==================== nw_seq_loader
==> src/rtl/nw_pkg.sv <==
// nw_pkg: symbol codes, ASCII constants and loader FSM states shared by the sequence loader.
package nw_pkg;
  localparam logic [2:0] SYM_GAP = 3'd0, SYM_A = 3'd1, SYM_C = 3'd2, SYM_G = 3'd3, SYM_T = 3'd4;
  localparam logic [7:0] ASC_LF = 8'h0A, ASC_SEMI = 8'h3B, ASC_CR = 8'h0D, ASC_SP = 8'h20;
  localparam logic [7:0] ASC_A = 8'h41, ASC_C = 8'h43, ASC_G = 8'h47, ASC_T = 8'h54;
  typedef enum logic [2:0] {IDLE, LOAD_A, LOAD_B, DONE, PAD_A, PAD_B} state_t;
endpackage

==> src/rtl/nw_ascii_enc.sv <==
// nw_ascii_enc: classifies an ASCII byte as base, terminator or skip and encodes bases to 3-bit symbols.
module nw_ascii_enc
  import nw_pkg::*;
(
  input  logic [7:0] in_data,
  output logic       is_base,
  output logic       is_term,
  output logic       is_skip,
  output logic [2:0] code
);
  logic [7:0] up;
  // Clearing bit 5 folds lowercase letters onto uppercase; only 'a'/'A' etc. collide.
  assign up = in_data & 8'hDF;
  always_comb begin
    code = up == ASC_A ? SYM_A : up == ASC_C ? SYM_C : up == ASC_G ? SYM_G : up == ASC_T ? SYM_T : SYM_GAP;
  end
  assign is_base = code != SYM_GAP;
  assign is_term = in_data == ASC_LF || in_data == ASC_SEMI;
  assign is_skip = in_data == ASC_CR || in_data == ASC_SP;
endmodule

==> src/rtl/nw_seq_loader.sv <==
// nw_seq_loader: streams ASCII nucleotides into the A then B sequence RAMs at addresses 1..len.
// Define NW_SEQ_LOADER_PAD_EN to gap-fill addresses len+1..N after each terminator.
module nw_seq_loader
  import nw_pkg::*;
#(
  parameter int N       = 128,
  parameter int BitAddr = $clog2(N + 1)
) (
  input  logic             clk,
  input  logic             rst,
  input  logic             start,
  input  logic             in_valid,
  input  logic [7:0]       in_data,
  output logic             in_ready,
  output logic             we_a,
  output logic             we_b,
  output logic [BitAddr:0] addr,
  output logic [2:0]       din,
  output logic [BitAddr:0] len_a,
  output logic [BitAddr:0] len_b,
  output logic             load_done,
  output logic             err_bad_char,
  output logic             err_overflow
);
  localparam int W = BitAddr + 1;
  localparam logic [BitAddr:0] NMAX = W'(N);
  state_t state, state_n;
  logic is_base, is_term, is_skip, acc, in_a;
  logic [2:0] code;
  logic [BitAddr:0] len_x;
`ifdef NW_SEQ_LOADER_PAD_EN
  logic [BitAddr:0] pad_ptr;
`endif
  nw_ascii_enc u_enc (
    .in_data (in_data),
    .is_base (is_base),
    .is_term (is_term),
    .is_skip (is_skip),
    .code    (code)
  );
  assign in_ready  = state == LOAD_A || state == LOAD_B;
  assign load_done = state == DONE;
  assign acc       = in_valid && in_ready;
  assign in_a      = state == LOAD_A;
  assign len_x     = in_a ? len_a : len_b;
  always_comb begin
    state_n = state;
    case (state)
      IDLE, DONE:     state_n = start ? LOAD_A : state;
      LOAD_A, LOAD_B: if (acc && is_term && len_x != '0)
`ifdef NW_SEQ_LOADER_PAD_EN
        state_n = len_x == NMAX ? (in_a ? LOAD_B : DONE) : (in_a ? PAD_A : PAD_B);
      PAD_A:          state_n = pad_ptr > NMAX ? LOAD_B : state;
      PAD_B:          state_n = pad_ptr > NMAX ? DONE : state;
`else
        state_n = in_a ? LOAD_B : DONE;
`endif
      default:        state_n = IDLE;
    endcase
  end
  always_ff @(posedge clk or posedge rst) begin
    if (rst) begin
      state        <= IDLE;
      we_a         <= 1'b0;
      we_b         <= 1'b0;
      addr         <= '0;
      din          <= SYM_GAP;
      len_a        <= '0;
      len_b        <= '0;
      err_bad_char <= 1'b0;
      err_overflow <= 1'b0;
`ifdef NW_SEQ_LOADER_PAD_EN
      pad_ptr      <= '0;
`endif
    end else begin
      state <= state_n;
      we_a  <= 1'b0;
      we_b  <= 1'b0;
      if ((state == IDLE || state == DONE) && start) begin
        len_a        <= '0;
        len_b        <= '0;
        err_bad_char <= 1'b0;
        err_overflow <= 1'b0;
      end
      if (acc && is_base) begin
        if (len_x == NMAX) err_overflow <= 1'b1;
        else begin
          we_a <= in_a;
          we_b <= !in_a;
          addr <= len_x + 1'b1;
          din  <= code;
          if (in_a) len_a <= len_a + 1'b1;
          else len_b <= len_b + 1'b1;
        end
      end
      if (acc && !is_base && !is_term && !is_skip) err_bad_char <= 1'b1;
`ifdef NW_SEQ_LOADER_PAD_EN
      if (acc && is_term) pad_ptr <= len_x + 1'b1;
      if ((state == PAD_A || state == PAD_B) && pad_ptr <= NMAX) begin
        we_a    <= state == PAD_A;
        we_b    <= state == PAD_B;
        addr    <= pad_ptr;
        din     <= SYM_GAP;
        pad_ptr <= pad_ptr + 1'b1;
      end
`endif
    end
  end
endmodule

==> config.mk <==
export PLATFORM = sky130hd
export DESIGN_NAME = nw_seq_loader
export DESIGN_NICKNAME = d
export VERILOG_FILES = /design/src/rtl/nw_pkg.sv /design/src/rtl/nw_ascii_enc.sv /design/src/rtl/nw_seq_loader.sv
export SDC_FILE = /design/constraint.sdc
export NUM_CORES = 1
export LEC_CHECK = 0
export CORE_MARGIN = 2
export CORE_UTILIZATION = 32
export CTS_CLUSTER_DIAMETER = 50
export CTS_CLUSTER_SIZE = 8
export DETAILED_ROUTE_END_ITERATION = 10
export PLACE_DENSITY = 0.55
export SLEW_MARGIN = 20
export SYNTH_ARGS = -nofsm -noshare
export SYNTH_HDL_FRONTEND = slang
export SYNTH_SLANG_ARGS = --single-unit
==> constraint.sdc <==
create_clock -name clk -period 3.51 [get_ports clk]
set_clock_uncertainty 0.15 [all_clocks]
set_input_delay 0.8775 -clock clk [delete_from_list [all_inputs] [get_ports clk]]
set_output_delay 0.8775 -clock clk [all_outputs]
set_load 0.01 [all_outputs]
==================== uart_hamming_transmitter_flat
## src/rtl/uart_pkg.sv

```systemverilog
// rtl/uart_pkg.sv - shared UART state encodings, frame constants and Hamming(7,4) encoder
//
// Purpose: state codes shared by the UART transmitter and receiver, the number of
//   code bits per frame, and the Hamming(7,4) encoding function.
// Contents:
//   IDLE/START/DATA/STOP  2-bit state codes (00/01/10/11)
//   FRAME_BITS            code bits carried by one frame (7)
//   uart_state_e          FSM state type built on the codes above
//   hamming74_encode      {d4,d3,d2,d1} -> {d4,d3,d2,p3,d1,p2,p1}
package uart_pkg;

  localparam logic [1:0] IDLE  = 2'b00;
  localparam logic [1:0] START = 2'b01;
  localparam logic [1:0] DATA  = 2'b10;
  localparam logic [1:0] STOP  = 2'b11;

  localparam int FRAME_BITS = 7;

  typedef enum logic [1:0] {
    S_IDLE  = IDLE,
    S_START = START,
    S_DATA  = DATA,
    S_STOP  = STOP
  } uart_state_e;

  function automatic logic [6:0] hamming74_encode(input logic [3:0] d);
    logic p1, p2, p3;
    p1 = d[0] ^ d[1] ^ d[3];
    p2 = d[0] ^ d[2] ^ d[3];
    p3 = d[1] ^ d[2] ^ d[3];
    return {d[3], d[2], d[1], p3, d[0], p2, p1};
  endfunction

endpackage

```

## src/rtl/uart_hamming_transmitter_if.sv

```systemverilog
// rtl/uart_hamming_transmitter_if.sv - nibble handshake between a producer and the transmitter
//
// Purpose: groups the valid/ready nibble handshake.
// Signals:
//   data_in     4  nibble {d4,d3,d2,d1}
//   data_valid  1  data_in is valid
//   ready       1  transmitter holding buffer is empty
// Modports: master (producer), slave (transmitter).
interface uart_hamming_transmitter_if;

  logic [3:0] data_in;
  logic       data_valid;
  logic       ready;

  modport master (output data_in, output data_valid, input ready);
  modport slave  (input data_in, input data_valid, output ready);

endinterface

```

## src/rtl/hamming74_encoder.sv

```systemverilog
// rtl/hamming74_encoder.sv - combinational Hamming(7,4) encoder
//
// Purpose: wraps the package encoding function so it can be instantiated on its own.
// Ports:
//   data_i  in   4  nibble {d4,d3,d2,d1}
//   code_o  out  7  codeword {d4,d3,d2,p3,d1,p2,p1}; code_o[0] is sent first
module hamming74_encoder
  import uart_pkg::*;
(
  input  logic [3:0] data_i,
  output logic [6:0] code_o
);

  assign code_o = hamming74_encode(data_i);

endmodule

```

## src/rtl/uart_hamming_transmitter.sv

```systemverilog
// rtl/uart_hamming_transmitter.sv - Hamming(7,4)-encoding UART frame transmitter
//
// Purpose: accepts nibbles, encodes them into a one-entry holding buffer and sends each
//   codeword as start(0) + 7 code bits LSB first + stop(1), OVERSAMPLE ena cycles per bit.
// Ports:
//   clk        in   1  clock
//   rst        in   1  synchronous active-high reset
//   ena        in   1  cycle enable; all state freezes while low
//   bus        --   -  slave side of the nibble handshake (data_in, data_valid, ready)
//   tx         out  1  registered serial line, idles high
//   busy       out  1  frame in progress or buffer full
//   state_out  out  2  FSM state (00 IDLE, 01 START, 10 DATA, 11 STOP)
module uart_hamming_transmitter
  import uart_pkg::*;
#(
  parameter int OVERSAMPLE = 8
) (
  input  logic                        clk,
  input  logic                        rst,
  input  logic                        ena,
  uart_hamming_transmitter_if.slave   bus,
  output logic                        tx,
  output logic                        busy,
  output logic [1:0]                  state_out
);

  localparam int                TICK_W    = $clog2(OVERSAMPLE);
  localparam logic [TICK_W-1:0] TICK_LAST = TICK_W'(OVERSAMPLE - 1);
  localparam logic [2:0]        BIT_LAST  = 3'(FRAME_BITS - 1);

  uart_state_e       state_q, state_d;
  logic [TICK_W-1:0] tick_q, tick_d;
  logic [2:0]        bit_cnt_q, bit_cnt_d;
  logic [6:0]        shift_q, shift_d;
  logic [6:0]        buf_q, buf_d;
  logic              buf_full_q, buf_full_d;
  logic              tx_q, tx_d;

  logic [6:0] code;
  logic       accept;

  hamming74_encoder u_enc (
    .data_i (bus.data_in),
    .code_o (code)
  );

  // Accept and drain can never coincide: accept needs an empty buffer, drain a full one.
  assign accept = ena & bus.data_valid & ~buf_full_q;

  always_comb begin
    state_d    = state_q;
    tick_d     = tick_q;
    bit_cnt_d  = bit_cnt_q;
    shift_d    = shift_q;
    buf_d      = buf_q;
    buf_full_d = buf_full_q;
    tx_d       = tx_q;

    if (ena) begin
      if (accept) begin
        buf_d      = code;
        buf_full_d = 1'b1;
      end

      // tick_d increments everywhere except at IDLE->START; at the last tick it wraps
      // to 0, which is exactly the start of the next bit.
      unique case (state_q)
        S_IDLE: begin
          tx_d = 1'b1;
          if (buf_full_q) begin
            shift_d    = buf_q;
            buf_full_d = 1'b0;
            tick_d     = '0;
            state_d    = S_START;
            tx_d       = 1'b0;
          end
        end
        S_START: begin
          tx_d   = 1'b0;
          tick_d = tick_q + 1'b1;
          if (tick_q == TICK_LAST) begin
            state_d   = S_DATA;
            bit_cnt_d = '0;
            tx_d      = shift_q[0];
          end
        end
        S_DATA: begin
          tx_d   = shift_q[0];
          tick_d = tick_q + 1'b1;
          if (tick_q == TICK_LAST) begin
            if (bit_cnt_q == BIT_LAST) begin
              state_d = S_STOP;
              tx_d    = 1'b1;
            end else begin
              shift_d   = shift_q >> 1;
              bit_cnt_d = bit_cnt_q + 3'd1;
              tx_d      = shift_q[1];
            end
          end
        end
        S_STOP: begin
          tx_d   = 1'b1;
          tick_d = tick_q + 1'b1;
          if (tick_q == TICK_LAST) begin
            if (buf_full_q) begin
              // Chain straight into the next frame with no idle gap.
              shift_d    = buf_q;
              buf_full_d = 1'b0;
              state_d    = S_START;
              tx_d       = 1'b0;
            end else begin
              state_d = S_IDLE;
            end
          end
        end
        default: begin
          state_d = S_IDLE;
          tx_d    = 1'b1;
        end
      endcase
    end
  end

  always_ff @(posedge clk) begin
    if (rst) begin
      state_q    <= S_IDLE;
      tick_q     <= '0;
      bit_cnt_q  <= '0;
      shift_q    <= '0;
      buf_q      <= '0;
      buf_full_q <= 1'b0;
      tx_q       <= 1'b1;
    end else begin
      state_q    <= state_d;
      tick_q     <= tick_d;
      bit_cnt_q  <= bit_cnt_d;
      shift_q    <= shift_d;
      buf_q      <= buf_d;
      buf_full_q <= buf_full_d;
      tx_q       <= tx_d;
    end
  end

  assign bus.ready = ~buf_full_q;
  assign tx        = tx_q;
  assign busy      = (state_q != S_IDLE) | buf_full_q;
  assign state_out = state_q;

endmodule

```

## src/flat_wrapper.sv

```systemverilog
// flat-port wrapper written by rule: the top's interface ports become plain ports
module uart_hamming_transmitter_flat import uart_pkg::*;
#(
  parameter int OVERSAMPLE = 8
)
  (clk, rst, ena, tx, busy, state_out, bus_data_in, bus_data_valid, bus_ready);
  uart_hamming_transmitter_if bus_i ();
  input  logic clk;
  input  logic rst;
  input  logic ena;
  output logic tx;
  output logic busy;
  output logic [1:0] state_out;
  input wire logic [$bits(bus_i.data_in)-1:0] bus_data_in;
  input wire logic [$bits(bus_i.data_valid)-1:0] bus_data_valid;
  output wire logic [$bits(bus_i.ready)-1:0] bus_ready;
  assign bus_i.data_in = bus_data_in;
  assign bus_i.data_valid = bus_data_valid;
  assign bus_ready = bus_i.ready;
  uart_hamming_transmitter #(.OVERSAMPLE(OVERSAMPLE)) u_core (.clk(clk), .rst(rst), .ena(ena), .bus(bus_i), .tx(tx), .busy(busy), .state_out(state_out));
endmodule
```

## config.mk

```make
export PLATFORM = sky130hd
export DESIGN_NAME = uart_hamming_transmitter_flat
export DESIGN_NICKNAME = d
export VERILOG_FILES = /design/src/rtl/uart_pkg.sv /design/src/rtl/uart_hamming_transmitter_if.sv /design/src/rtl/hamming74_encoder.sv /design/src/rtl/uart_hamming_transmitter.sv /design/src/flat_wrapper.sv
export SDC_FILE = /design/constraint.sdc
export NUM_CORES = 1
export LEC_CHECK = 0
export CAP_MARGIN = 0
export CORE_MARGIN = 3
export CORE_UTILIZATION = 45
export CTS_CLUSTER_SIZE = 16
export DETAILED_ROUTE_END_ITERATION = 6
export GPL_TIMING_DRIVEN = 1
export PLACE_DENSITY = 0.65
export SKIP_CTS_REPAIR_TIMING = 1
export SYNTH_ARGS = -nofsm -noshare
export SYNTH_HDL_FRONTEND = slang
export SYNTH_SLANG_ARGS = --single-unit
```

## constraint.sdc

```tcl
create_clock -name clk -period 2.95 [get_ports clk]
set_clock_uncertainty 0.2 [all_clocks]
set_input_delay 0.59 -clock clk [delete_from_list [all_inputs] [get_ports clk]]
set_output_delay 0.59 -clock clk [all_outputs]
set_load 0.03 [all_outputs]
```

==================== ones_count_pipe
**src/rtl/ones_count_pkg.sv**
```systemverilog
// Shared types and arithmetic helpers for the multi-lane ones counter.
// The helpers work at fixed maximum widths. Callers size the arguments and results with casts.
package ones_count_pkg;

    localparam int MAX_X_W   = 64;
    localparam int MAX_ACC_W = 32;

    typedef enum logic {
        MODE_BEAT  = 1'b0,
        MODE_FRAME = 1'b1
    } mode_e;

    typedef struct packed {
        logic z;
        logic sat;
    } lane_flags_t;

    function automatic logic [MAX_ACC_W-1:0] popcount(input logic [MAX_X_W-1:0] x);
        logic [MAX_ACC_W-1:0] c;
        c = '0;
        for (int k = 0; k < MAX_X_W; k++) c += MAX_ACC_W'(x[k]);
        return c;
    endfunction

    // The width argument w gives the clamp limit, which is 2^w-1.
    function automatic logic [MAX_ACC_W-1:0] sat_add(input logic [MAX_ACC_W-1:0] a,
                                                     input logic [MAX_ACC_W-1:0] b,
                                                     input int w);
        logic [MAX_ACC_W:0] s, lim;
        s   = {1'b0, a} + {1'b0, b};
        lim = ((MAX_ACC_W+1)'(1) << w) - (MAX_ACC_W+1)'(1);
        return (s > lim) ? lim[MAX_ACC_W-1:0] : s[MAX_ACC_W-1:0];
    endfunction

    function automatic logic add_clamps(input logic [MAX_ACC_W-1:0] a,
                                        input logic [MAX_ACC_W-1:0] b,
                                        input int w);
        logic [MAX_ACC_W:0] s, lim;
        s   = {1'b0, a} + {1'b0, b};
        lim = ((MAX_ACC_W+1)'(1) << w) - (MAX_ACC_W+1)'(1);
        return s > lim;
    endfunction

endpackage

```
**src/rtl/ones_count_fifo2.sv**
```systemverilog
// Generic 2-entry in-order valid/ready buffer.
// in_ready comes from the registered count only, so it has no combinational path from out_ready.
module ones_count_fifo2 #(
    parameter int W = 8
) (
    input  logic         clk,
    input  logic         rst_n,
    input  logic         in_valid,
    output logic         in_ready,
    input  logic [W-1:0] in_data,
    output logic         out_valid,
    input  logic         out_ready,
    output logic [W-1:0] out_data
);

    logic [1:0][W-1:0] mem;
    logic              wr_ptr, rd_ptr;
    logic [1:0]        cnt;
    logic              push, pop;

    assign in_ready  = (cnt != 2'd2);
    assign out_valid = (cnt != 2'd0);
    assign push      = in_valid & in_ready;
    assign pop       = out_valid & out_ready;
    assign out_data  = mem[rd_ptr];

    always_ff @(posedge clk or negedge rst_n) begin
        if (!rst_n) begin
            mem    <= '0;
            wr_ptr <= 1'b0;
            rd_ptr <= 1'b0;
            cnt    <= 2'd0;
        end else begin
            if (push) begin
                mem[wr_ptr] <= in_data;
                wr_ptr      <= ~wr_ptr;
            end
            if (pop) rd_ptr <= ~rd_ptr;
            case ({push, pop})
                2'b10:   cnt <= cnt + 2'd1;
                2'b01:   cnt <= cnt - 2'd1;
                default: cnt <= cnt;
            endcase
        end
    end

endmodule

```
**src/rtl/ones_count_pipe.sv**
```systemverilog
// This block counts the ones in each of NUM_CH lanes. It can report one result per beat,
// or one saturating sum for each frame that in_last closes. Results pass through a 2-entry buffer.
import ones_count_pkg::*;

module ones_count_pipe #(
    parameter int X_W    = 4,
    parameter int NUM_CH = 2,
    parameter int ACC_W  = 8,
    parameter int THRESH = 2
) (
    input  logic                    clk,
    input  logic                    rst_n,
    input  logic                    mode,
    input  logic                    in_valid,
    output logic                    in_ready,
    input  logic [NUM_CH*X_W-1:0]   in_x,
    input  logic                    in_last,
    output logic                    out_valid,
    input  logic                    out_ready,
    output logic [NUM_CH*ACC_W-1:0] out_y,
    output logic [NUM_CH-1:0]       out_z,
    output logic [NUM_CH-1:0]       out_sat
);

    localparam logic [0:0] ST_IDLE  = 1'b0;
    localparam logic [0:0] ST_FRAME = 1'b1;

    typedef struct packed {
        logic [ACC_W-1:0] y;
        lane_flags_t      f;
    } lane_res_t;

    logic [0:0]                    state_r;
    mode_e                         mode_r, cur_mode;
    logic                          fifo_ready, accept, closes, push;
    logic [NUM_CH-1:0][ACC_W-1:0]  acc_r, sum;
    logic [NUM_CH-1:0]             sat_r, hit;
    lane_res_t [NUM_CH-1:0]        push_data, pop_data;

    // The mode input is sampled only while idle. Inside a frame the latched mode holds.
    assign cur_mode = (state_r == ST_IDLE) ? mode_e'(mode) : mode_r;
    assign in_ready = fifo_ready;
    assign accept   = in_valid & fifo_ready;
    assign closes   = (cur_mode == MODE_BEAT) | in_last;
    assign push     = accept & closes;

    always_ff @(posedge clk or negedge rst_n) begin
        if (!rst_n) begin
            state_r <= ST_IDLE;
            mode_r  <= MODE_BEAT;
        end else if (accept) begin
            if (closes) begin
                state_r <= ST_IDLE;
            end else begin
                if (state_r == ST_IDLE) mode_r <= cur_mode;
                state_r <= ST_FRAME;
            end
        end
    end

    for (genvar i = 0; i < NUM_CH; i++) begin : g_lane
        logic [ACC_W-1:0] pop;

        assign pop    = ACC_W'(popcount(MAX_X_W'(in_x[i*X_W +: X_W])));
        assign sum[i] = ACC_W'(sat_add(MAX_ACC_W'(acc_r[i]), MAX_ACC_W'(pop), ACC_W));
        assign hit[i] = sat_r[i] | add_clamps(MAX_ACC_W'(acc_r[i]), MAX_ACC_W'(pop), ACC_W);

        assign push_data[i].y     = sum[i];
        assign push_data[i].f.z   = (sum[i] >= ACC_W'(THRESH));
        assign push_data[i].f.sat = (cur_mode == MODE_FRAME) & hit[i];

        // The accumulator stays at zero while idle, so a beat-mode result equals the plain popcount.
        always_ff @(posedge clk or negedge rst_n) begin
            if (!rst_n) begin
                acc_r[i] <= '0;
                sat_r[i] <= 1'b0;
            end else if (accept) begin
                acc_r[i] <= closes ? '0 : sum[i];
                sat_r[i] <= closes ? 1'b0 : hit[i];
            end
        end

        assign out_y[i*ACC_W +: ACC_W] = pop_data[i].y;
        assign out_z[i]                = pop_data[i].f.z;
        assign out_sat[i]              = pop_data[i].f.sat;
    end

    ones_count_fifo2 #(.W($bits(push_data))) u_fifo (
        .clk       (clk),
        .rst_n     (rst_n),
        .in_valid  (push),
        .in_ready  (fifo_ready),
        .in_data   (push_data),
        .out_valid (out_valid),
        .out_ready (out_ready),
        .out_data  (pop_data)
    );

endmodule
```
**config.mk**
```make
export PLATFORM = sky130hd
export DESIGN_NAME = ones_count_pipe
export DESIGN_NICKNAME = d
export VERILOG_FILES = /design/src/rtl/ones_count_pkg.sv /design/src/rtl/ones_count_fifo2.sv /design/src/rtl/ones_count_pipe.sv
export SDC_FILE = /design/constraint.sdc
export NUM_CORES = 1
export LEC_CHECK = 0
export CAP_MARGIN = 20
export CORE_AREA = 2 2 88 90
export DETAILED_ROUTE_END_ITERATION = 10
export DIE_AREA = 0 0 90 92
export SYNTH_ARGS = -nofsm -noshare
export SYNTH_HDL_FRONTEND = slang
export SYNTH_SLANG_ARGS = --single-unit
```
**constraint.sdc**
```tcl
create_clock -name clk -period 2.33 [get_ports clk]
set_input_delay 0.3495 -clock clk [delete_from_list [all_inputs] [get_ports clk]]
set_output_delay 0.3495 -clock clk [all_outputs]
set_load 0.05 [all_outputs]
```
Fig. 1: nw_seq_loader, cells coloured by class
Drawn at 4 px/micron.
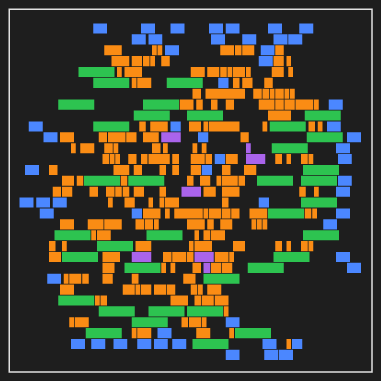
Key: clock drivers and dummy loads = purple [cells 7, share of their area 2.7%]; combinational and other logic = orange [cells 199, share of their area 48%]; remaining buffers and delay cells = blue [cells 55, share of their area 18%]; sequential cells = green [cells 36, share of their area 31%]

==> git commit body, nw_seq_loader <==
Refresh implementation metrics

- Result of the run: completed
* Portion of the clock cycle consumed by the worst path in the final layout: 0.852
* Clock buffers and inverters, area share: 0.0257
- After detailed routing, the wire length on met1 is 2.96 mm.
- Core region area: 7210 sq um
- The placement report lists the number of port buffers as 47.
- Synthesized net count: 270
- Max-slew violation count: 0
- Per the detailed-route log, wirelength across all metal layers totals 5.76 mm.
* Combinational gate count: 191
- P_int: 722 uW
* Antenna fix cells: 0
- The critical path goes through inv_1 > ha_1 > buf_4 > mux2_4 > o211a_2 > a2111o_4 > buf_4 > o31ai_2.
* Least-Margin Pin Slew: 0.470 ns
- Critical path depth in cells: 8
- The first detailed-routing pass took 4 iterations.
- After detailed routing, the met3 layer carries around 190 microns of wire.
- By instance count, the cell type seen most on the critical path is buf_4.
* And+or+nand+nor area frac: 0.236
- On the worst setup and hold paths after CTS, the clock-pin slew comes to 0.07 ns.
- Fill cells in the final layout number 741.
* First-pass GRT wire length: ~10 mm
* NumNets Final: 316
- Per the layout report, the design carries 8 non-clock inverters.
- Top Layout Cells: clkdlybuf4s50_1 (47), nand2_1 (42), dfrtp_1 (36)
- The cell-mix breakdown from Yosys lists the XOR/XNOR area share as 0.0367.
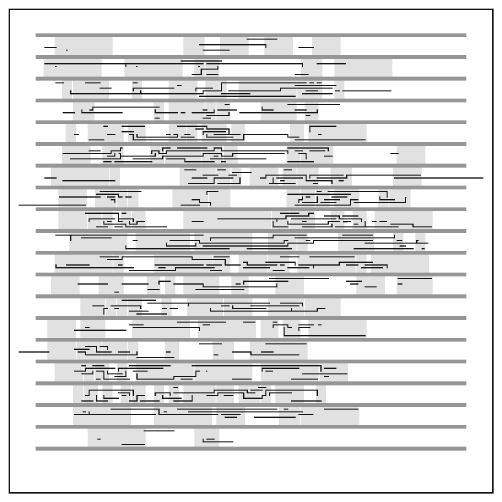
Fig. 2. The metal 1 layer (uart_hamming_transmitter_flat).
Drawn at 8 px/micron. Supply wires on this layer in grey.
The longest straight run is 19.8 microns. 153 nets have wire on it. The layer holds 51% of the routed length. The layer carries 1270 microns of wire.

==> git commit body, uart_hamming_transmitter_flat <==
Refresh implementation metrics

- Looking at the max-slew report, the worst-margin pin has a slew of ~0.87 ns.
- Of the total power, the clock network draws 0.331.
* Net switching fraction of the power: 0.276
- Area share of fa/ha/maj cells after synthesis: 0.0850
* Flop share of the area: 0.323
- FF+latch area: 480 sq um
- Cell type of the slowest stage on the worst timing path: dfxtp_1
- At the end of routability-driven placement, the weighted congestion stood at 0.732.
* Result of the run: completed
- End point of the critical path: busy
- For reference, the placement row count at floorplan is 19.
* Cell with the most instances after synthesis: dfxtp_1
- Largest cell class by area: combinational gates
- Global-route congestion overflow total: 0
- CTS reports a maximum clock tree buffer depth of 2.
* Pre-CTS worst setup slack: 0.459 ns
- For reference, the most critical setup path is categorized as reg -> out.
* Number of well taps: 31
- Walking the critical path from launch to capture passes 4 cell instances.
- For the combinational group, total power comes out at approximately 140 uW.
- Combinational gate count: 108
- Per STA, the highest per-stage delay on the worst path measures about 0.47 ns.
- The power report lists the sequential group at roughly 360 uW.
- Tally of buffers added on design ports: 12
* Number of synthesized flops with an enable pin: 0
- Fraction of layout instances using a drive strength above 1: 0.117
* Clk. pwr: between 200 and 250 uW
- Area leader, netlist: dfxtp_1
* Portion of synthesized cell area occupied by the leading cell type: 0.363
* Maximum clock frequency: 400 MHz
- Async set-reset flop share out of synthesis: 0
- Non-Clock Buffer Count: 13
- Count of cells along the worst hold path: 2
- The count of nets left with antenna violations once routing finished came out at 0.
* Static leakage power: 0.543 nW
Fig. 3: ones_count_pipe, cells coloured by class
Drawn at 4 px/micron.
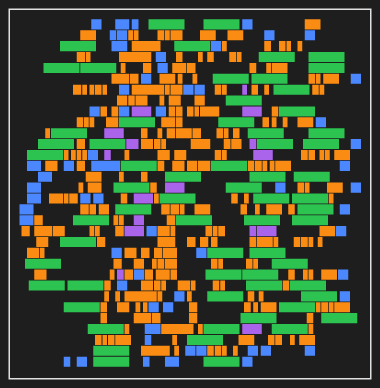
Key: clock drivers and dummy loads = purple [cells 16, share of their area 4.3%]; combinational and other logic = orange [cells 252, share of their area 42%]; sequential cells = green [cells 64, share of their area 42%]; remaining buffers and delay cells = blue [cells 60, share of their area 12%]

==> git commit body, ones_count_pipe <==
Refresh implementation metrics

- In this run, the synthesized area fraction spent on xor and xnor cells is recorded as 0.0218.
* R2R setup slack: 0.32 ns
- The number of antenna violations at the first check in global routing came to 0.
- The worst setup path is captured at a register.
- The final layout report lists a non-clock inverter count of 11.
- Result of the run: completed
* Clock buffers and inverters, area share: 0.0413
- Largest net degree at the start of global routing: ~65
* TritonCTS Sinks: between 60 and 70
- On the worst setup and hold paths after CTS, the clock-pin slew comes to roughly 0.07 ns.
- Maximum net fanout on the critical path: 2
- End point of the critical path: u_fifo.mem[21]
- CTS Buffer Depth: 2
- The tightest hold path in the finished design has a slack of 0.148 ns.
- Wire length on met3: 193 microns
- Proportion of final cell area spent on non-clock buffers: 0.120
* Largest delay contributor family on the critical path: adder cells
- The area taken by multi-input combinational cells is reported as 1560 sq um.
- Looking at the VDD voltage map, the peak drop is 0.000967 V.
- Clock network fraction of design power: 0.189
- The power report attributes to the sequential group a share of 0.350.
- Switching power as a fraction of the total was reported as 0.420.
* Biggest registers after layout: u_fifo.mem x40, acc_r x16
- Comb power frac: 0.461
- met2 is the most crowded layer.

==================== keypad_scanner
Fig. 4: keypad_scanner, port wiring
Drawn at 3 px/micron.
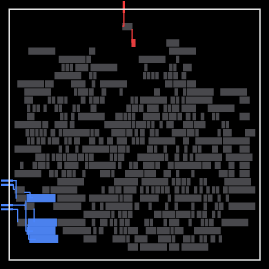

<file path="config.mk">
export PLATFORM = sky130hd
export DESIGN_NAME = keypad_scanner
export DESIGN_NICKNAME = d
export VERILOG_FILES = /design/src/rtl/keypad_scanner.sv
export SDC_FILE = /design/constraint.sdc
export NUM_CORES = 1
export LEC_CHECK = 0
export ABC_AREA = 1
export CORE_MARGIN = 1
export CORE_UTILIZATION = 40
export CTS_CLUSTER_SIZE = 40
export DETAILED_ROUTE_END_ITERATION = 7
export PLACE_DENSITY = 0.68
export SYNTH_ARGS = -nofsm -noshare
export SYNTH_HDL_FRONTEND = slang
export SYNTH_SLANG_ARGS = --single-unit
</file>
<file path="constraint.sdc">
create_clock -name clock -period 2.9 [get_ports clock]
set_input_delay 0.87 -clock clock [delete_from_list [all_inputs] [get_ports clock]]
set_output_delay 0.87 -clock clock [all_outputs]
set_load 0.03 [all_outputs]
</file>
<file path="src/rtl/keypad_scanner.sv">
// keypad_scanner: 4x4 matrix keypad scanner with debounced press/release tracking.
//
// Drives one column low at a time. Each column is held for SCAN_DIV clocks, and
// the synchronized rows are sampled in the last clock of that dwell. The four
// column samples make up one frame, which is classified as NONE, KEY(code) or
// MULTI. A press FSM accepts a key after DEBOUNCE identical KEY frames and
// releases it after DEBOUNCE NONE frames.
//
// Parameters:
//   SCAN_DIV  clocks each column is driven (4..65535)
//   DEBOUNCE  consecutive matching frames to accept a press or release (1..15)
// Ports:
//   clock      system clock; all state changes on its rising edge
//   reset      asynchronous, active-high reset
//   row_n      keypad rows, active-low, asynchronous to clock
//   col_n      column strobes, active-low one-hot
//   col_idx    index of the driven column
//   key_code   hex code of the last accepted key
//   key_valid  one-clock pulse for a newly accepted press
//   key_held   high while the accepted key is considered pressed
//
// Press FSM states:
//   state        | meaning
//   ST_IDLE      | no key accepted; waiting for a single-key frame
//   ST_DEBOUNCE  | candidate seen; counting identical KEY frames
//   ST_PRESSED   | key accepted and held; waiting for an empty frame
//   ST_RELEASE   | empty frames seen; counting toward release

module keypad_scanner #(
    parameter int SCAN_DIV = 1000,
    parameter int DEBOUNCE = 4
) (
    input  logic       clock,
    input  logic       reset,
    input  logic [3:0] row_n,
    output logic [3:0] col_n,
    output logic [1:0] col_idx,
    output logic [3:0] key_code,
    output logic       key_valid,
    output logic       key_held
);

    localparam logic [15:0] DWELL_LAST = 16'(SCAN_DIV - 1);
    localparam logic [3:0]  DEB_TARGET = 4'(DEBOUNCE);

    typedef enum logic [1:0] {
        ST_IDLE,
        ST_DEBOUNCE,
        ST_PRESSED,
        ST_RELEASE
    } state_t;

    logic [3:0]  row_meta;
    logic [3:0]  row_sample;
    logic [15:0] dwell;
    logic        capture;
    logic        frame_done;

    // Frame accumulator: hit count saturates at 2, meaning "two or more".
    logic [1:0]  acc_hits;
    logic [3:0]  acc_code;
    logic [1:0]  base_hits;
    logic [3:0]  base_code;
    logic [2:0]  col_zeros;
    logic [1:0]  col_row;
    logic [3:0]  col_code;
    logic [2:0]  hit_sum;
    logic [1:0]  frame_hits;
    logic [3:0]  frame_code;
    logic        frame_none;
    logic        frame_key;

    state_t      state, state_next;
    logic [3:0]  deb_cnt, deb_cnt_next;
    logic [3:0]  candidate, candidate_next;
    logic [3:0]  key_code_next;
    logic        key_valid_next;
    logic        key_held_next;
    logic [3:0]  cnt_inc;

    // Row synchronizer; rows idle high, so reset to all ones.
    always_ff @(posedge clock or posedge reset) begin
        if (reset) begin
            row_meta   <= 4'b1111;
            row_sample <= 4'b1111;
        end else begin
            row_meta   <= row_n;
            row_sample <= row_meta;
        end
    end

    // Column dwell timer. Sampling in the last dwell cycle leaves the rows
    // several cycles to settle through the synchronizer after a column change.
    assign capture    = (dwell == DWELL_LAST);
    assign frame_done = capture && (col_idx == 2'd3);

    always_ff @(posedge clock or posedge reset) begin
        if (reset) begin
            dwell   <= 16'd0;
            col_idx <= 2'd0;
        end else if (capture) begin
            dwell   <= 16'd0;
            col_idx <= col_idx + 2'd1;
        end else begin
            dwell   <= dwell + 16'd1;
        end
    end

    assign col_n = ~(4'b0001 << col_idx);

    // Per-column decode of the sampled rows.
    always_comb begin
        col_zeros = 3'd0;
        col_row   = 2'd0;
        for (int r = 0; r < 4; r++) begin
            if (!row_sample[r]) begin
                col_zeros = col_zeros + 3'd1;
                col_row   = 2'(r);
            end
        end
    end

    // {row, col} + 1 wraps naturally in 4 bits, so row 3 / col 3 becomes 0.
    assign col_code = {col_row, col_idx} + 4'd1;

    // Column 0 starts a fresh frame, so the previous frame's totals are ignored.
    assign base_hits = (col_idx == 2'd0) ? 2'd0 : acc_hits;
    assign base_code = (col_idx == 2'd0) ? 4'd0 : acc_code;
    assign hit_sum   = {1'b0, base_hits} + col_zeros;

    always_comb begin
        frame_hits = (hit_sum >= 3'd2) ? 2'd2 : hit_sum[1:0];
        frame_code = (base_hits == 2'd1) ? base_code : col_code;
    end

    assign frame_none = (frame_hits == 2'd0);
    assign frame_key  = (frame_hits == 2'd1);

    always_ff @(posedge clock or posedge reset) begin
        if (reset) begin
            acc_hits <= 2'd0;
            acc_code <= 4'd0;
        end else if (capture) begin
            acc_hits <= frame_hits;
            acc_code <= frame_code;
        end
    end

    // Press FSM: state register.
    always_ff @(posedge clock or posedge reset) begin
        if (reset) begin
            state     <= ST_IDLE;
            deb_cnt   <= 4'd0;
            candidate <= 4'd0;
            key_code  <= 4'd0;
            key_valid <= 1'b0;
            key_held  <= 1'b0;
        end else begin
            state     <= state_next;
            deb_cnt   <= deb_cnt_next;
            candidate <= candidate_next;
            key_code  <= key_code_next;
            key_valid <= key_valid_next;
            key_held  <= key_held_next;
        end
    end

    assign cnt_inc = deb_cnt + 4'd1;

    // Press FSM: next state. Everything advances only on a completed frame.
    always_comb begin
        state_next     = state;
        deb_cnt_next   = deb_cnt;
        candidate_next = candidate;
        key_code_next  = key_code;
        key_valid_next = 1'b0;
        key_held_next  = key_held;

        if (frame_done) begin
            unique case (state)
                ST_IDLE: begin
                    if (frame_key) begin
                        candidate_next = frame_code;
                        deb_cnt_next   = 4'd1;
                        if (DEB_TARGET == 4'd1) begin
                            state_next     = ST_PRESSED;
                            key_code_next  = frame_code;
                            key_valid_next = 1'b1;
                            key_held_next  = 1'b1;
                        end else begin
                            state_next = ST_DEBOUNCE;
                        end
                    end
                end

                ST_DEBOUNCE: begin
                    if (frame_key && (frame_code == candidate)) begin
                        deb_cnt_next = cnt_inc;
                        if (cnt_inc == DEB_TARGET) begin
                            state_next     = ST_PRESSED;
                            key_code_next  = candidate;
                            key_valid_next = 1'b1;
                            key_held_next  = 1'b1;
                        end
                    end else begin
                        state_next   = ST_IDLE;
                        deb_cnt_next = 4'd0;
                    end
                end

                ST_PRESSED: begin
                    // Any key activity keeps the press alive; no auto-repeat.
                    if (frame_none) begin
                        if (DEB_TARGET == 4'd1) begin
                            state_next    = ST_IDLE;
                            deb_cnt_next  = 4'd0;
                            key_held_next = 1'b0;
                        end else begin
                            state_next   = ST_RELEASE;
                            deb_cnt_next = 4'd1;
                        end
                    end
                end

                ST_RELEASE: begin
                    if (frame_none) begin
                        deb_cnt_next = cnt_inc;
                        if (cnt_inc == DEB_TARGET) begin
                            state_next    = ST_IDLE;
                            deb_cnt_next  = 4'd0;
                            key_held_next = 1'b0;
                        end
                    end else begin
                        state_next   = ST_PRESSED;
                        deb_cnt_next = 4'd0;
                    end
                end

                default: begin
                    state_next   = ST_IDLE;
                    deb_cnt_next = 4'd0;
                end
            endcase
        end
    end

endmodule

</file>
==================== axi_aw_arbiter
## src/rtl/axi_aw_arbiter_pkg.sv

```systemverilog
// Shared types and constants for the AXI AW/W write-port arbiter.
package axi_arb_pkg;

  typedef enum logic [1:0] {
    IDLE = 2'd0,
    ADDR = 2'd1,
    DATA = 2'd2
  } state_t;

  localparam int unsigned STATS_W = 16;

  // Index width for a requester count; a lone requester still gets one bit.
  function automatic int unsigned idx_width(input int unsigned n);
    return (n > 1) ? $clog2(n) : 1;
  endfunction

endpackage

```

## src/rtl/axi_aw_arbiter_rr_pick.sv

```systemverilog
// Combinational round-robin select: first set request at or after ptr,
// scanning upward and wrapping from NUM_REQ-1 back to 0.
module rr_pick
  import axi_arb_pkg::*;
#(
  parameter  int unsigned NUM_REQ = 4,
  localparam int unsigned IDX_W   = idx_width(NUM_REQ)
) (
  input  logic [NUM_REQ-1:0] req,
  input  logic [IDX_W-1:0]   ptr,
  output logic [IDX_W-1:0]   idx,
  output logic               found
);

  // Scan NUM_REQ positions starting at ptr; the first hit wins.
  always_comb begin
    logic [IDX_W-1:0] cand;
    found = 1'b0;
    idx   = '0;
    cand  = '0;
    for (int unsigned i = 0; i < NUM_REQ; i++) begin
      cand = IDX_W'((32'(ptr) + i) % NUM_REQ);
      if (!found && req[cand]) begin
        found = 1'b1;
        idx   = cand;
      end
    end
  end

endmodule

```

## src/rtl/axi_aw_arbiter.sv

```systemverilog
// Round-robin arbiter sharing one AXI write port (AW + W) between NUM_REQ
// requesters. A grant is held from the AW handshake through the completing
// W beat, so bursts never interleave. The grant index is prepended to AWID,
// and WLAST is cross-checked against the captured AWLEN.
// Optional per-requester grant counters and an error counter are built when
// AXI_AW_ARB_STATS_EN is defined.
module axi_aw_arbiter
  import axi_arb_pkg::*;
#(
  parameter  int unsigned NUM_REQ = 4,
  parameter  int unsigned ID_W    = 4,
  parameter  int unsigned LEN_W   = 8,
  parameter  int unsigned ADDR_W  = 32,
  parameter  int unsigned DATA_W  = 64,
  localparam int unsigned IDX_W   = idx_width(NUM_REQ),
  localparam int unsigned STRB_W  = DATA_W / 8
) (
  input  logic                        clk,
  input  logic                        rst_n,
  input  logic [NUM_REQ-1:0]          s_awvalid,
  output logic [NUM_REQ-1:0]          s_awready,
  input  logic [NUM_REQ*ID_W-1:0]     s_awid,
  input  logic [NUM_REQ*ADDR_W-1:0]   s_awaddr,
  input  logic [NUM_REQ*LEN_W-1:0]    s_awlen,
  input  logic [NUM_REQ-1:0]          s_wvalid,
  output logic [NUM_REQ-1:0]          s_wready,
  input  logic [NUM_REQ*DATA_W-1:0]   s_wdata,
  input  logic [NUM_REQ*STRB_W-1:0]   s_wstrb,
  input  logic [NUM_REQ-1:0]          s_wlast,
  output logic                        m_awvalid,
  input  logic                        m_awready,
  output logic [IDX_W+ID_W-1:0]       m_awid,
  output logic [ADDR_W-1:0]           m_awaddr,
  output logic [LEN_W-1:0]            m_awlen,
  output logic                        m_wvalid,
  input  logic                        m_wready,
  output logic [DATA_W-1:0]           m_wdata,
  output logic [STRB_W-1:0]           m_wstrb,
  output logic                        m_wlast,
  output logic                        err_wlast
`ifdef AXI_AW_ARB_STATS_EN
  ,
  output logic [NUM_REQ*STATS_W-1:0]  grant_cnt,
  output logic [STATS_W-1:0]          err_cnt
`endif
);

  state_t             state, state_nxt;
  logic [IDX_W-1:0]   gnt_idx;
  logic [IDX_W-1:0]   rr_ptr;
  logic [LEN_W-1:0]   len_q;
  logic [LEN_W:0]     beat_cnt;

  logic [IDX_W-1:0]   pick_idx;
  logic               pick_found;

  logic [ID_W-1:0]    awid_a   [NUM_REQ];
  logic [ADDR_W-1:0]  awaddr_a [NUM_REQ];
  logic [LEN_W-1:0]   awlen_a  [NUM_REQ];
  logic [DATA_W-1:0]  wdata_a  [NUM_REQ];
  logic [STRB_W-1:0]  wstrb_a  [NUM_REQ];

  logic in_addr, in_data, aw_hs, w_hs, len_hit, done_beat;

  // Split the flattened requester buses into per-requester views.
  always_comb begin
    for (int unsigned r = 0; r < NUM_REQ; r++) begin
      awid_a[r]   = s_awid[r*ID_W +: ID_W];
      awaddr_a[r] = s_awaddr[r*ADDR_W +: ADDR_W];
      awlen_a[r]  = s_awlen[r*LEN_W +: LEN_W];
      wdata_a[r]  = s_wdata[r*DATA_W +: DATA_W];
      wstrb_a[r]  = s_wstrb[r*STRB_W +: STRB_W];
    end
  end

  rr_pick #(
    .NUM_REQ (NUM_REQ)
  ) u_pick (
    .req   (s_awvalid),
    .ptr   (rr_ptr),
    .idx   (pick_idx),
    .found (pick_found)
  );

  // Handshake and completion qualifiers for the granted requester.
  always_comb begin
    in_addr   = (state == ADDR);
    in_data   = (state == DATA);
    aw_hs     = in_addr & m_awready;
    w_hs      = in_data & s_wvalid[gnt_idx] & m_wready;
    len_hit   = (beat_cnt == {1'b0, len_q});
    done_beat = w_hs & (s_wlast[gnt_idx] | len_hit);
  end

  // State register.
  always_ff @(posedge clk or negedge rst_n) begin
    if (!rst_n) state <= IDLE;
    else        state <= state_nxt;
  end

  // Next-state and port muxing; payloads are gated to zero outside their phase.
  always_comb begin
    state_nxt = state;
    m_awvalid = 1'b0;
    m_awid    = '0;
    m_awaddr  = '0;
    m_awlen   = '0;
    m_wvalid  = 1'b0;
    m_wdata   = '0;
    m_wstrb   = '0;
    m_wlast   = 1'b0;
    s_awready = '0;
    s_wready  = '0;
    err_wlast = 1'b0;
    case (state)
      IDLE: begin
        if (pick_found) state_nxt = ADDR;
      end
      ADDR: begin
        m_awvalid          = 1'b1;
        m_awid             = {gnt_idx, awid_a[gnt_idx]};
        m_awaddr           = awaddr_a[gnt_idx];
        m_awlen            = awlen_a[gnt_idx];
        s_awready[gnt_idx] = m_awready;
        if (m_awready) state_nxt = DATA;
      end
      DATA: begin
        m_wvalid          = s_wvalid[gnt_idx];
        m_wdata           = wdata_a[gnt_idx];
        m_wstrb           = wstrb_a[gnt_idx];
        // Forcing WLAST at the AWLEN count keeps ip1's beat count exact.
        m_wlast           = s_wlast[gnt_idx] | len_hit;
        s_wready[gnt_idx] = m_wready;
        err_wlast         = done_beat & (s_wlast[gnt_idx] ^ len_hit);
        if (done_beat) state_nxt = IDLE;
      end
      default: state_nxt = IDLE;
    endcase
  end

  // Grant, round-robin pointer, burst length and beat counter.
  always_ff @(posedge clk or negedge rst_n) begin
    if (!rst_n) begin
      gnt_idx  <= '0;
      rr_ptr   <= '0;
      len_q    <= '0;
      beat_cnt <= '0;
    end else begin
      if (state == IDLE && pick_found) gnt_idx <= pick_idx;
      if (aw_hs) begin
        len_q    <= awlen_a[gnt_idx];
        beat_cnt <= '0;
      end else if (w_hs) begin
        beat_cnt <= beat_cnt + 1'b1;
      end
      if (done_beat)
        rr_ptr <= (gnt_idx == IDX_W'(NUM_REQ - 1)) ? '0 : gnt_idx + 1'b1;
    end
  end

`ifdef AXI_AW_ARB_STATS_EN
  logic [STATS_W-1:0] gcnt [NUM_REQ];

  // Saturating per-requester AW grant counters and WLAST error counter.
  always_ff @(posedge clk or negedge rst_n) begin
    if (!rst_n) begin
      for (int unsigned r = 0; r < NUM_REQ; r++) gcnt[r] <= '0;
      err_cnt <= '0;
    end else begin
      for (int unsigned r = 0; r < NUM_REQ; r++)
        if (aw_hs && gnt_idx == IDX_W'(r) && gcnt[r] != '1)
          gcnt[r] <= gcnt[r] + 1'b1;
      if (err_wlast && err_cnt != '1) err_cnt <= err_cnt + 1'b1;
    end
  end

  // Flatten the counters onto the output bus.
  always_comb begin
    for (int unsigned r = 0; r < NUM_REQ; r++)
      grant_cnt[r*STATS_W +: STATS_W] = gcnt[r];
  end
`endif

endmodule

```

## config.mk

```make
export PLATFORM = sky130hd
export DESIGN_NAME = axi_aw_arbiter
export DESIGN_NICKNAME = d
export VERILOG_FILES = /design/src/rtl/axi_aw_arbiter_pkg.sv /design/src/rtl/axi_aw_arbiter_rr_pick.sv /design/src/rtl/axi_aw_arbiter.sv
export SDC_FILE = /design/constraint.sdc
export NUM_CORES = 1
export LEC_CHECK = 0
export ABC_AREA = 1
export CAP_MARGIN = 10
export CELL_PAD_IN_SITES_DETAIL_PLACEMENT = 2
export CELL_PAD_IN_SITES_GLOBAL_PLACEMENT = 2
export CORE_AREA = 4 4 237 239
export CTS_CLUSTER_DIAMETER = 120
export CTS_CLUSTER_SIZE = 12
export DETAILED_ROUTE_END_ITERATION = 7
export DIE_AREA = 0 0 241 243
export GPL_TIMING_DRIVEN = 0
export PLACE_DENSITY = 0.78
export SETUP_SLACK_MARGIN = 0.5
export SYNTH_ARGS = -nofsm -noshare
export SYNTH_HDL_FRONTEND = slang
export SYNTH_HIERARCHICAL = 1
export SYNTH_SLANG_ARGS = --single-unit
```

## constraint.sdc

```tcl
create_clock -name clk -period 3.85 [get_ports clk]
set_input_delay 0.5775 -clock clk [delete_from_list [all_inputs] [get_ports clk]]
set_output_delay 0.5775 -clock clk [all_outputs]
set_load 0.005 [all_outputs]
```

Fig. 5: keypad_scanner, cell outlines without signal wires
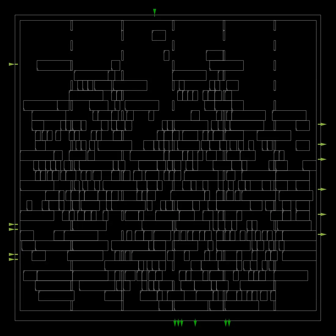
fill count: 603
Core Util, Final: 0.496
Cell Count, Final, Fillers Out: 431

Fig. 6: keypad_scanner, the metal 1 layer
Drawn at 6 px/micron. Supply wires on this layer in grey.
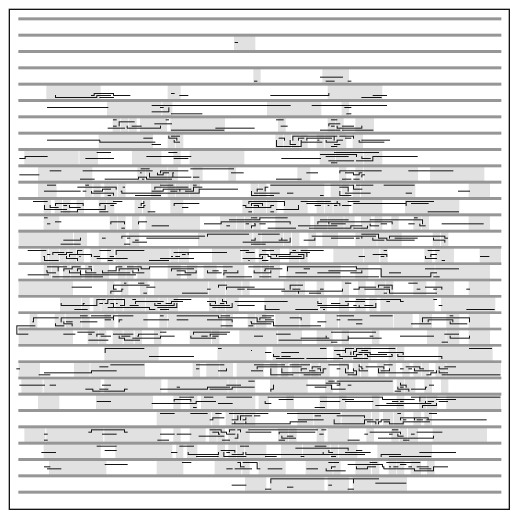
The wires run mostly horizontal. The longest straight run is 23.0 microns.
total number of vias: 2053
met1 GRT Util: 0.190
Routed WL: 4.72 mm

## Picture notes: Fig. 4
Key: row_n = blue [bits 4, direction input, edge left, end cells 4, buffers 4, wire 50.0 microns]; reset = red [bits 1, direction input, edge top, end cells 1, buffers 1, wire 9.80 microns]

==> git commit body, keypad_scanner <==
Refresh implementation metrics

- Largest non-sequential cell family by area: simple AND/OR/NAND/NOR gates
- Pre-CTS worst setup slack: -0.141 ns
- Leaving out fill and tap cells, the most frequent cells in the layout are nand2_1 (76), inv_1 (43), dfrtp_1 (40).
- The number of antenna violations at the first check in global routing was 0.
* Top cells by count: nand2_1 (83), inv_1 (47), dfrtp_1 (40)
- Type of the most critical hold path: reg -> reg
- For this run, the chip area from Yosys synthesis comes to about 2600 sq um.
- Entering global routing, the biggest net connects 25 pins.
- Largest Register: dwell
- The area fraction of the largest cell type after synthesis is 0.381.
- Number of endpoints with negative hold slack in the final report: 0
* Critical path depth in cells: 19
- NumNets Final: 371
- The power report lists the combinational group at around 100 uW.
- Synthesized-area fraction occupied by ao, oa, aoi and oai cells: 0.0657
- In the finished design, the share of the clock period the worst path needs comes to 0.991.
- Cell with the most instances after synthesis: nand2_1
* Async set-reset flop share out of synthesis: 1.00
- After layout, the buffer instance count without clock buffers stands at 28.
* Buffers and inverters on the worst path: 2
* Multi-input logic portion of the cell area: 0.408
- Number of inverters outside the clock class in the layout: 55
- The run finished with clean final reports.
- R2r endpoint: state[0]
- The detail route stage leaves a number of antenna-violating nets equal to 0.
* Maximum net fanout on the critical path: 4
- P_int: 916 uW
- From left edge to right edge, the die measures 83.1 microns.
- Per the OpenROAD floorplan log, the area of the core is 6350 sq um.
- Per the STA report, the cell with the highest stage delay on the worst path is dfstp_2.
- Summed over the clock group, the power is between 400 and 500 uW.
- Area post-placement: 2980 sq um
- First-pass GRT wire length: 8.75 mm
- Number of synthesized flops with an enable pin: 0
- Reg2Reg Launch Point: row_sample[1]
- Summing every instance area after synthesis gives 2630 sq um.
* Crit path time final: 2.87 ns
- Summing all non-filler instances in the final layout gives an area of 3150 sq um.
* Max-slew violation count: 0
* R2R setup slack: 0.03 ns
- The initialized floorplan defines 29 standard-cell rows.
- Relative to the synthesized area, the layout overhead comes to 19.6%.
- The global routing stage identified its most utilized layer as met2.
- After synthesis, the design contains roughly 320 cells according to Yosys.
- Number of remaining DRC errors: 0
- Antenna fix cells: 0
* Flip-flop and latch count: approximately 48
- Largest delay contributor family on the critical path: simple AND/OR/NAND/NOR gates
- OpenROAD emitted warnings numbering 33.
- The floorplan step set the die height to 83.1 microns.
- Switching power as a fraction of the total was reported as 0.233.
- Register bit total from synthesis: 48
- The via count of the first global-routing pass was 2059.
- STA puts the critical path data required time at a little over 3 ns.
Fig. 7: axi_aw_arbiter, cells coloured by class
Drawn at 1.5 px/micron.
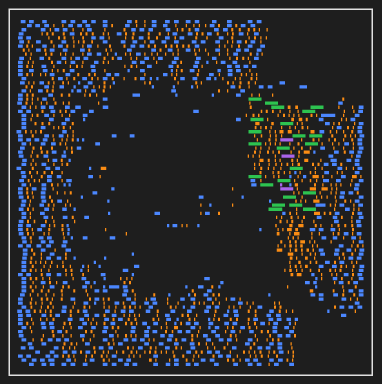
Key: remaining buffers and delay cells = blue [cells 709, share of their area 56%]; sequential cells = green [cells 23, share of their area 4.8%]; combinational and other logic = orange [cells 1052, share of their area 38%]; clock drivers and dummy loads = purple [cells 4, share of their area 0.66%]
Core Util, Final: 0.240
core region area: 53800 sq um
Post-Layout Inst Area: 12900 sq um
flop share of the area: 0.0446

==> git commit body, axi_aw_arbiter <==
Refresh implementation metrics

- The run finished with clean final reports.
- Cell Count, Final, Fillers Out: ~2500
- Routed WL: 57.2 mm
* Distinct cell type count after synthesis: 30
- In the final design database the tool counted 2275 nets.
* Number of inverters outside the clock class in the layout: 30
* Buffers and inverters on the worst path: 4
* CTS HTree Levels: 1
- GRT Max-Usage Layer: met2
* Max-Slew Margin vs Limit: 0.557
- Most frequent logic cell in the layout: clkdlybuf4s50_1
- The routed design shows a wire length per standard cell of roughly 23 microns.
- Number of remaining DRC errors: 0
* Top Layout Cells: clkdlybuf4s50_1 (606), nor2_1 (471), nand2_1 (130)
- P_int: 3.29 mW
- Multi-input logic portion of the cell area: 0.349
- Post-synthesis xor/xnor area fraction: 0.00918
- Highest Signal Layer: met5
- Largest cell class by area: buffers
- Type of the worst setup path: reg -> out
* Combinational gate count: 1022
* WL met1: 22.5 mm

==================== cyclic_lamp_monitor_flat
Fig. 8: cyclic_lamp_monitor_flat, cells coloured by class
Drawn at 4 px/micron.
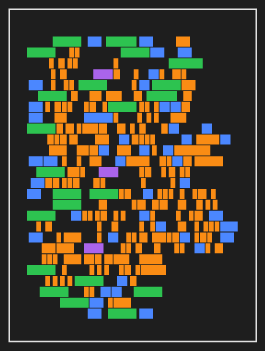

--- src/rtl/cyclic_lamp_pkg.sv ---
// rtl/cyclic_lamp_pkg.sv - shared encodings for the cyclic lamp monitor
// States, colour codes, lamp words, error causes and colour ordering helpers.
package cyclic_lamp_pkg;

   typedef enum logic [2:0] {
      ST_SYNC   = 3'd0,
      ST_RED    = 3'd1,
      ST_GREEN  = 3'd2,
      ST_YELLOW = 3'd3,
      ST_ERROR  = 3'd4
   } state_e;

   typedef enum logic [1:0] {
      COL_NONE = 2'd0,
      COL_R    = 2'd1,
      COL_G    = 2'd2,
      COL_Y    = 2'd3
   } colour_e;

   localparam logic [0:2] LIGHT_R = 3'b100;
   localparam logic [0:2] LIGHT_G = 3'b010;
   localparam logic [0:2] LIGHT_Y = 3'b001;

   localparam logic [1:0] ERR_NONE   = 2'd0;
   localparam logic [1:0] ERR_ONEHOT = 2'd1;
   localparam logic [1:0] ERR_ORDER  = 2'd2;
   localparam logic [1:0] ERR_DWELL  = 2'd3;

   localparam int DWELL_W = 4;

   function automatic colour_e next_colour(input colour_e c);
      case (c)
         COL_R:   return COL_G;
         COL_G:   return COL_Y;
         COL_Y:   return COL_R;
         default: return COL_NONE;
      endcase
   endfunction

   function automatic state_e colour_state(input colour_e c);
      case (c)
         COL_R:   return ST_RED;
         COL_G:   return ST_GREEN;
         COL_Y:   return ST_YELLOW;
         default: return ST_SYNC;
      endcase
   endfunction

   function automatic colour_e state_colour(input state_e s);
      case (s)
         ST_RED:    return COL_R;
         ST_GREEN:  return COL_G;
         ST_YELLOW: return COL_Y;
         default:   return COL_NONE;
      endcase
   endfunction

endpackage

--- src/rtl/cyclic_lamp_monitor_if.sv ---
// rtl/cyclic_lamp_monitor_if.sv - lamp observation and monitor status bundle
// master drives the lamp word, slave is the monitor reporting status.
interface cyclic_lamp_monitor_if;
   logic [0:2] light;
   logic [1:0] phase;
   logic       locked;
   logic       err;
   logic [1:0] err_code;
   logic [7:0] cycle_cnt;

   modport master (
      output light,
      input  phase, locked, err, err_code, cycle_cnt
   );

   modport slave (
      input  light,
      output phase, locked, err, err_code, cycle_cnt
   );
endinterface

--- src/rtl/lamp_decode.sv ---
// rtl/lamp_decode.sv - lamp word to {onehot_ok, colour} decoder
// Any word that is not exactly one lamp lit decodes to COL_NONE with onehot_ok low.
module lamp_decode
   import cyclic_lamp_pkg::*;
(
   input  logic [0:2] light,
   output logic       onehot_ok,
   output colour_e    colour
);

   always_comb begin
      onehot_ok = 1'b1;
      colour    = COL_NONE;
      case (light)
         LIGHT_R: colour = COL_R;
         LIGHT_G: colour = COL_G;
         LIGHT_Y: colour = COL_Y;
         default: onehot_ok = 1'b0;
      endcase
   end

endmodule

--- src/rtl/cyclic_lamp_monitor.sv ---
// rtl/cyclic_lamp_monitor.sv - tracks an R-G-Y lamp cycle and flags the first violation
// Dwell counter and tracking FSM; all status outputs are registered.
module cyclic_lamp_monitor
   import cyclic_lamp_pkg::*;
#(
   parameter int DWELL = 1
)(
   input  logic                 clk,
   input  logic                 rst,
   cyclic_lamp_monitor_if.slave lamp
);

   localparam logic [DWELL_W-1:0] DWELL_L = DWELL_W'(DWELL);

   logic    onehot_ok;
   colour_e colour;
   colour_e cur_colour;

   state_e             state_q, state_d;
   logic [DWELL_W-1:0] dwell_q, dwell_d;
   logic               first_q, first_d;
   logic [1:0]         phase_q, phase_d;
   logic               locked_q, locked_d;
   logic               err_q, err_d;
   logic [1:0]         err_code_q, err_code_d;
   logic [7:0]         cycle_cnt_q, cycle_cnt_d;
   logic               fault;
   logic [1:0]         fault_code;

   lamp_decode u_decode (
      .light     (lamp.light),
      .onehot_ok (onehot_ok),
      .colour    (colour)
   );

   assign cur_colour = state_colour(state_q);

   always_comb begin
      state_d     = state_q;
      dwell_d     = dwell_q;
      first_d     = first_q;
      locked_d    = locked_q;
      err_d       = err_q;
      err_code_d  = err_code_q;
      cycle_cnt_d = cycle_cnt_q;
      fault       = 1'b0;
      fault_code  = ERR_NONE;

      case (state_q)
         ST_SYNC: begin
            if (onehot_ok) begin
               state_d = colour_state(colour);
               dwell_d = DWELL_W'(1);
               first_d = 1'b1;
            end
         end
         ST_RED, ST_GREEN, ST_YELLOW: begin
            if (!onehot_ok) begin
               fault      = 1'b1;
               fault_code = ERR_ONEHOT;
            end else if (colour == cur_colour) begin
               if (dwell_q < DWELL_L) begin
                  dwell_d = dwell_q + DWELL_W'(1);
               end else begin
                  fault      = 1'b1;
                  fault_code = ERR_DWELL;
               end
            end else if (colour == next_colour(cur_colour)) begin
               // The first observed colour may be partial, so its length is not judged.
               if (dwell_q == DWELL_L || first_q) begin
                  state_d  = colour_state(colour);
                  dwell_d  = DWELL_W'(1);
                  first_d  = 1'b0;
                  locked_d = 1'b1;
                  if (cur_colour == COL_Y && cycle_cnt_q != 8'hFF) begin
                     cycle_cnt_d = cycle_cnt_q + 8'd1;
                  end
               end else begin
                  fault      = 1'b1;
                  fault_code = ERR_DWELL;
               end
            end else begin
               fault      = 1'b1;
               fault_code = ERR_ORDER;
            end
         end
         default: ;
      endcase

      if (fault) begin
         state_d    = ST_ERROR;
         first_d    = 1'b0;
         locked_d   = 1'b0;
         err_d      = 1'b1;
         err_code_d = fault_code;
      end

      phase_d = state_colour(state_d);
   end

   always_ff @(posedge clk) begin
      if (rst) begin
         state_q     <= ST_SYNC;
         dwell_q     <= '0;
         first_q     <= 1'b0;
         phase_q     <= 2'd0;
         locked_q    <= 1'b0;
         err_q       <= 1'b0;
         err_code_q  <= ERR_NONE;
         cycle_cnt_q <= 8'd0;
      end else begin
         state_q     <= state_d;
         dwell_q     <= dwell_d;
         first_q     <= first_d;
         phase_q     <= phase_d;
         locked_q    <= locked_d;
         err_q       <= err_d;
         err_code_q  <= err_code_d;
         cycle_cnt_q <= cycle_cnt_d;
      end
   end

   assign lamp.phase     = phase_q;
   assign lamp.locked    = locked_q;
   assign lamp.err       = err_q;
   assign lamp.err_code  = err_code_q;
   assign lamp.cycle_cnt = cycle_cnt_q;

endmodule

--- src/flat_wrapper.sv ---
// flat-port wrapper written by rule: the top's interface ports become plain ports
module cyclic_lamp_monitor_flat import cyclic_lamp_pkg::*;
#(
   parameter int DWELL = 1
)
  (clk, rst, lamp_light, lamp_phase, lamp_locked, lamp_err, lamp_err_code, lamp_cycle_cnt);
  cyclic_lamp_monitor_if lamp_i ();
  input  logic clk;
  input  logic rst;
  input wire logic [$bits(lamp_i.light)-1:0] lamp_light;
  output wire logic [$bits(lamp_i.phase)-1:0] lamp_phase;
  output wire logic [$bits(lamp_i.locked)-1:0] lamp_locked;
  output wire logic [$bits(lamp_i.err)-1:0] lamp_err;
  output wire logic [$bits(lamp_i.err_code)-1:0] lamp_err_code;
  output wire logic [$bits(lamp_i.cycle_cnt)-1:0] lamp_cycle_cnt;
  assign lamp_i.light = lamp_light;
  assign lamp_phase = lamp_i.phase;
  assign lamp_locked = lamp_i.locked;
  assign lamp_err = lamp_i.err;
  assign lamp_err_code = lamp_i.err_code;
  assign lamp_cycle_cnt = lamp_i.cycle_cnt;
  cyclic_lamp_monitor #(.DWELL(DWELL)) u_core (.clk(clk), .rst(rst), .lamp(lamp_i));
endmodule
--- config.mk ---
export PLATFORM = sky130hd
export DESIGN_NAME = cyclic_lamp_monitor_flat
export DESIGN_NICKNAME = d
export VERILOG_FILES = /design/src/rtl/cyclic_lamp_pkg.sv /design/src/rtl/cyclic_lamp_monitor_if.sv /design/src/rtl/lamp_decode.sv /design/src/rtl/cyclic_lamp_monitor.sv /design/src/flat_wrapper.sv
export SDC_FILE = /design/constraint.sdc
export NUM_CORES = 1
export LEC_CHECK = 0
export ABC_AREA = 1
export CAP_MARGIN = 5
export CORE_ASPECT_RATIO = 1.4
export CORE_MARGIN = 4
export CORE_UTILIZATION = 35
export CTS_CLUSTER_DIAMETER = 150
export DETAILED_ROUTE_END_ITERATION = 8
export GPL_ROUTABILITY_DRIVEN = 0
export RECOVER_POWER = 50
export SKIP_CTS_REPAIR_TIMING = 1
export SLEW_MARGIN = 10
export SYNTH_ARGS = -nofsm -noshare
export SYNTH_HDL_FRONTEND = slang
export SYNTH_SLANG_ARGS = --single-unit
--- constraint.sdc ---
create_clock -name clk -period 1.9 [get_ports clk]
set_input_delay 0.19 -clock clk [delete_from_list [all_inputs] [get_ports clk]]
set_output_delay 0.19 -clock clk [all_outputs]
set_load 0.02 [all_outputs]
==================== seg7_scan_decoder_flat
File: config.mk
export PLATFORM = sky130hd
export DESIGN_NAME = seg7_scan_decoder_flat
export DESIGN_NICKNAME = d
export VERILOG_FILES = /design/src/rtl/seg7_scan_if.sv /design/src/rtl/seg7_scan_decoder.sv /design/src/flat_wrapper.sv
export SDC_FILE = /design/constraint.sdc
export NUM_CORES = 1
export LEC_CHECK = 0
export CAP_MARGIN = 10
export CORE_MARGIN = 2
export CORE_UTILIZATION = 40
export DETAILED_ROUTE_END_ITERATION = 12
export SLEW_MARGIN = 25
export SYNTH_ARGS = -nofsm -noshare
export SYNTH_HDL_FRONTEND = slang
export SYNTH_SLANG_ARGS = --single-unit
export TNS_END_PERCENT = 30
File: constraint.sdc
create_clock -name clk -period 3.3 [get_ports clk]
set_clock_uncertainty 0.2 [all_clocks]
set_input_delay 0.825 -clock clk [delete_from_list [all_inputs] [get_ports clk]]
set_output_delay 0.825 -clock clk [all_outputs]
set_load 0.01 [all_outputs]
File: src/rtl/seg7_scan_if.sv
// Bundle for the multiplexed 7-segment display bus and the decoded frame outputs.
// The display side drives segments and enables; the decoder drives frame results back.
interface seg7_scan_if #(
    parameter int NDIG = 4
);
    logic [6:0]        seg;
    logic [NDIG-1:0]   an;
    logic [4*NDIG-1:0] value;
    logic              value_ok;
    logic              frame_valid;
    logic              code_err;
    logic              stale;

    modport master (
        output seg,
        output an,
        input  value,
        input  value_ok,
        input  frame_valid,
        input  code_err,
        input  stale
    );

    modport slave (
        input  seg,
        input  an,
        output value,
        output value_ok,
        output frame_valid,
        output code_err,
        output stale
    );
endinterface

File: src/rtl/seg7_scan_decoder.sv
// Watches a scanned active-low 7-segment bus, debounces each digit dwell, decodes it
// back to a hex nibble and publishes a complete multi-digit frame.
module seg7_scan_decoder #(
    parameter int NDIG       = 4,
    parameter int STABLE_CYC = 4,
    parameter int TIMEOUT    = 1000000
) (
    input  logic        clk,
    input  logic        rst_n,
    seg7_scan_if.slave  bus
);

    localparam int CW = $clog2(STABLE_CYC + 1);
    localparam int WW = $clog2(TIMEOUT + 1);
    localparam logic [CW-1:0]   CNT_MAX  = CW'(STABLE_CYC);
    localparam logic [CW-1:0]   CNT_ARM  = CW'(STABLE_CYC - 1);
    localparam logic [CW-1:0]   CNT_ONE  = CW'(1);
    localparam logic [WW-1:0]   WD_MAX   = WW'(TIMEOUT);
    localparam logic [WW-1:0]   WD_LAST  = WW'(TIMEOUT - 1);
    localparam logic [WW-1:0]   WD_ONE   = WW'(1);
    localparam logic [NDIG-1:0] DIG_ONE  = NDIG'(1);
    localparam logic [NDIG-1:0] ALL_SEEN = '1;

    // Bit 4 flags a legal pattern; bits 3:0 carry the decoded nibble.
    function automatic logic [4:0] decode7(input logic [6:0] s);
        logic [4:0] d;
        case (s)
            7'h40:   d = 5'h10;
            7'h79:   d = 5'h11;
            7'h24:   d = 5'h12;
            7'h30:   d = 5'h13;
            7'h19:   d = 5'h14;
            7'h12:   d = 5'h15;
            7'h02:   d = 5'h16;
            7'h78:   d = 5'h17;
            7'h00:   d = 5'h18;
            7'h18:   d = 5'h19;
            7'h08:   d = 5'h1A;
            7'h03:   d = 5'h1B;
            7'h27:   d = 5'h1C;
            7'h21:   d = 5'h1D;
            7'h06:   d = 5'h1E;
            7'h0E:   d = 5'h1F;
            default: d = 5'h00;
        endcase
        return d;
    endfunction

    logic [6:0]        seg_r;
    logic [NDIG-1:0]   an_r;
    logic [6:0]        seg_prev_r;
    logic [NDIG-1:0]   an_prev_r;
    logic [CW-1:0]     cnt_r;
    logic [WW-1:0]     wd_r;
    logic [4*NDIG-1:0] store_r;
    logic [NDIG-1:0]   ok_r;
    logic [NDIG-1:0]   seen_r;
    logic [4*NDIG-1:0] value_r;
    logic              value_ok_r;
    logic              frame_valid_r;
    logic              code_err_r;
    logic              stale_r;

    logic [NDIG-1:0]   en_s;
    logic              onehot_s;
    logic              same_s;
    logic              accept_s;
    logic [CW-1:0]     cnt_nxt_s;
    logic [4:0]        dec_s;
    logic              frame_s;
    logic              timeout_s;
    logic [WW-1:0]     wd_nxt_s;
    logic [4*NDIG-1:0] store_nxt_s;
    logic [NDIG-1:0]   ok_nxt_s;
    logic [NDIG-1:0]   seen_nxt_s;

    // Dwell tracking: the count holds how many identical samples the previous cycle had seen.
    always_comb begin
        en_s      = ~an_r;
        onehot_s  = (en_s != '0) && ((en_s & (en_s - DIG_ONE)) == '0);
        same_s    = (seg_r == seg_prev_r) && (an_r == an_prev_r);
        dec_s     = decode7(seg_r);
        cnt_nxt_s = '0;
        accept_s  = 1'b0;
        if (!onehot_s) begin
            cnt_nxt_s = '0;
            accept_s  = 1'b0;
        end else if (!same_s) begin
            cnt_nxt_s = (STABLE_CYC == 1) ? CNT_MAX : CNT_ONE;
            accept_s  = (STABLE_CYC == 1);
        end else if (cnt_r == CNT_MAX) begin
            cnt_nxt_s = cnt_r;
            accept_s  = 1'b0;
        end else begin
            cnt_nxt_s = cnt_r + CNT_ONE;
            accept_s  = (cnt_r == CNT_ARM);
        end
    end

    // Frame assembly, watchdog and per-digit store updates; an accept beats a timeout.
    always_comb begin
        frame_s     = (seen_r == ALL_SEEN);
        timeout_s   = (!accept_s) && (wd_r == WD_LAST);
        store_nxt_s = store_r;
        ok_nxt_s    = ok_r;
        seen_nxt_s  = seen_r;
        wd_nxt_s    = wd_r;
        if (accept_s) begin
            wd_nxt_s = '0;
        end else if (wd_r == WD_MAX) begin
            wd_nxt_s = wd_r;
        end else begin
            wd_nxt_s = wd_r + WD_ONE;
        end
        for (int i = 0; i < NDIG; i++) begin
            if (accept_s && en_s[i]) begin
                seen_nxt_s[i]      = 1'b1;
                ok_nxt_s[i]        = dec_s[4];
                store_nxt_s[4*i +: 4] = dec_s[4] ? dec_s[3:0] : store_r[4*i +: 4];
            end else begin
                seen_nxt_s[i]      = (frame_s || timeout_s) ? 1'b0 : seen_r[i];
                ok_nxt_s[i]        = timeout_s ? 1'b0 : ok_r[i];
                store_nxt_s[4*i +: 4] = store_r[4*i +: 4];
            end
        end
    end

    // State and registered outputs.
    always_ff @(posedge clk or negedge rst_n) begin
        if (!rst_n) begin
            seg_r         <= 7'h00;
            an_r          <= '0;
            seg_prev_r    <= 7'h00;
            an_prev_r     <= '0;
            cnt_r         <= '0;
            wd_r          <= '0;
            store_r       <= '0;
            ok_r          <= '0;
            seen_r        <= '0;
            value_r       <= '0;
            value_ok_r    <= 1'b0;
            frame_valid_r <= 1'b0;
            code_err_r    <= 1'b0;
            stale_r       <= 1'b0;
        end else begin
            seg_r         <= bus.seg;
            an_r          <= bus.an;
            seg_prev_r    <= seg_r;
            an_prev_r     <= an_r;
            cnt_r         <= cnt_nxt_s;
            wd_r          <= wd_nxt_s;
            store_r       <= store_nxt_s;
            ok_r          <= ok_nxt_s;
            seen_r        <= seen_nxt_s;
            frame_valid_r <= frame_s;
            code_err_r    <= accept_s && !dec_s[4];
            stale_r       <= timeout_s;
            if (frame_s) begin
                value_r    <= store_r;
                value_ok_r <= &ok_r;
            end else begin
                value_r    <= value_r;
                value_ok_r <= value_ok_r;
            end
        end
    end

    assign bus.value       = value_r;
    assign bus.value_ok    = value_ok_r;
    assign bus.frame_valid = frame_valid_r;
    assign bus.code_err    = code_err_r;
    assign bus.stale       = stale_r;

endmodule
File: src/flat_wrapper.sv
// flat-port wrapper written by rule: the top's interface ports become plain ports
module seg7_scan_decoder_flat 
#(
    parameter int NDIG       = 4,
    parameter int STABLE_CYC = 4,
    parameter int TIMEOUT    = 1000000
)
  (clk, rst_n, bus_seg, bus_an, bus_value, bus_value_ok, bus_frame_valid, bus_code_err, bus_stale);
  seg7_scan_if #(.NDIG(NDIG)) bus_i ();
  input  logic clk;
  input  logic rst_n;
  input wire logic [$bits(bus_i.seg)-1:0] bus_seg;
  input wire logic [$bits(bus_i.an)-1:0] bus_an;
  output wire logic [$bits(bus_i.value)-1:0] bus_value;
  output wire logic [$bits(bus_i.value_ok)-1:0] bus_value_ok;
  output wire logic [$bits(bus_i.frame_valid)-1:0] bus_frame_valid;
  output wire logic [$bits(bus_i.code_err)-1:0] bus_code_err;
  output wire logic [$bits(bus_i.stale)-1:0] bus_stale;
  assign bus_i.seg = bus_seg;
  assign bus_i.an = bus_an;
  assign bus_value = bus_i.value;
  assign bus_value_ok = bus_i.value_ok;
  assign bus_frame_valid = bus_i.frame_valid;
  assign bus_code_err = bus_i.code_err;
  assign bus_stale = bus_i.stale;
  seg7_scan_decoder #(.NDIG(NDIG), .STABLE_CYC(STABLE_CYC), .TIMEOUT(TIMEOUT)) u_core (.clk(clk), .rst_n(rst_n), .bus(bus_i));
endmodule
Fig. 9: seg7_scan_decoder_flat, cells coloured by class
Drawn at 4 px/micron.
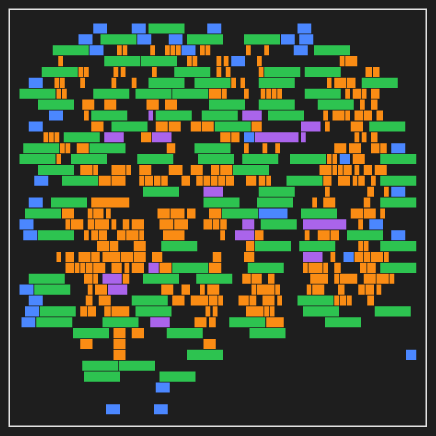
Key: sequential cells = green [cells 89, share of their area 50%]; combinational and other logic = orange [cells 271, share of their area 37%]; remaining buffers and delay cells = blue [cells 36, share of their area 8.1%]; clock drivers and dummy loads = purple [cells 16, share of their area 5.0%]
Post-Layout Inst Area: 4630 sq um
Core Util, Final: 0.475
flop share of the area: 0.481
core region area: 9730 sq um
total number of placement rows: 36

Fig. 10: seg7_scan_decoder_flat, local utilization
Drawn at 4 px/micron. The die is cut into 10 by 10 equal tiles; dark blue is low, red is high, 0 to 100% covered.
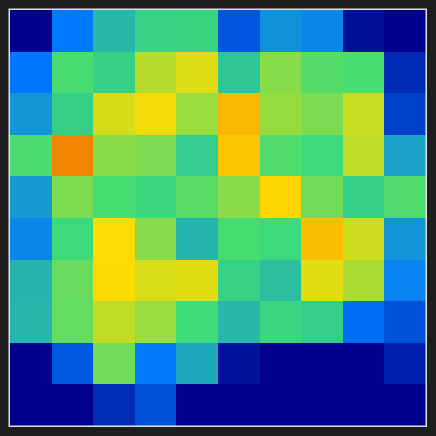
14% of the tiles are nearly empty. The mean over all tiles is 41%. The fullest tile reaches 85%. The emptiest ninth of the die: lower right. 5.0% of the tiles are over 75% full.

==> git commit body, seg7_scan_decoder_flat <==
Refresh implementation metrics

* Result of the run: completed
* Worst EP arrival: slightly below 3 ns
- Per report_power, the top consumer among the power groups is registers.
* Synthesis-to-finish area growth: 15.9%
* P_int: 1.59 mW
- Clock buffers and inverters, area share: 0.0479
* Seq pwr share: 0.555
* Top cells by area, synth: dfrtp_1 (56%), nand2_1 (6.2%), xor2_1 (4.8%)
- Among logic cells in the layout, the one with the most instances is dfrtp_1.
- The cell-mix breakdown from Yosys lists the simple-gate area share as 0.212.
- Post-synthesis xor/xnor area fraction: 0.0680
- Counting flops and latches in the post-synthesis netlist gives 89.
- The placement summary gives the final routability congestion estimate as between 0.7 and 0.8.
* Area leader, netlist: dfrtp_1
- Detailed placer's ending HPWL: about 5.4 mm
- The critical path runs through a total of 6 cells.
* Largest delay contributor family on the critical path: simple AND/OR/NAND/NOR gates
- After synthesis, the share of flip-flops with an asynchronous set or reset is 1.00.
- Die width: 104 microns
- WL met1: 3.62 mm
- Portion of the clock cycle consumed by the worst path in the final layout: 0.853
- The final layout contains routed wiring with a total length of 7.69 mm.
- Met3 Track Usage GR: 0.0426
- Initial antenna violation count: 0
- TritonCTS built the clock tree.
- Critical Path End Type: register
* Fraction of layout instances using a drive strength above 1: 0.0850
* Global-route congestion overflow total: 0
- TritonCTS Sinks: 89
- Clock latency (worst-skew pair): 0.35 ns
- Launch point of the worst path: u_core.seg_r[3]
- Of the total power, the clock network draws 0.399.
- Adding up every negative setup slack in the final design gives 0 ns.
* Pre-CTS worst setup slack: between 0.4 and 0.5 ns
* Number of warnings printed during yosys synthesis: 0
* Fill count: 939
- Cell with the most instances after synthesis: dfrtp_1
- Count of cells along the worst hold path: 2
* Warning total across the stage logs: 28
- The H-tree was split into 3 levels.
- Switching power total: 446 uW
- Setup repair after global routing left no endpoint under its margin.
- Per the timing report, the most critical flop-to-flop path originates at u_core.seg_r[3].
- Area fraction in mux cells: 0.00251
* Top cells by count: dfrtp_1 (89), nand2_1 (66), nor2_1 (33)
- The area taken by multi-input combinational cells is reported as 1610 sq um.
* CTS Buffer Depth: 2
- The iteration count recorded for the first detailed-route pass is 4.
- Number of gates resized after cts: 0
* Hold Slack: 0.275 ns
- Main flop type: dfrtp_1
- Slowest cell delay on critical path: about 0.69 ns
- In this run the clock root is driven by a clkbuf_8.
- Per STA, the worst path is made up of and3b_1 > o221ai_1 > o311ai_4 > nor3_2 > nor2_1 > a2bb2oi_1.
- The layout report lists the combined flip-flop and latch area as 2230 sq um.
* Flip-flop and latch count: 89
- Looking at the VDD voltage map, the peak drop is 0.000267 V.
* Sequential-cell power consumption: 1.13 mW
- R2R setup slack: 0.48 ns
* Mapped Avg Cell Area: 10.6 sq um
- Looking at the global route congestion table, the highest-usage layer is met2.
* CTS Buf Count: 9
- Non-Clock Buffer Count: 36
- Overall routing resource usage recorded by global route was 0.156.
- Data required time of the critical path: 3.37 ns
Fig. 11: cyclic_lamp_monitor_flat, cell outlines without signal wires
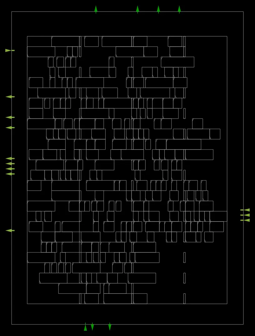
fill count: 381
number of well taps: 42
flop share of the area: 0.232
Cell Count, Final, Fillers Out: 290
flip-flop and latch count: 22

Fig. 12: cyclic_lamp_monitor_flat, the metal 1 layer
Drawn at 6 px/micron. Supply wires on this layer in grey.
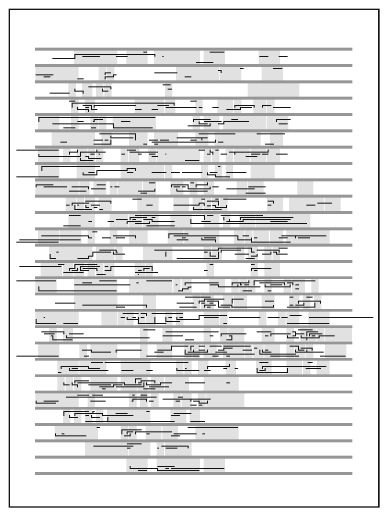
The layer holds 42% of the routed length. The layer carries 1370 microns of wire. 235 nets have wire on it.

About Fig. 8:
Key: combinational and other logic = orange [cells 179, share of their area 53%]; clock drivers = purple [cells 3, share of their area 2.2%]; remaining buffers and delay cells = blue [cells 44, share of their area 21%]; sequential cells = green [cells 22, share of their area 24%]
Core Util, Final: 0.514
core region area: 3740 sq um

==> git commit body, cyclic_lamp_monitor_flat <==
Refresh implementation metrics

- Met2 Routed Length: 1.67 mm
* Count of instantiated cells in the yosys netlist: between 200 and 250
- Wire length per cell after detailed routing: 11.2 microns
- Logic depth of the worst register-to-register path: 14
- Tally of buffers added on design ports: 18
- Max fanout on the critical path was recorded as 7.
* Portion of the clock cycle consumed by the worst path in the final layout: 0.992
* Sequential-cell power consumption: 626 uW
- The routed layout reports a DRC error count of 0.
* Post-Layout Inst Area: 1920 sq um
- The report gives the cell count of the worst hold path as 2.
* Global routing met2 resource utilization: 0.254
- Clk. pwr: a little under 300 uW
* Result of the run: completed
- For this run the detailed placement stage logged an HPWL of 2.62 mm.
- WL met1: about 1.4 mm
* Reg2Reg Launch Point: u_core.state_q[0]
* Routed WL: 3.24 mm
- The power report attributes to the clock group a share of 0.117.
* Number of flip-flops in the largest register: 8
* Async set-reset flop share out of synthesis: 0
- The critical path goes through inv_4 > nand3_2 > nand2_2 > ha_4 > inv_2 > nand4_1 > nand2_2 > nor2_8 > nand3_2 > nand3_4 > nand2_4 > nor2_4 > nand2_2 > nor2_2.
* Top cells by area, synth: dfxtp_1 (32%), nand2_1 (14%), nor2_1 (6.7%)
* Cell type of the slowest stage on the worst timing path: dfxtp_4
* Violation tally from detailed-route iteration zero: 34
- Area share of fa/ha/maj cells after synthesis: 0.0448
- Looking at the clock tree report, the H-tree level count equals 1.
- After floorplanning, the core was divided into 26 placement rows.
* Crit path time final: between 1.5 and 2 ns
* Switching power total: around 1.1 mW
- According to the floorplan report, the total die area is 5070 sq um.
- Total power per unit cell area: 1280 nW/um^2
- Per the synthesis report, the simple-gate share of the synthesized area is 0.402.
- After clock tree synthesis, the clock-pin slew on the worst setup and hold paths is 0.07 ns.
- Top Layout Cells: nand2_1 (50), buf_4 (25), inv_1 (23)
- Vias per inst: 4.84
* Synthesized-area fraction occupied by ao, oa, aoi and oai cells: 0.123
- The pin closest to its max-slew limit shows a slew of between 0.3 and 0.4 ns.
- In the Yosys stats the netlist draws on 29 distinct library cells.
* Final setup vio count: 0
- The floorplan step set the die height to roughly 83 microns.
* Top power group: combinational cells
- Clock buffers and inverters, area share: 0.0215
* Comb power frac: 0.628
* Area fraction in mux cells: 0
* NumNets Final: 260
* Slowest cell delay on critical path: 0.37 ns
- In this run the tightest slew margin relative to its limit is 0.746.
* GRT Max-Usage Layer: met2

## Gallery

Port wiring.
Drawn at 3 px/micron.
shot_01.png
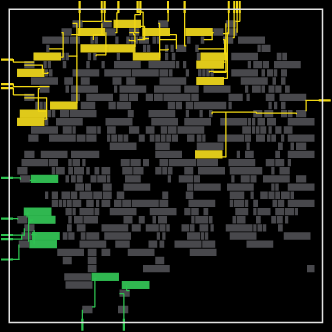
shot_02.png
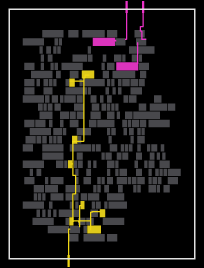
The one with the most cells is shot_01.png.
The one with the largest die is shot_01.png.
cyclic_lamp_monitor_flat: shot_02.png
seg7_scan_decoder_flat: shot_01.png



==> layout pictures side by side <==
The metal 1 layer.
(a)
Drawn at 4 px/micron. Supply wires on this layer in grey.
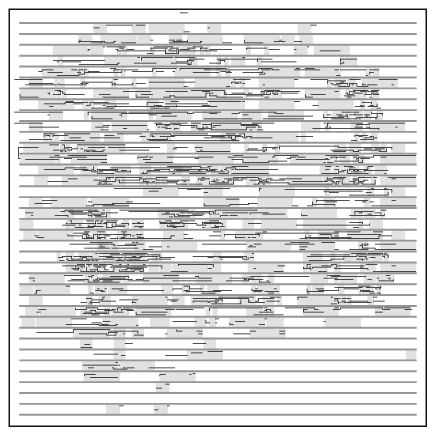
(b)
Drawn at 4 px/micron. Supply wires on this layer in grey.
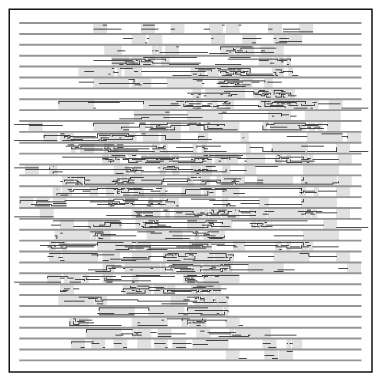
(c)
Drawn at 2 px/micron. Supply wires on this layer in grey.
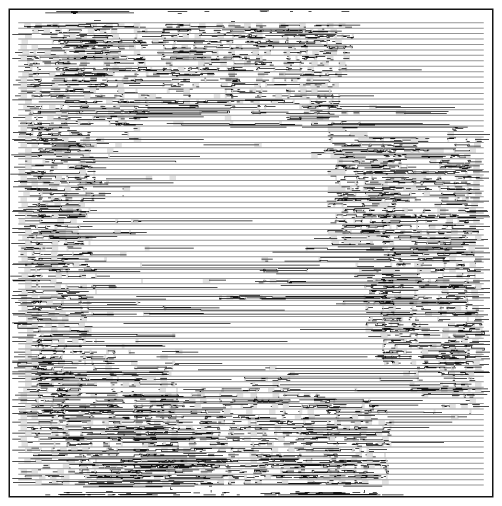
(d)
Drawn at 4 px/micron. Supply wires on this layer in grey.
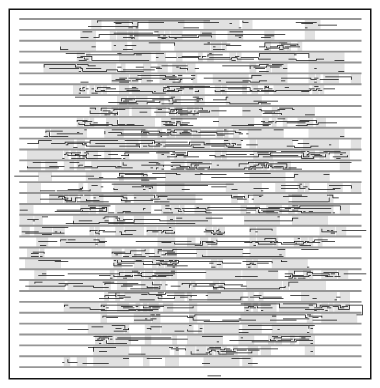
| picture | from |
|---|---|
| (d) | ones_count_pipe |
| (b) | nw_seq_loader |
| (c) | axi_aw_arbiter |
| (a) | seg7_scan_decoder_flat |
The one with the largest die is (c).

Key to (d):
The longest straight run is 46.5 microns. 373 nets have wire on it. The layer holds 50% of the routed length.


==> gallery <==
Local utilization.
image #1
Drawn at 4 px/micron. The die is cut into 9 by 9 equal tiles; dark blue is low, red is high, 0 to 100% covered.
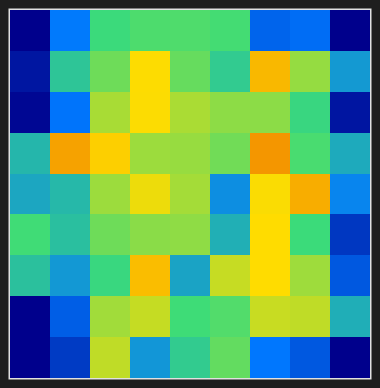
image #2
Drawn at 4 px/micron. The die is cut into 6 by 8 equal tiles; dark blue is low, red is high, 0 to 100% covered.
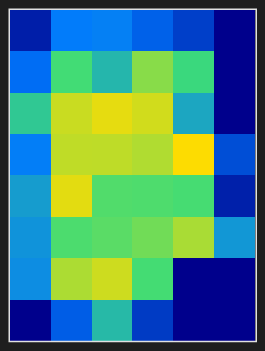
image #3
Drawn at 1.5 px/micron. The die is cut into 24 by 24 equal tiles; dark blue is low, red is high, 0 to 100% covered.
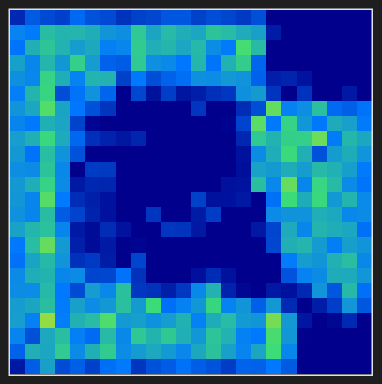
image #4
Drawn at 6 px/micron. The die is cut into 6 by 6 equal tiles; dark blue is low, red is high, 0 to 100% covered.
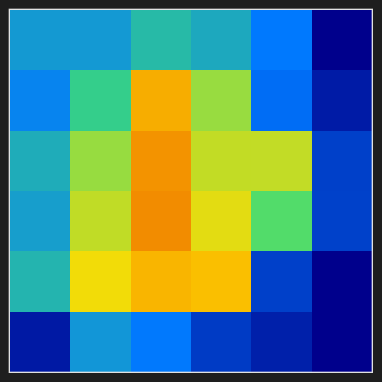
image #5
Drawn at 4 px/micron. The die is cut into 9 by 9 equal tiles; dark blue is low, red is high, 0 to 100% covered.
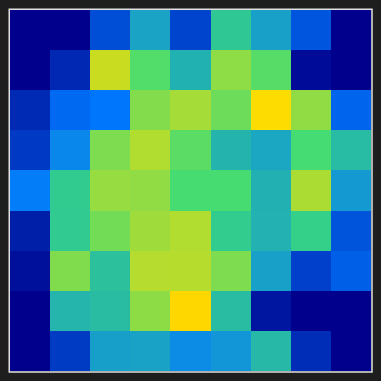
image #6
Drawn at 4 px/micron. The die is cut into 8 by 8 equal tiles; dark blue is low, red is high, 0 to 100% covered.
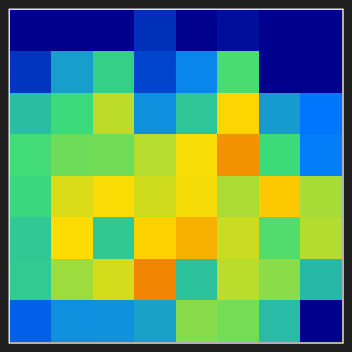
Image #1 comes from ones_count_pipe.
Image #3 comes from axi_aw_arbiter.
Image #5 comes from nw_seq_loader.
Image #2 comes from cyclic_lamp_monitor_flat.
Image #6 comes from keypad_scanner.
Image #4 comes from uart_hamming_transmitter_flat.

Power figures rest on the tool's default switching activity, not on a simulated workload.
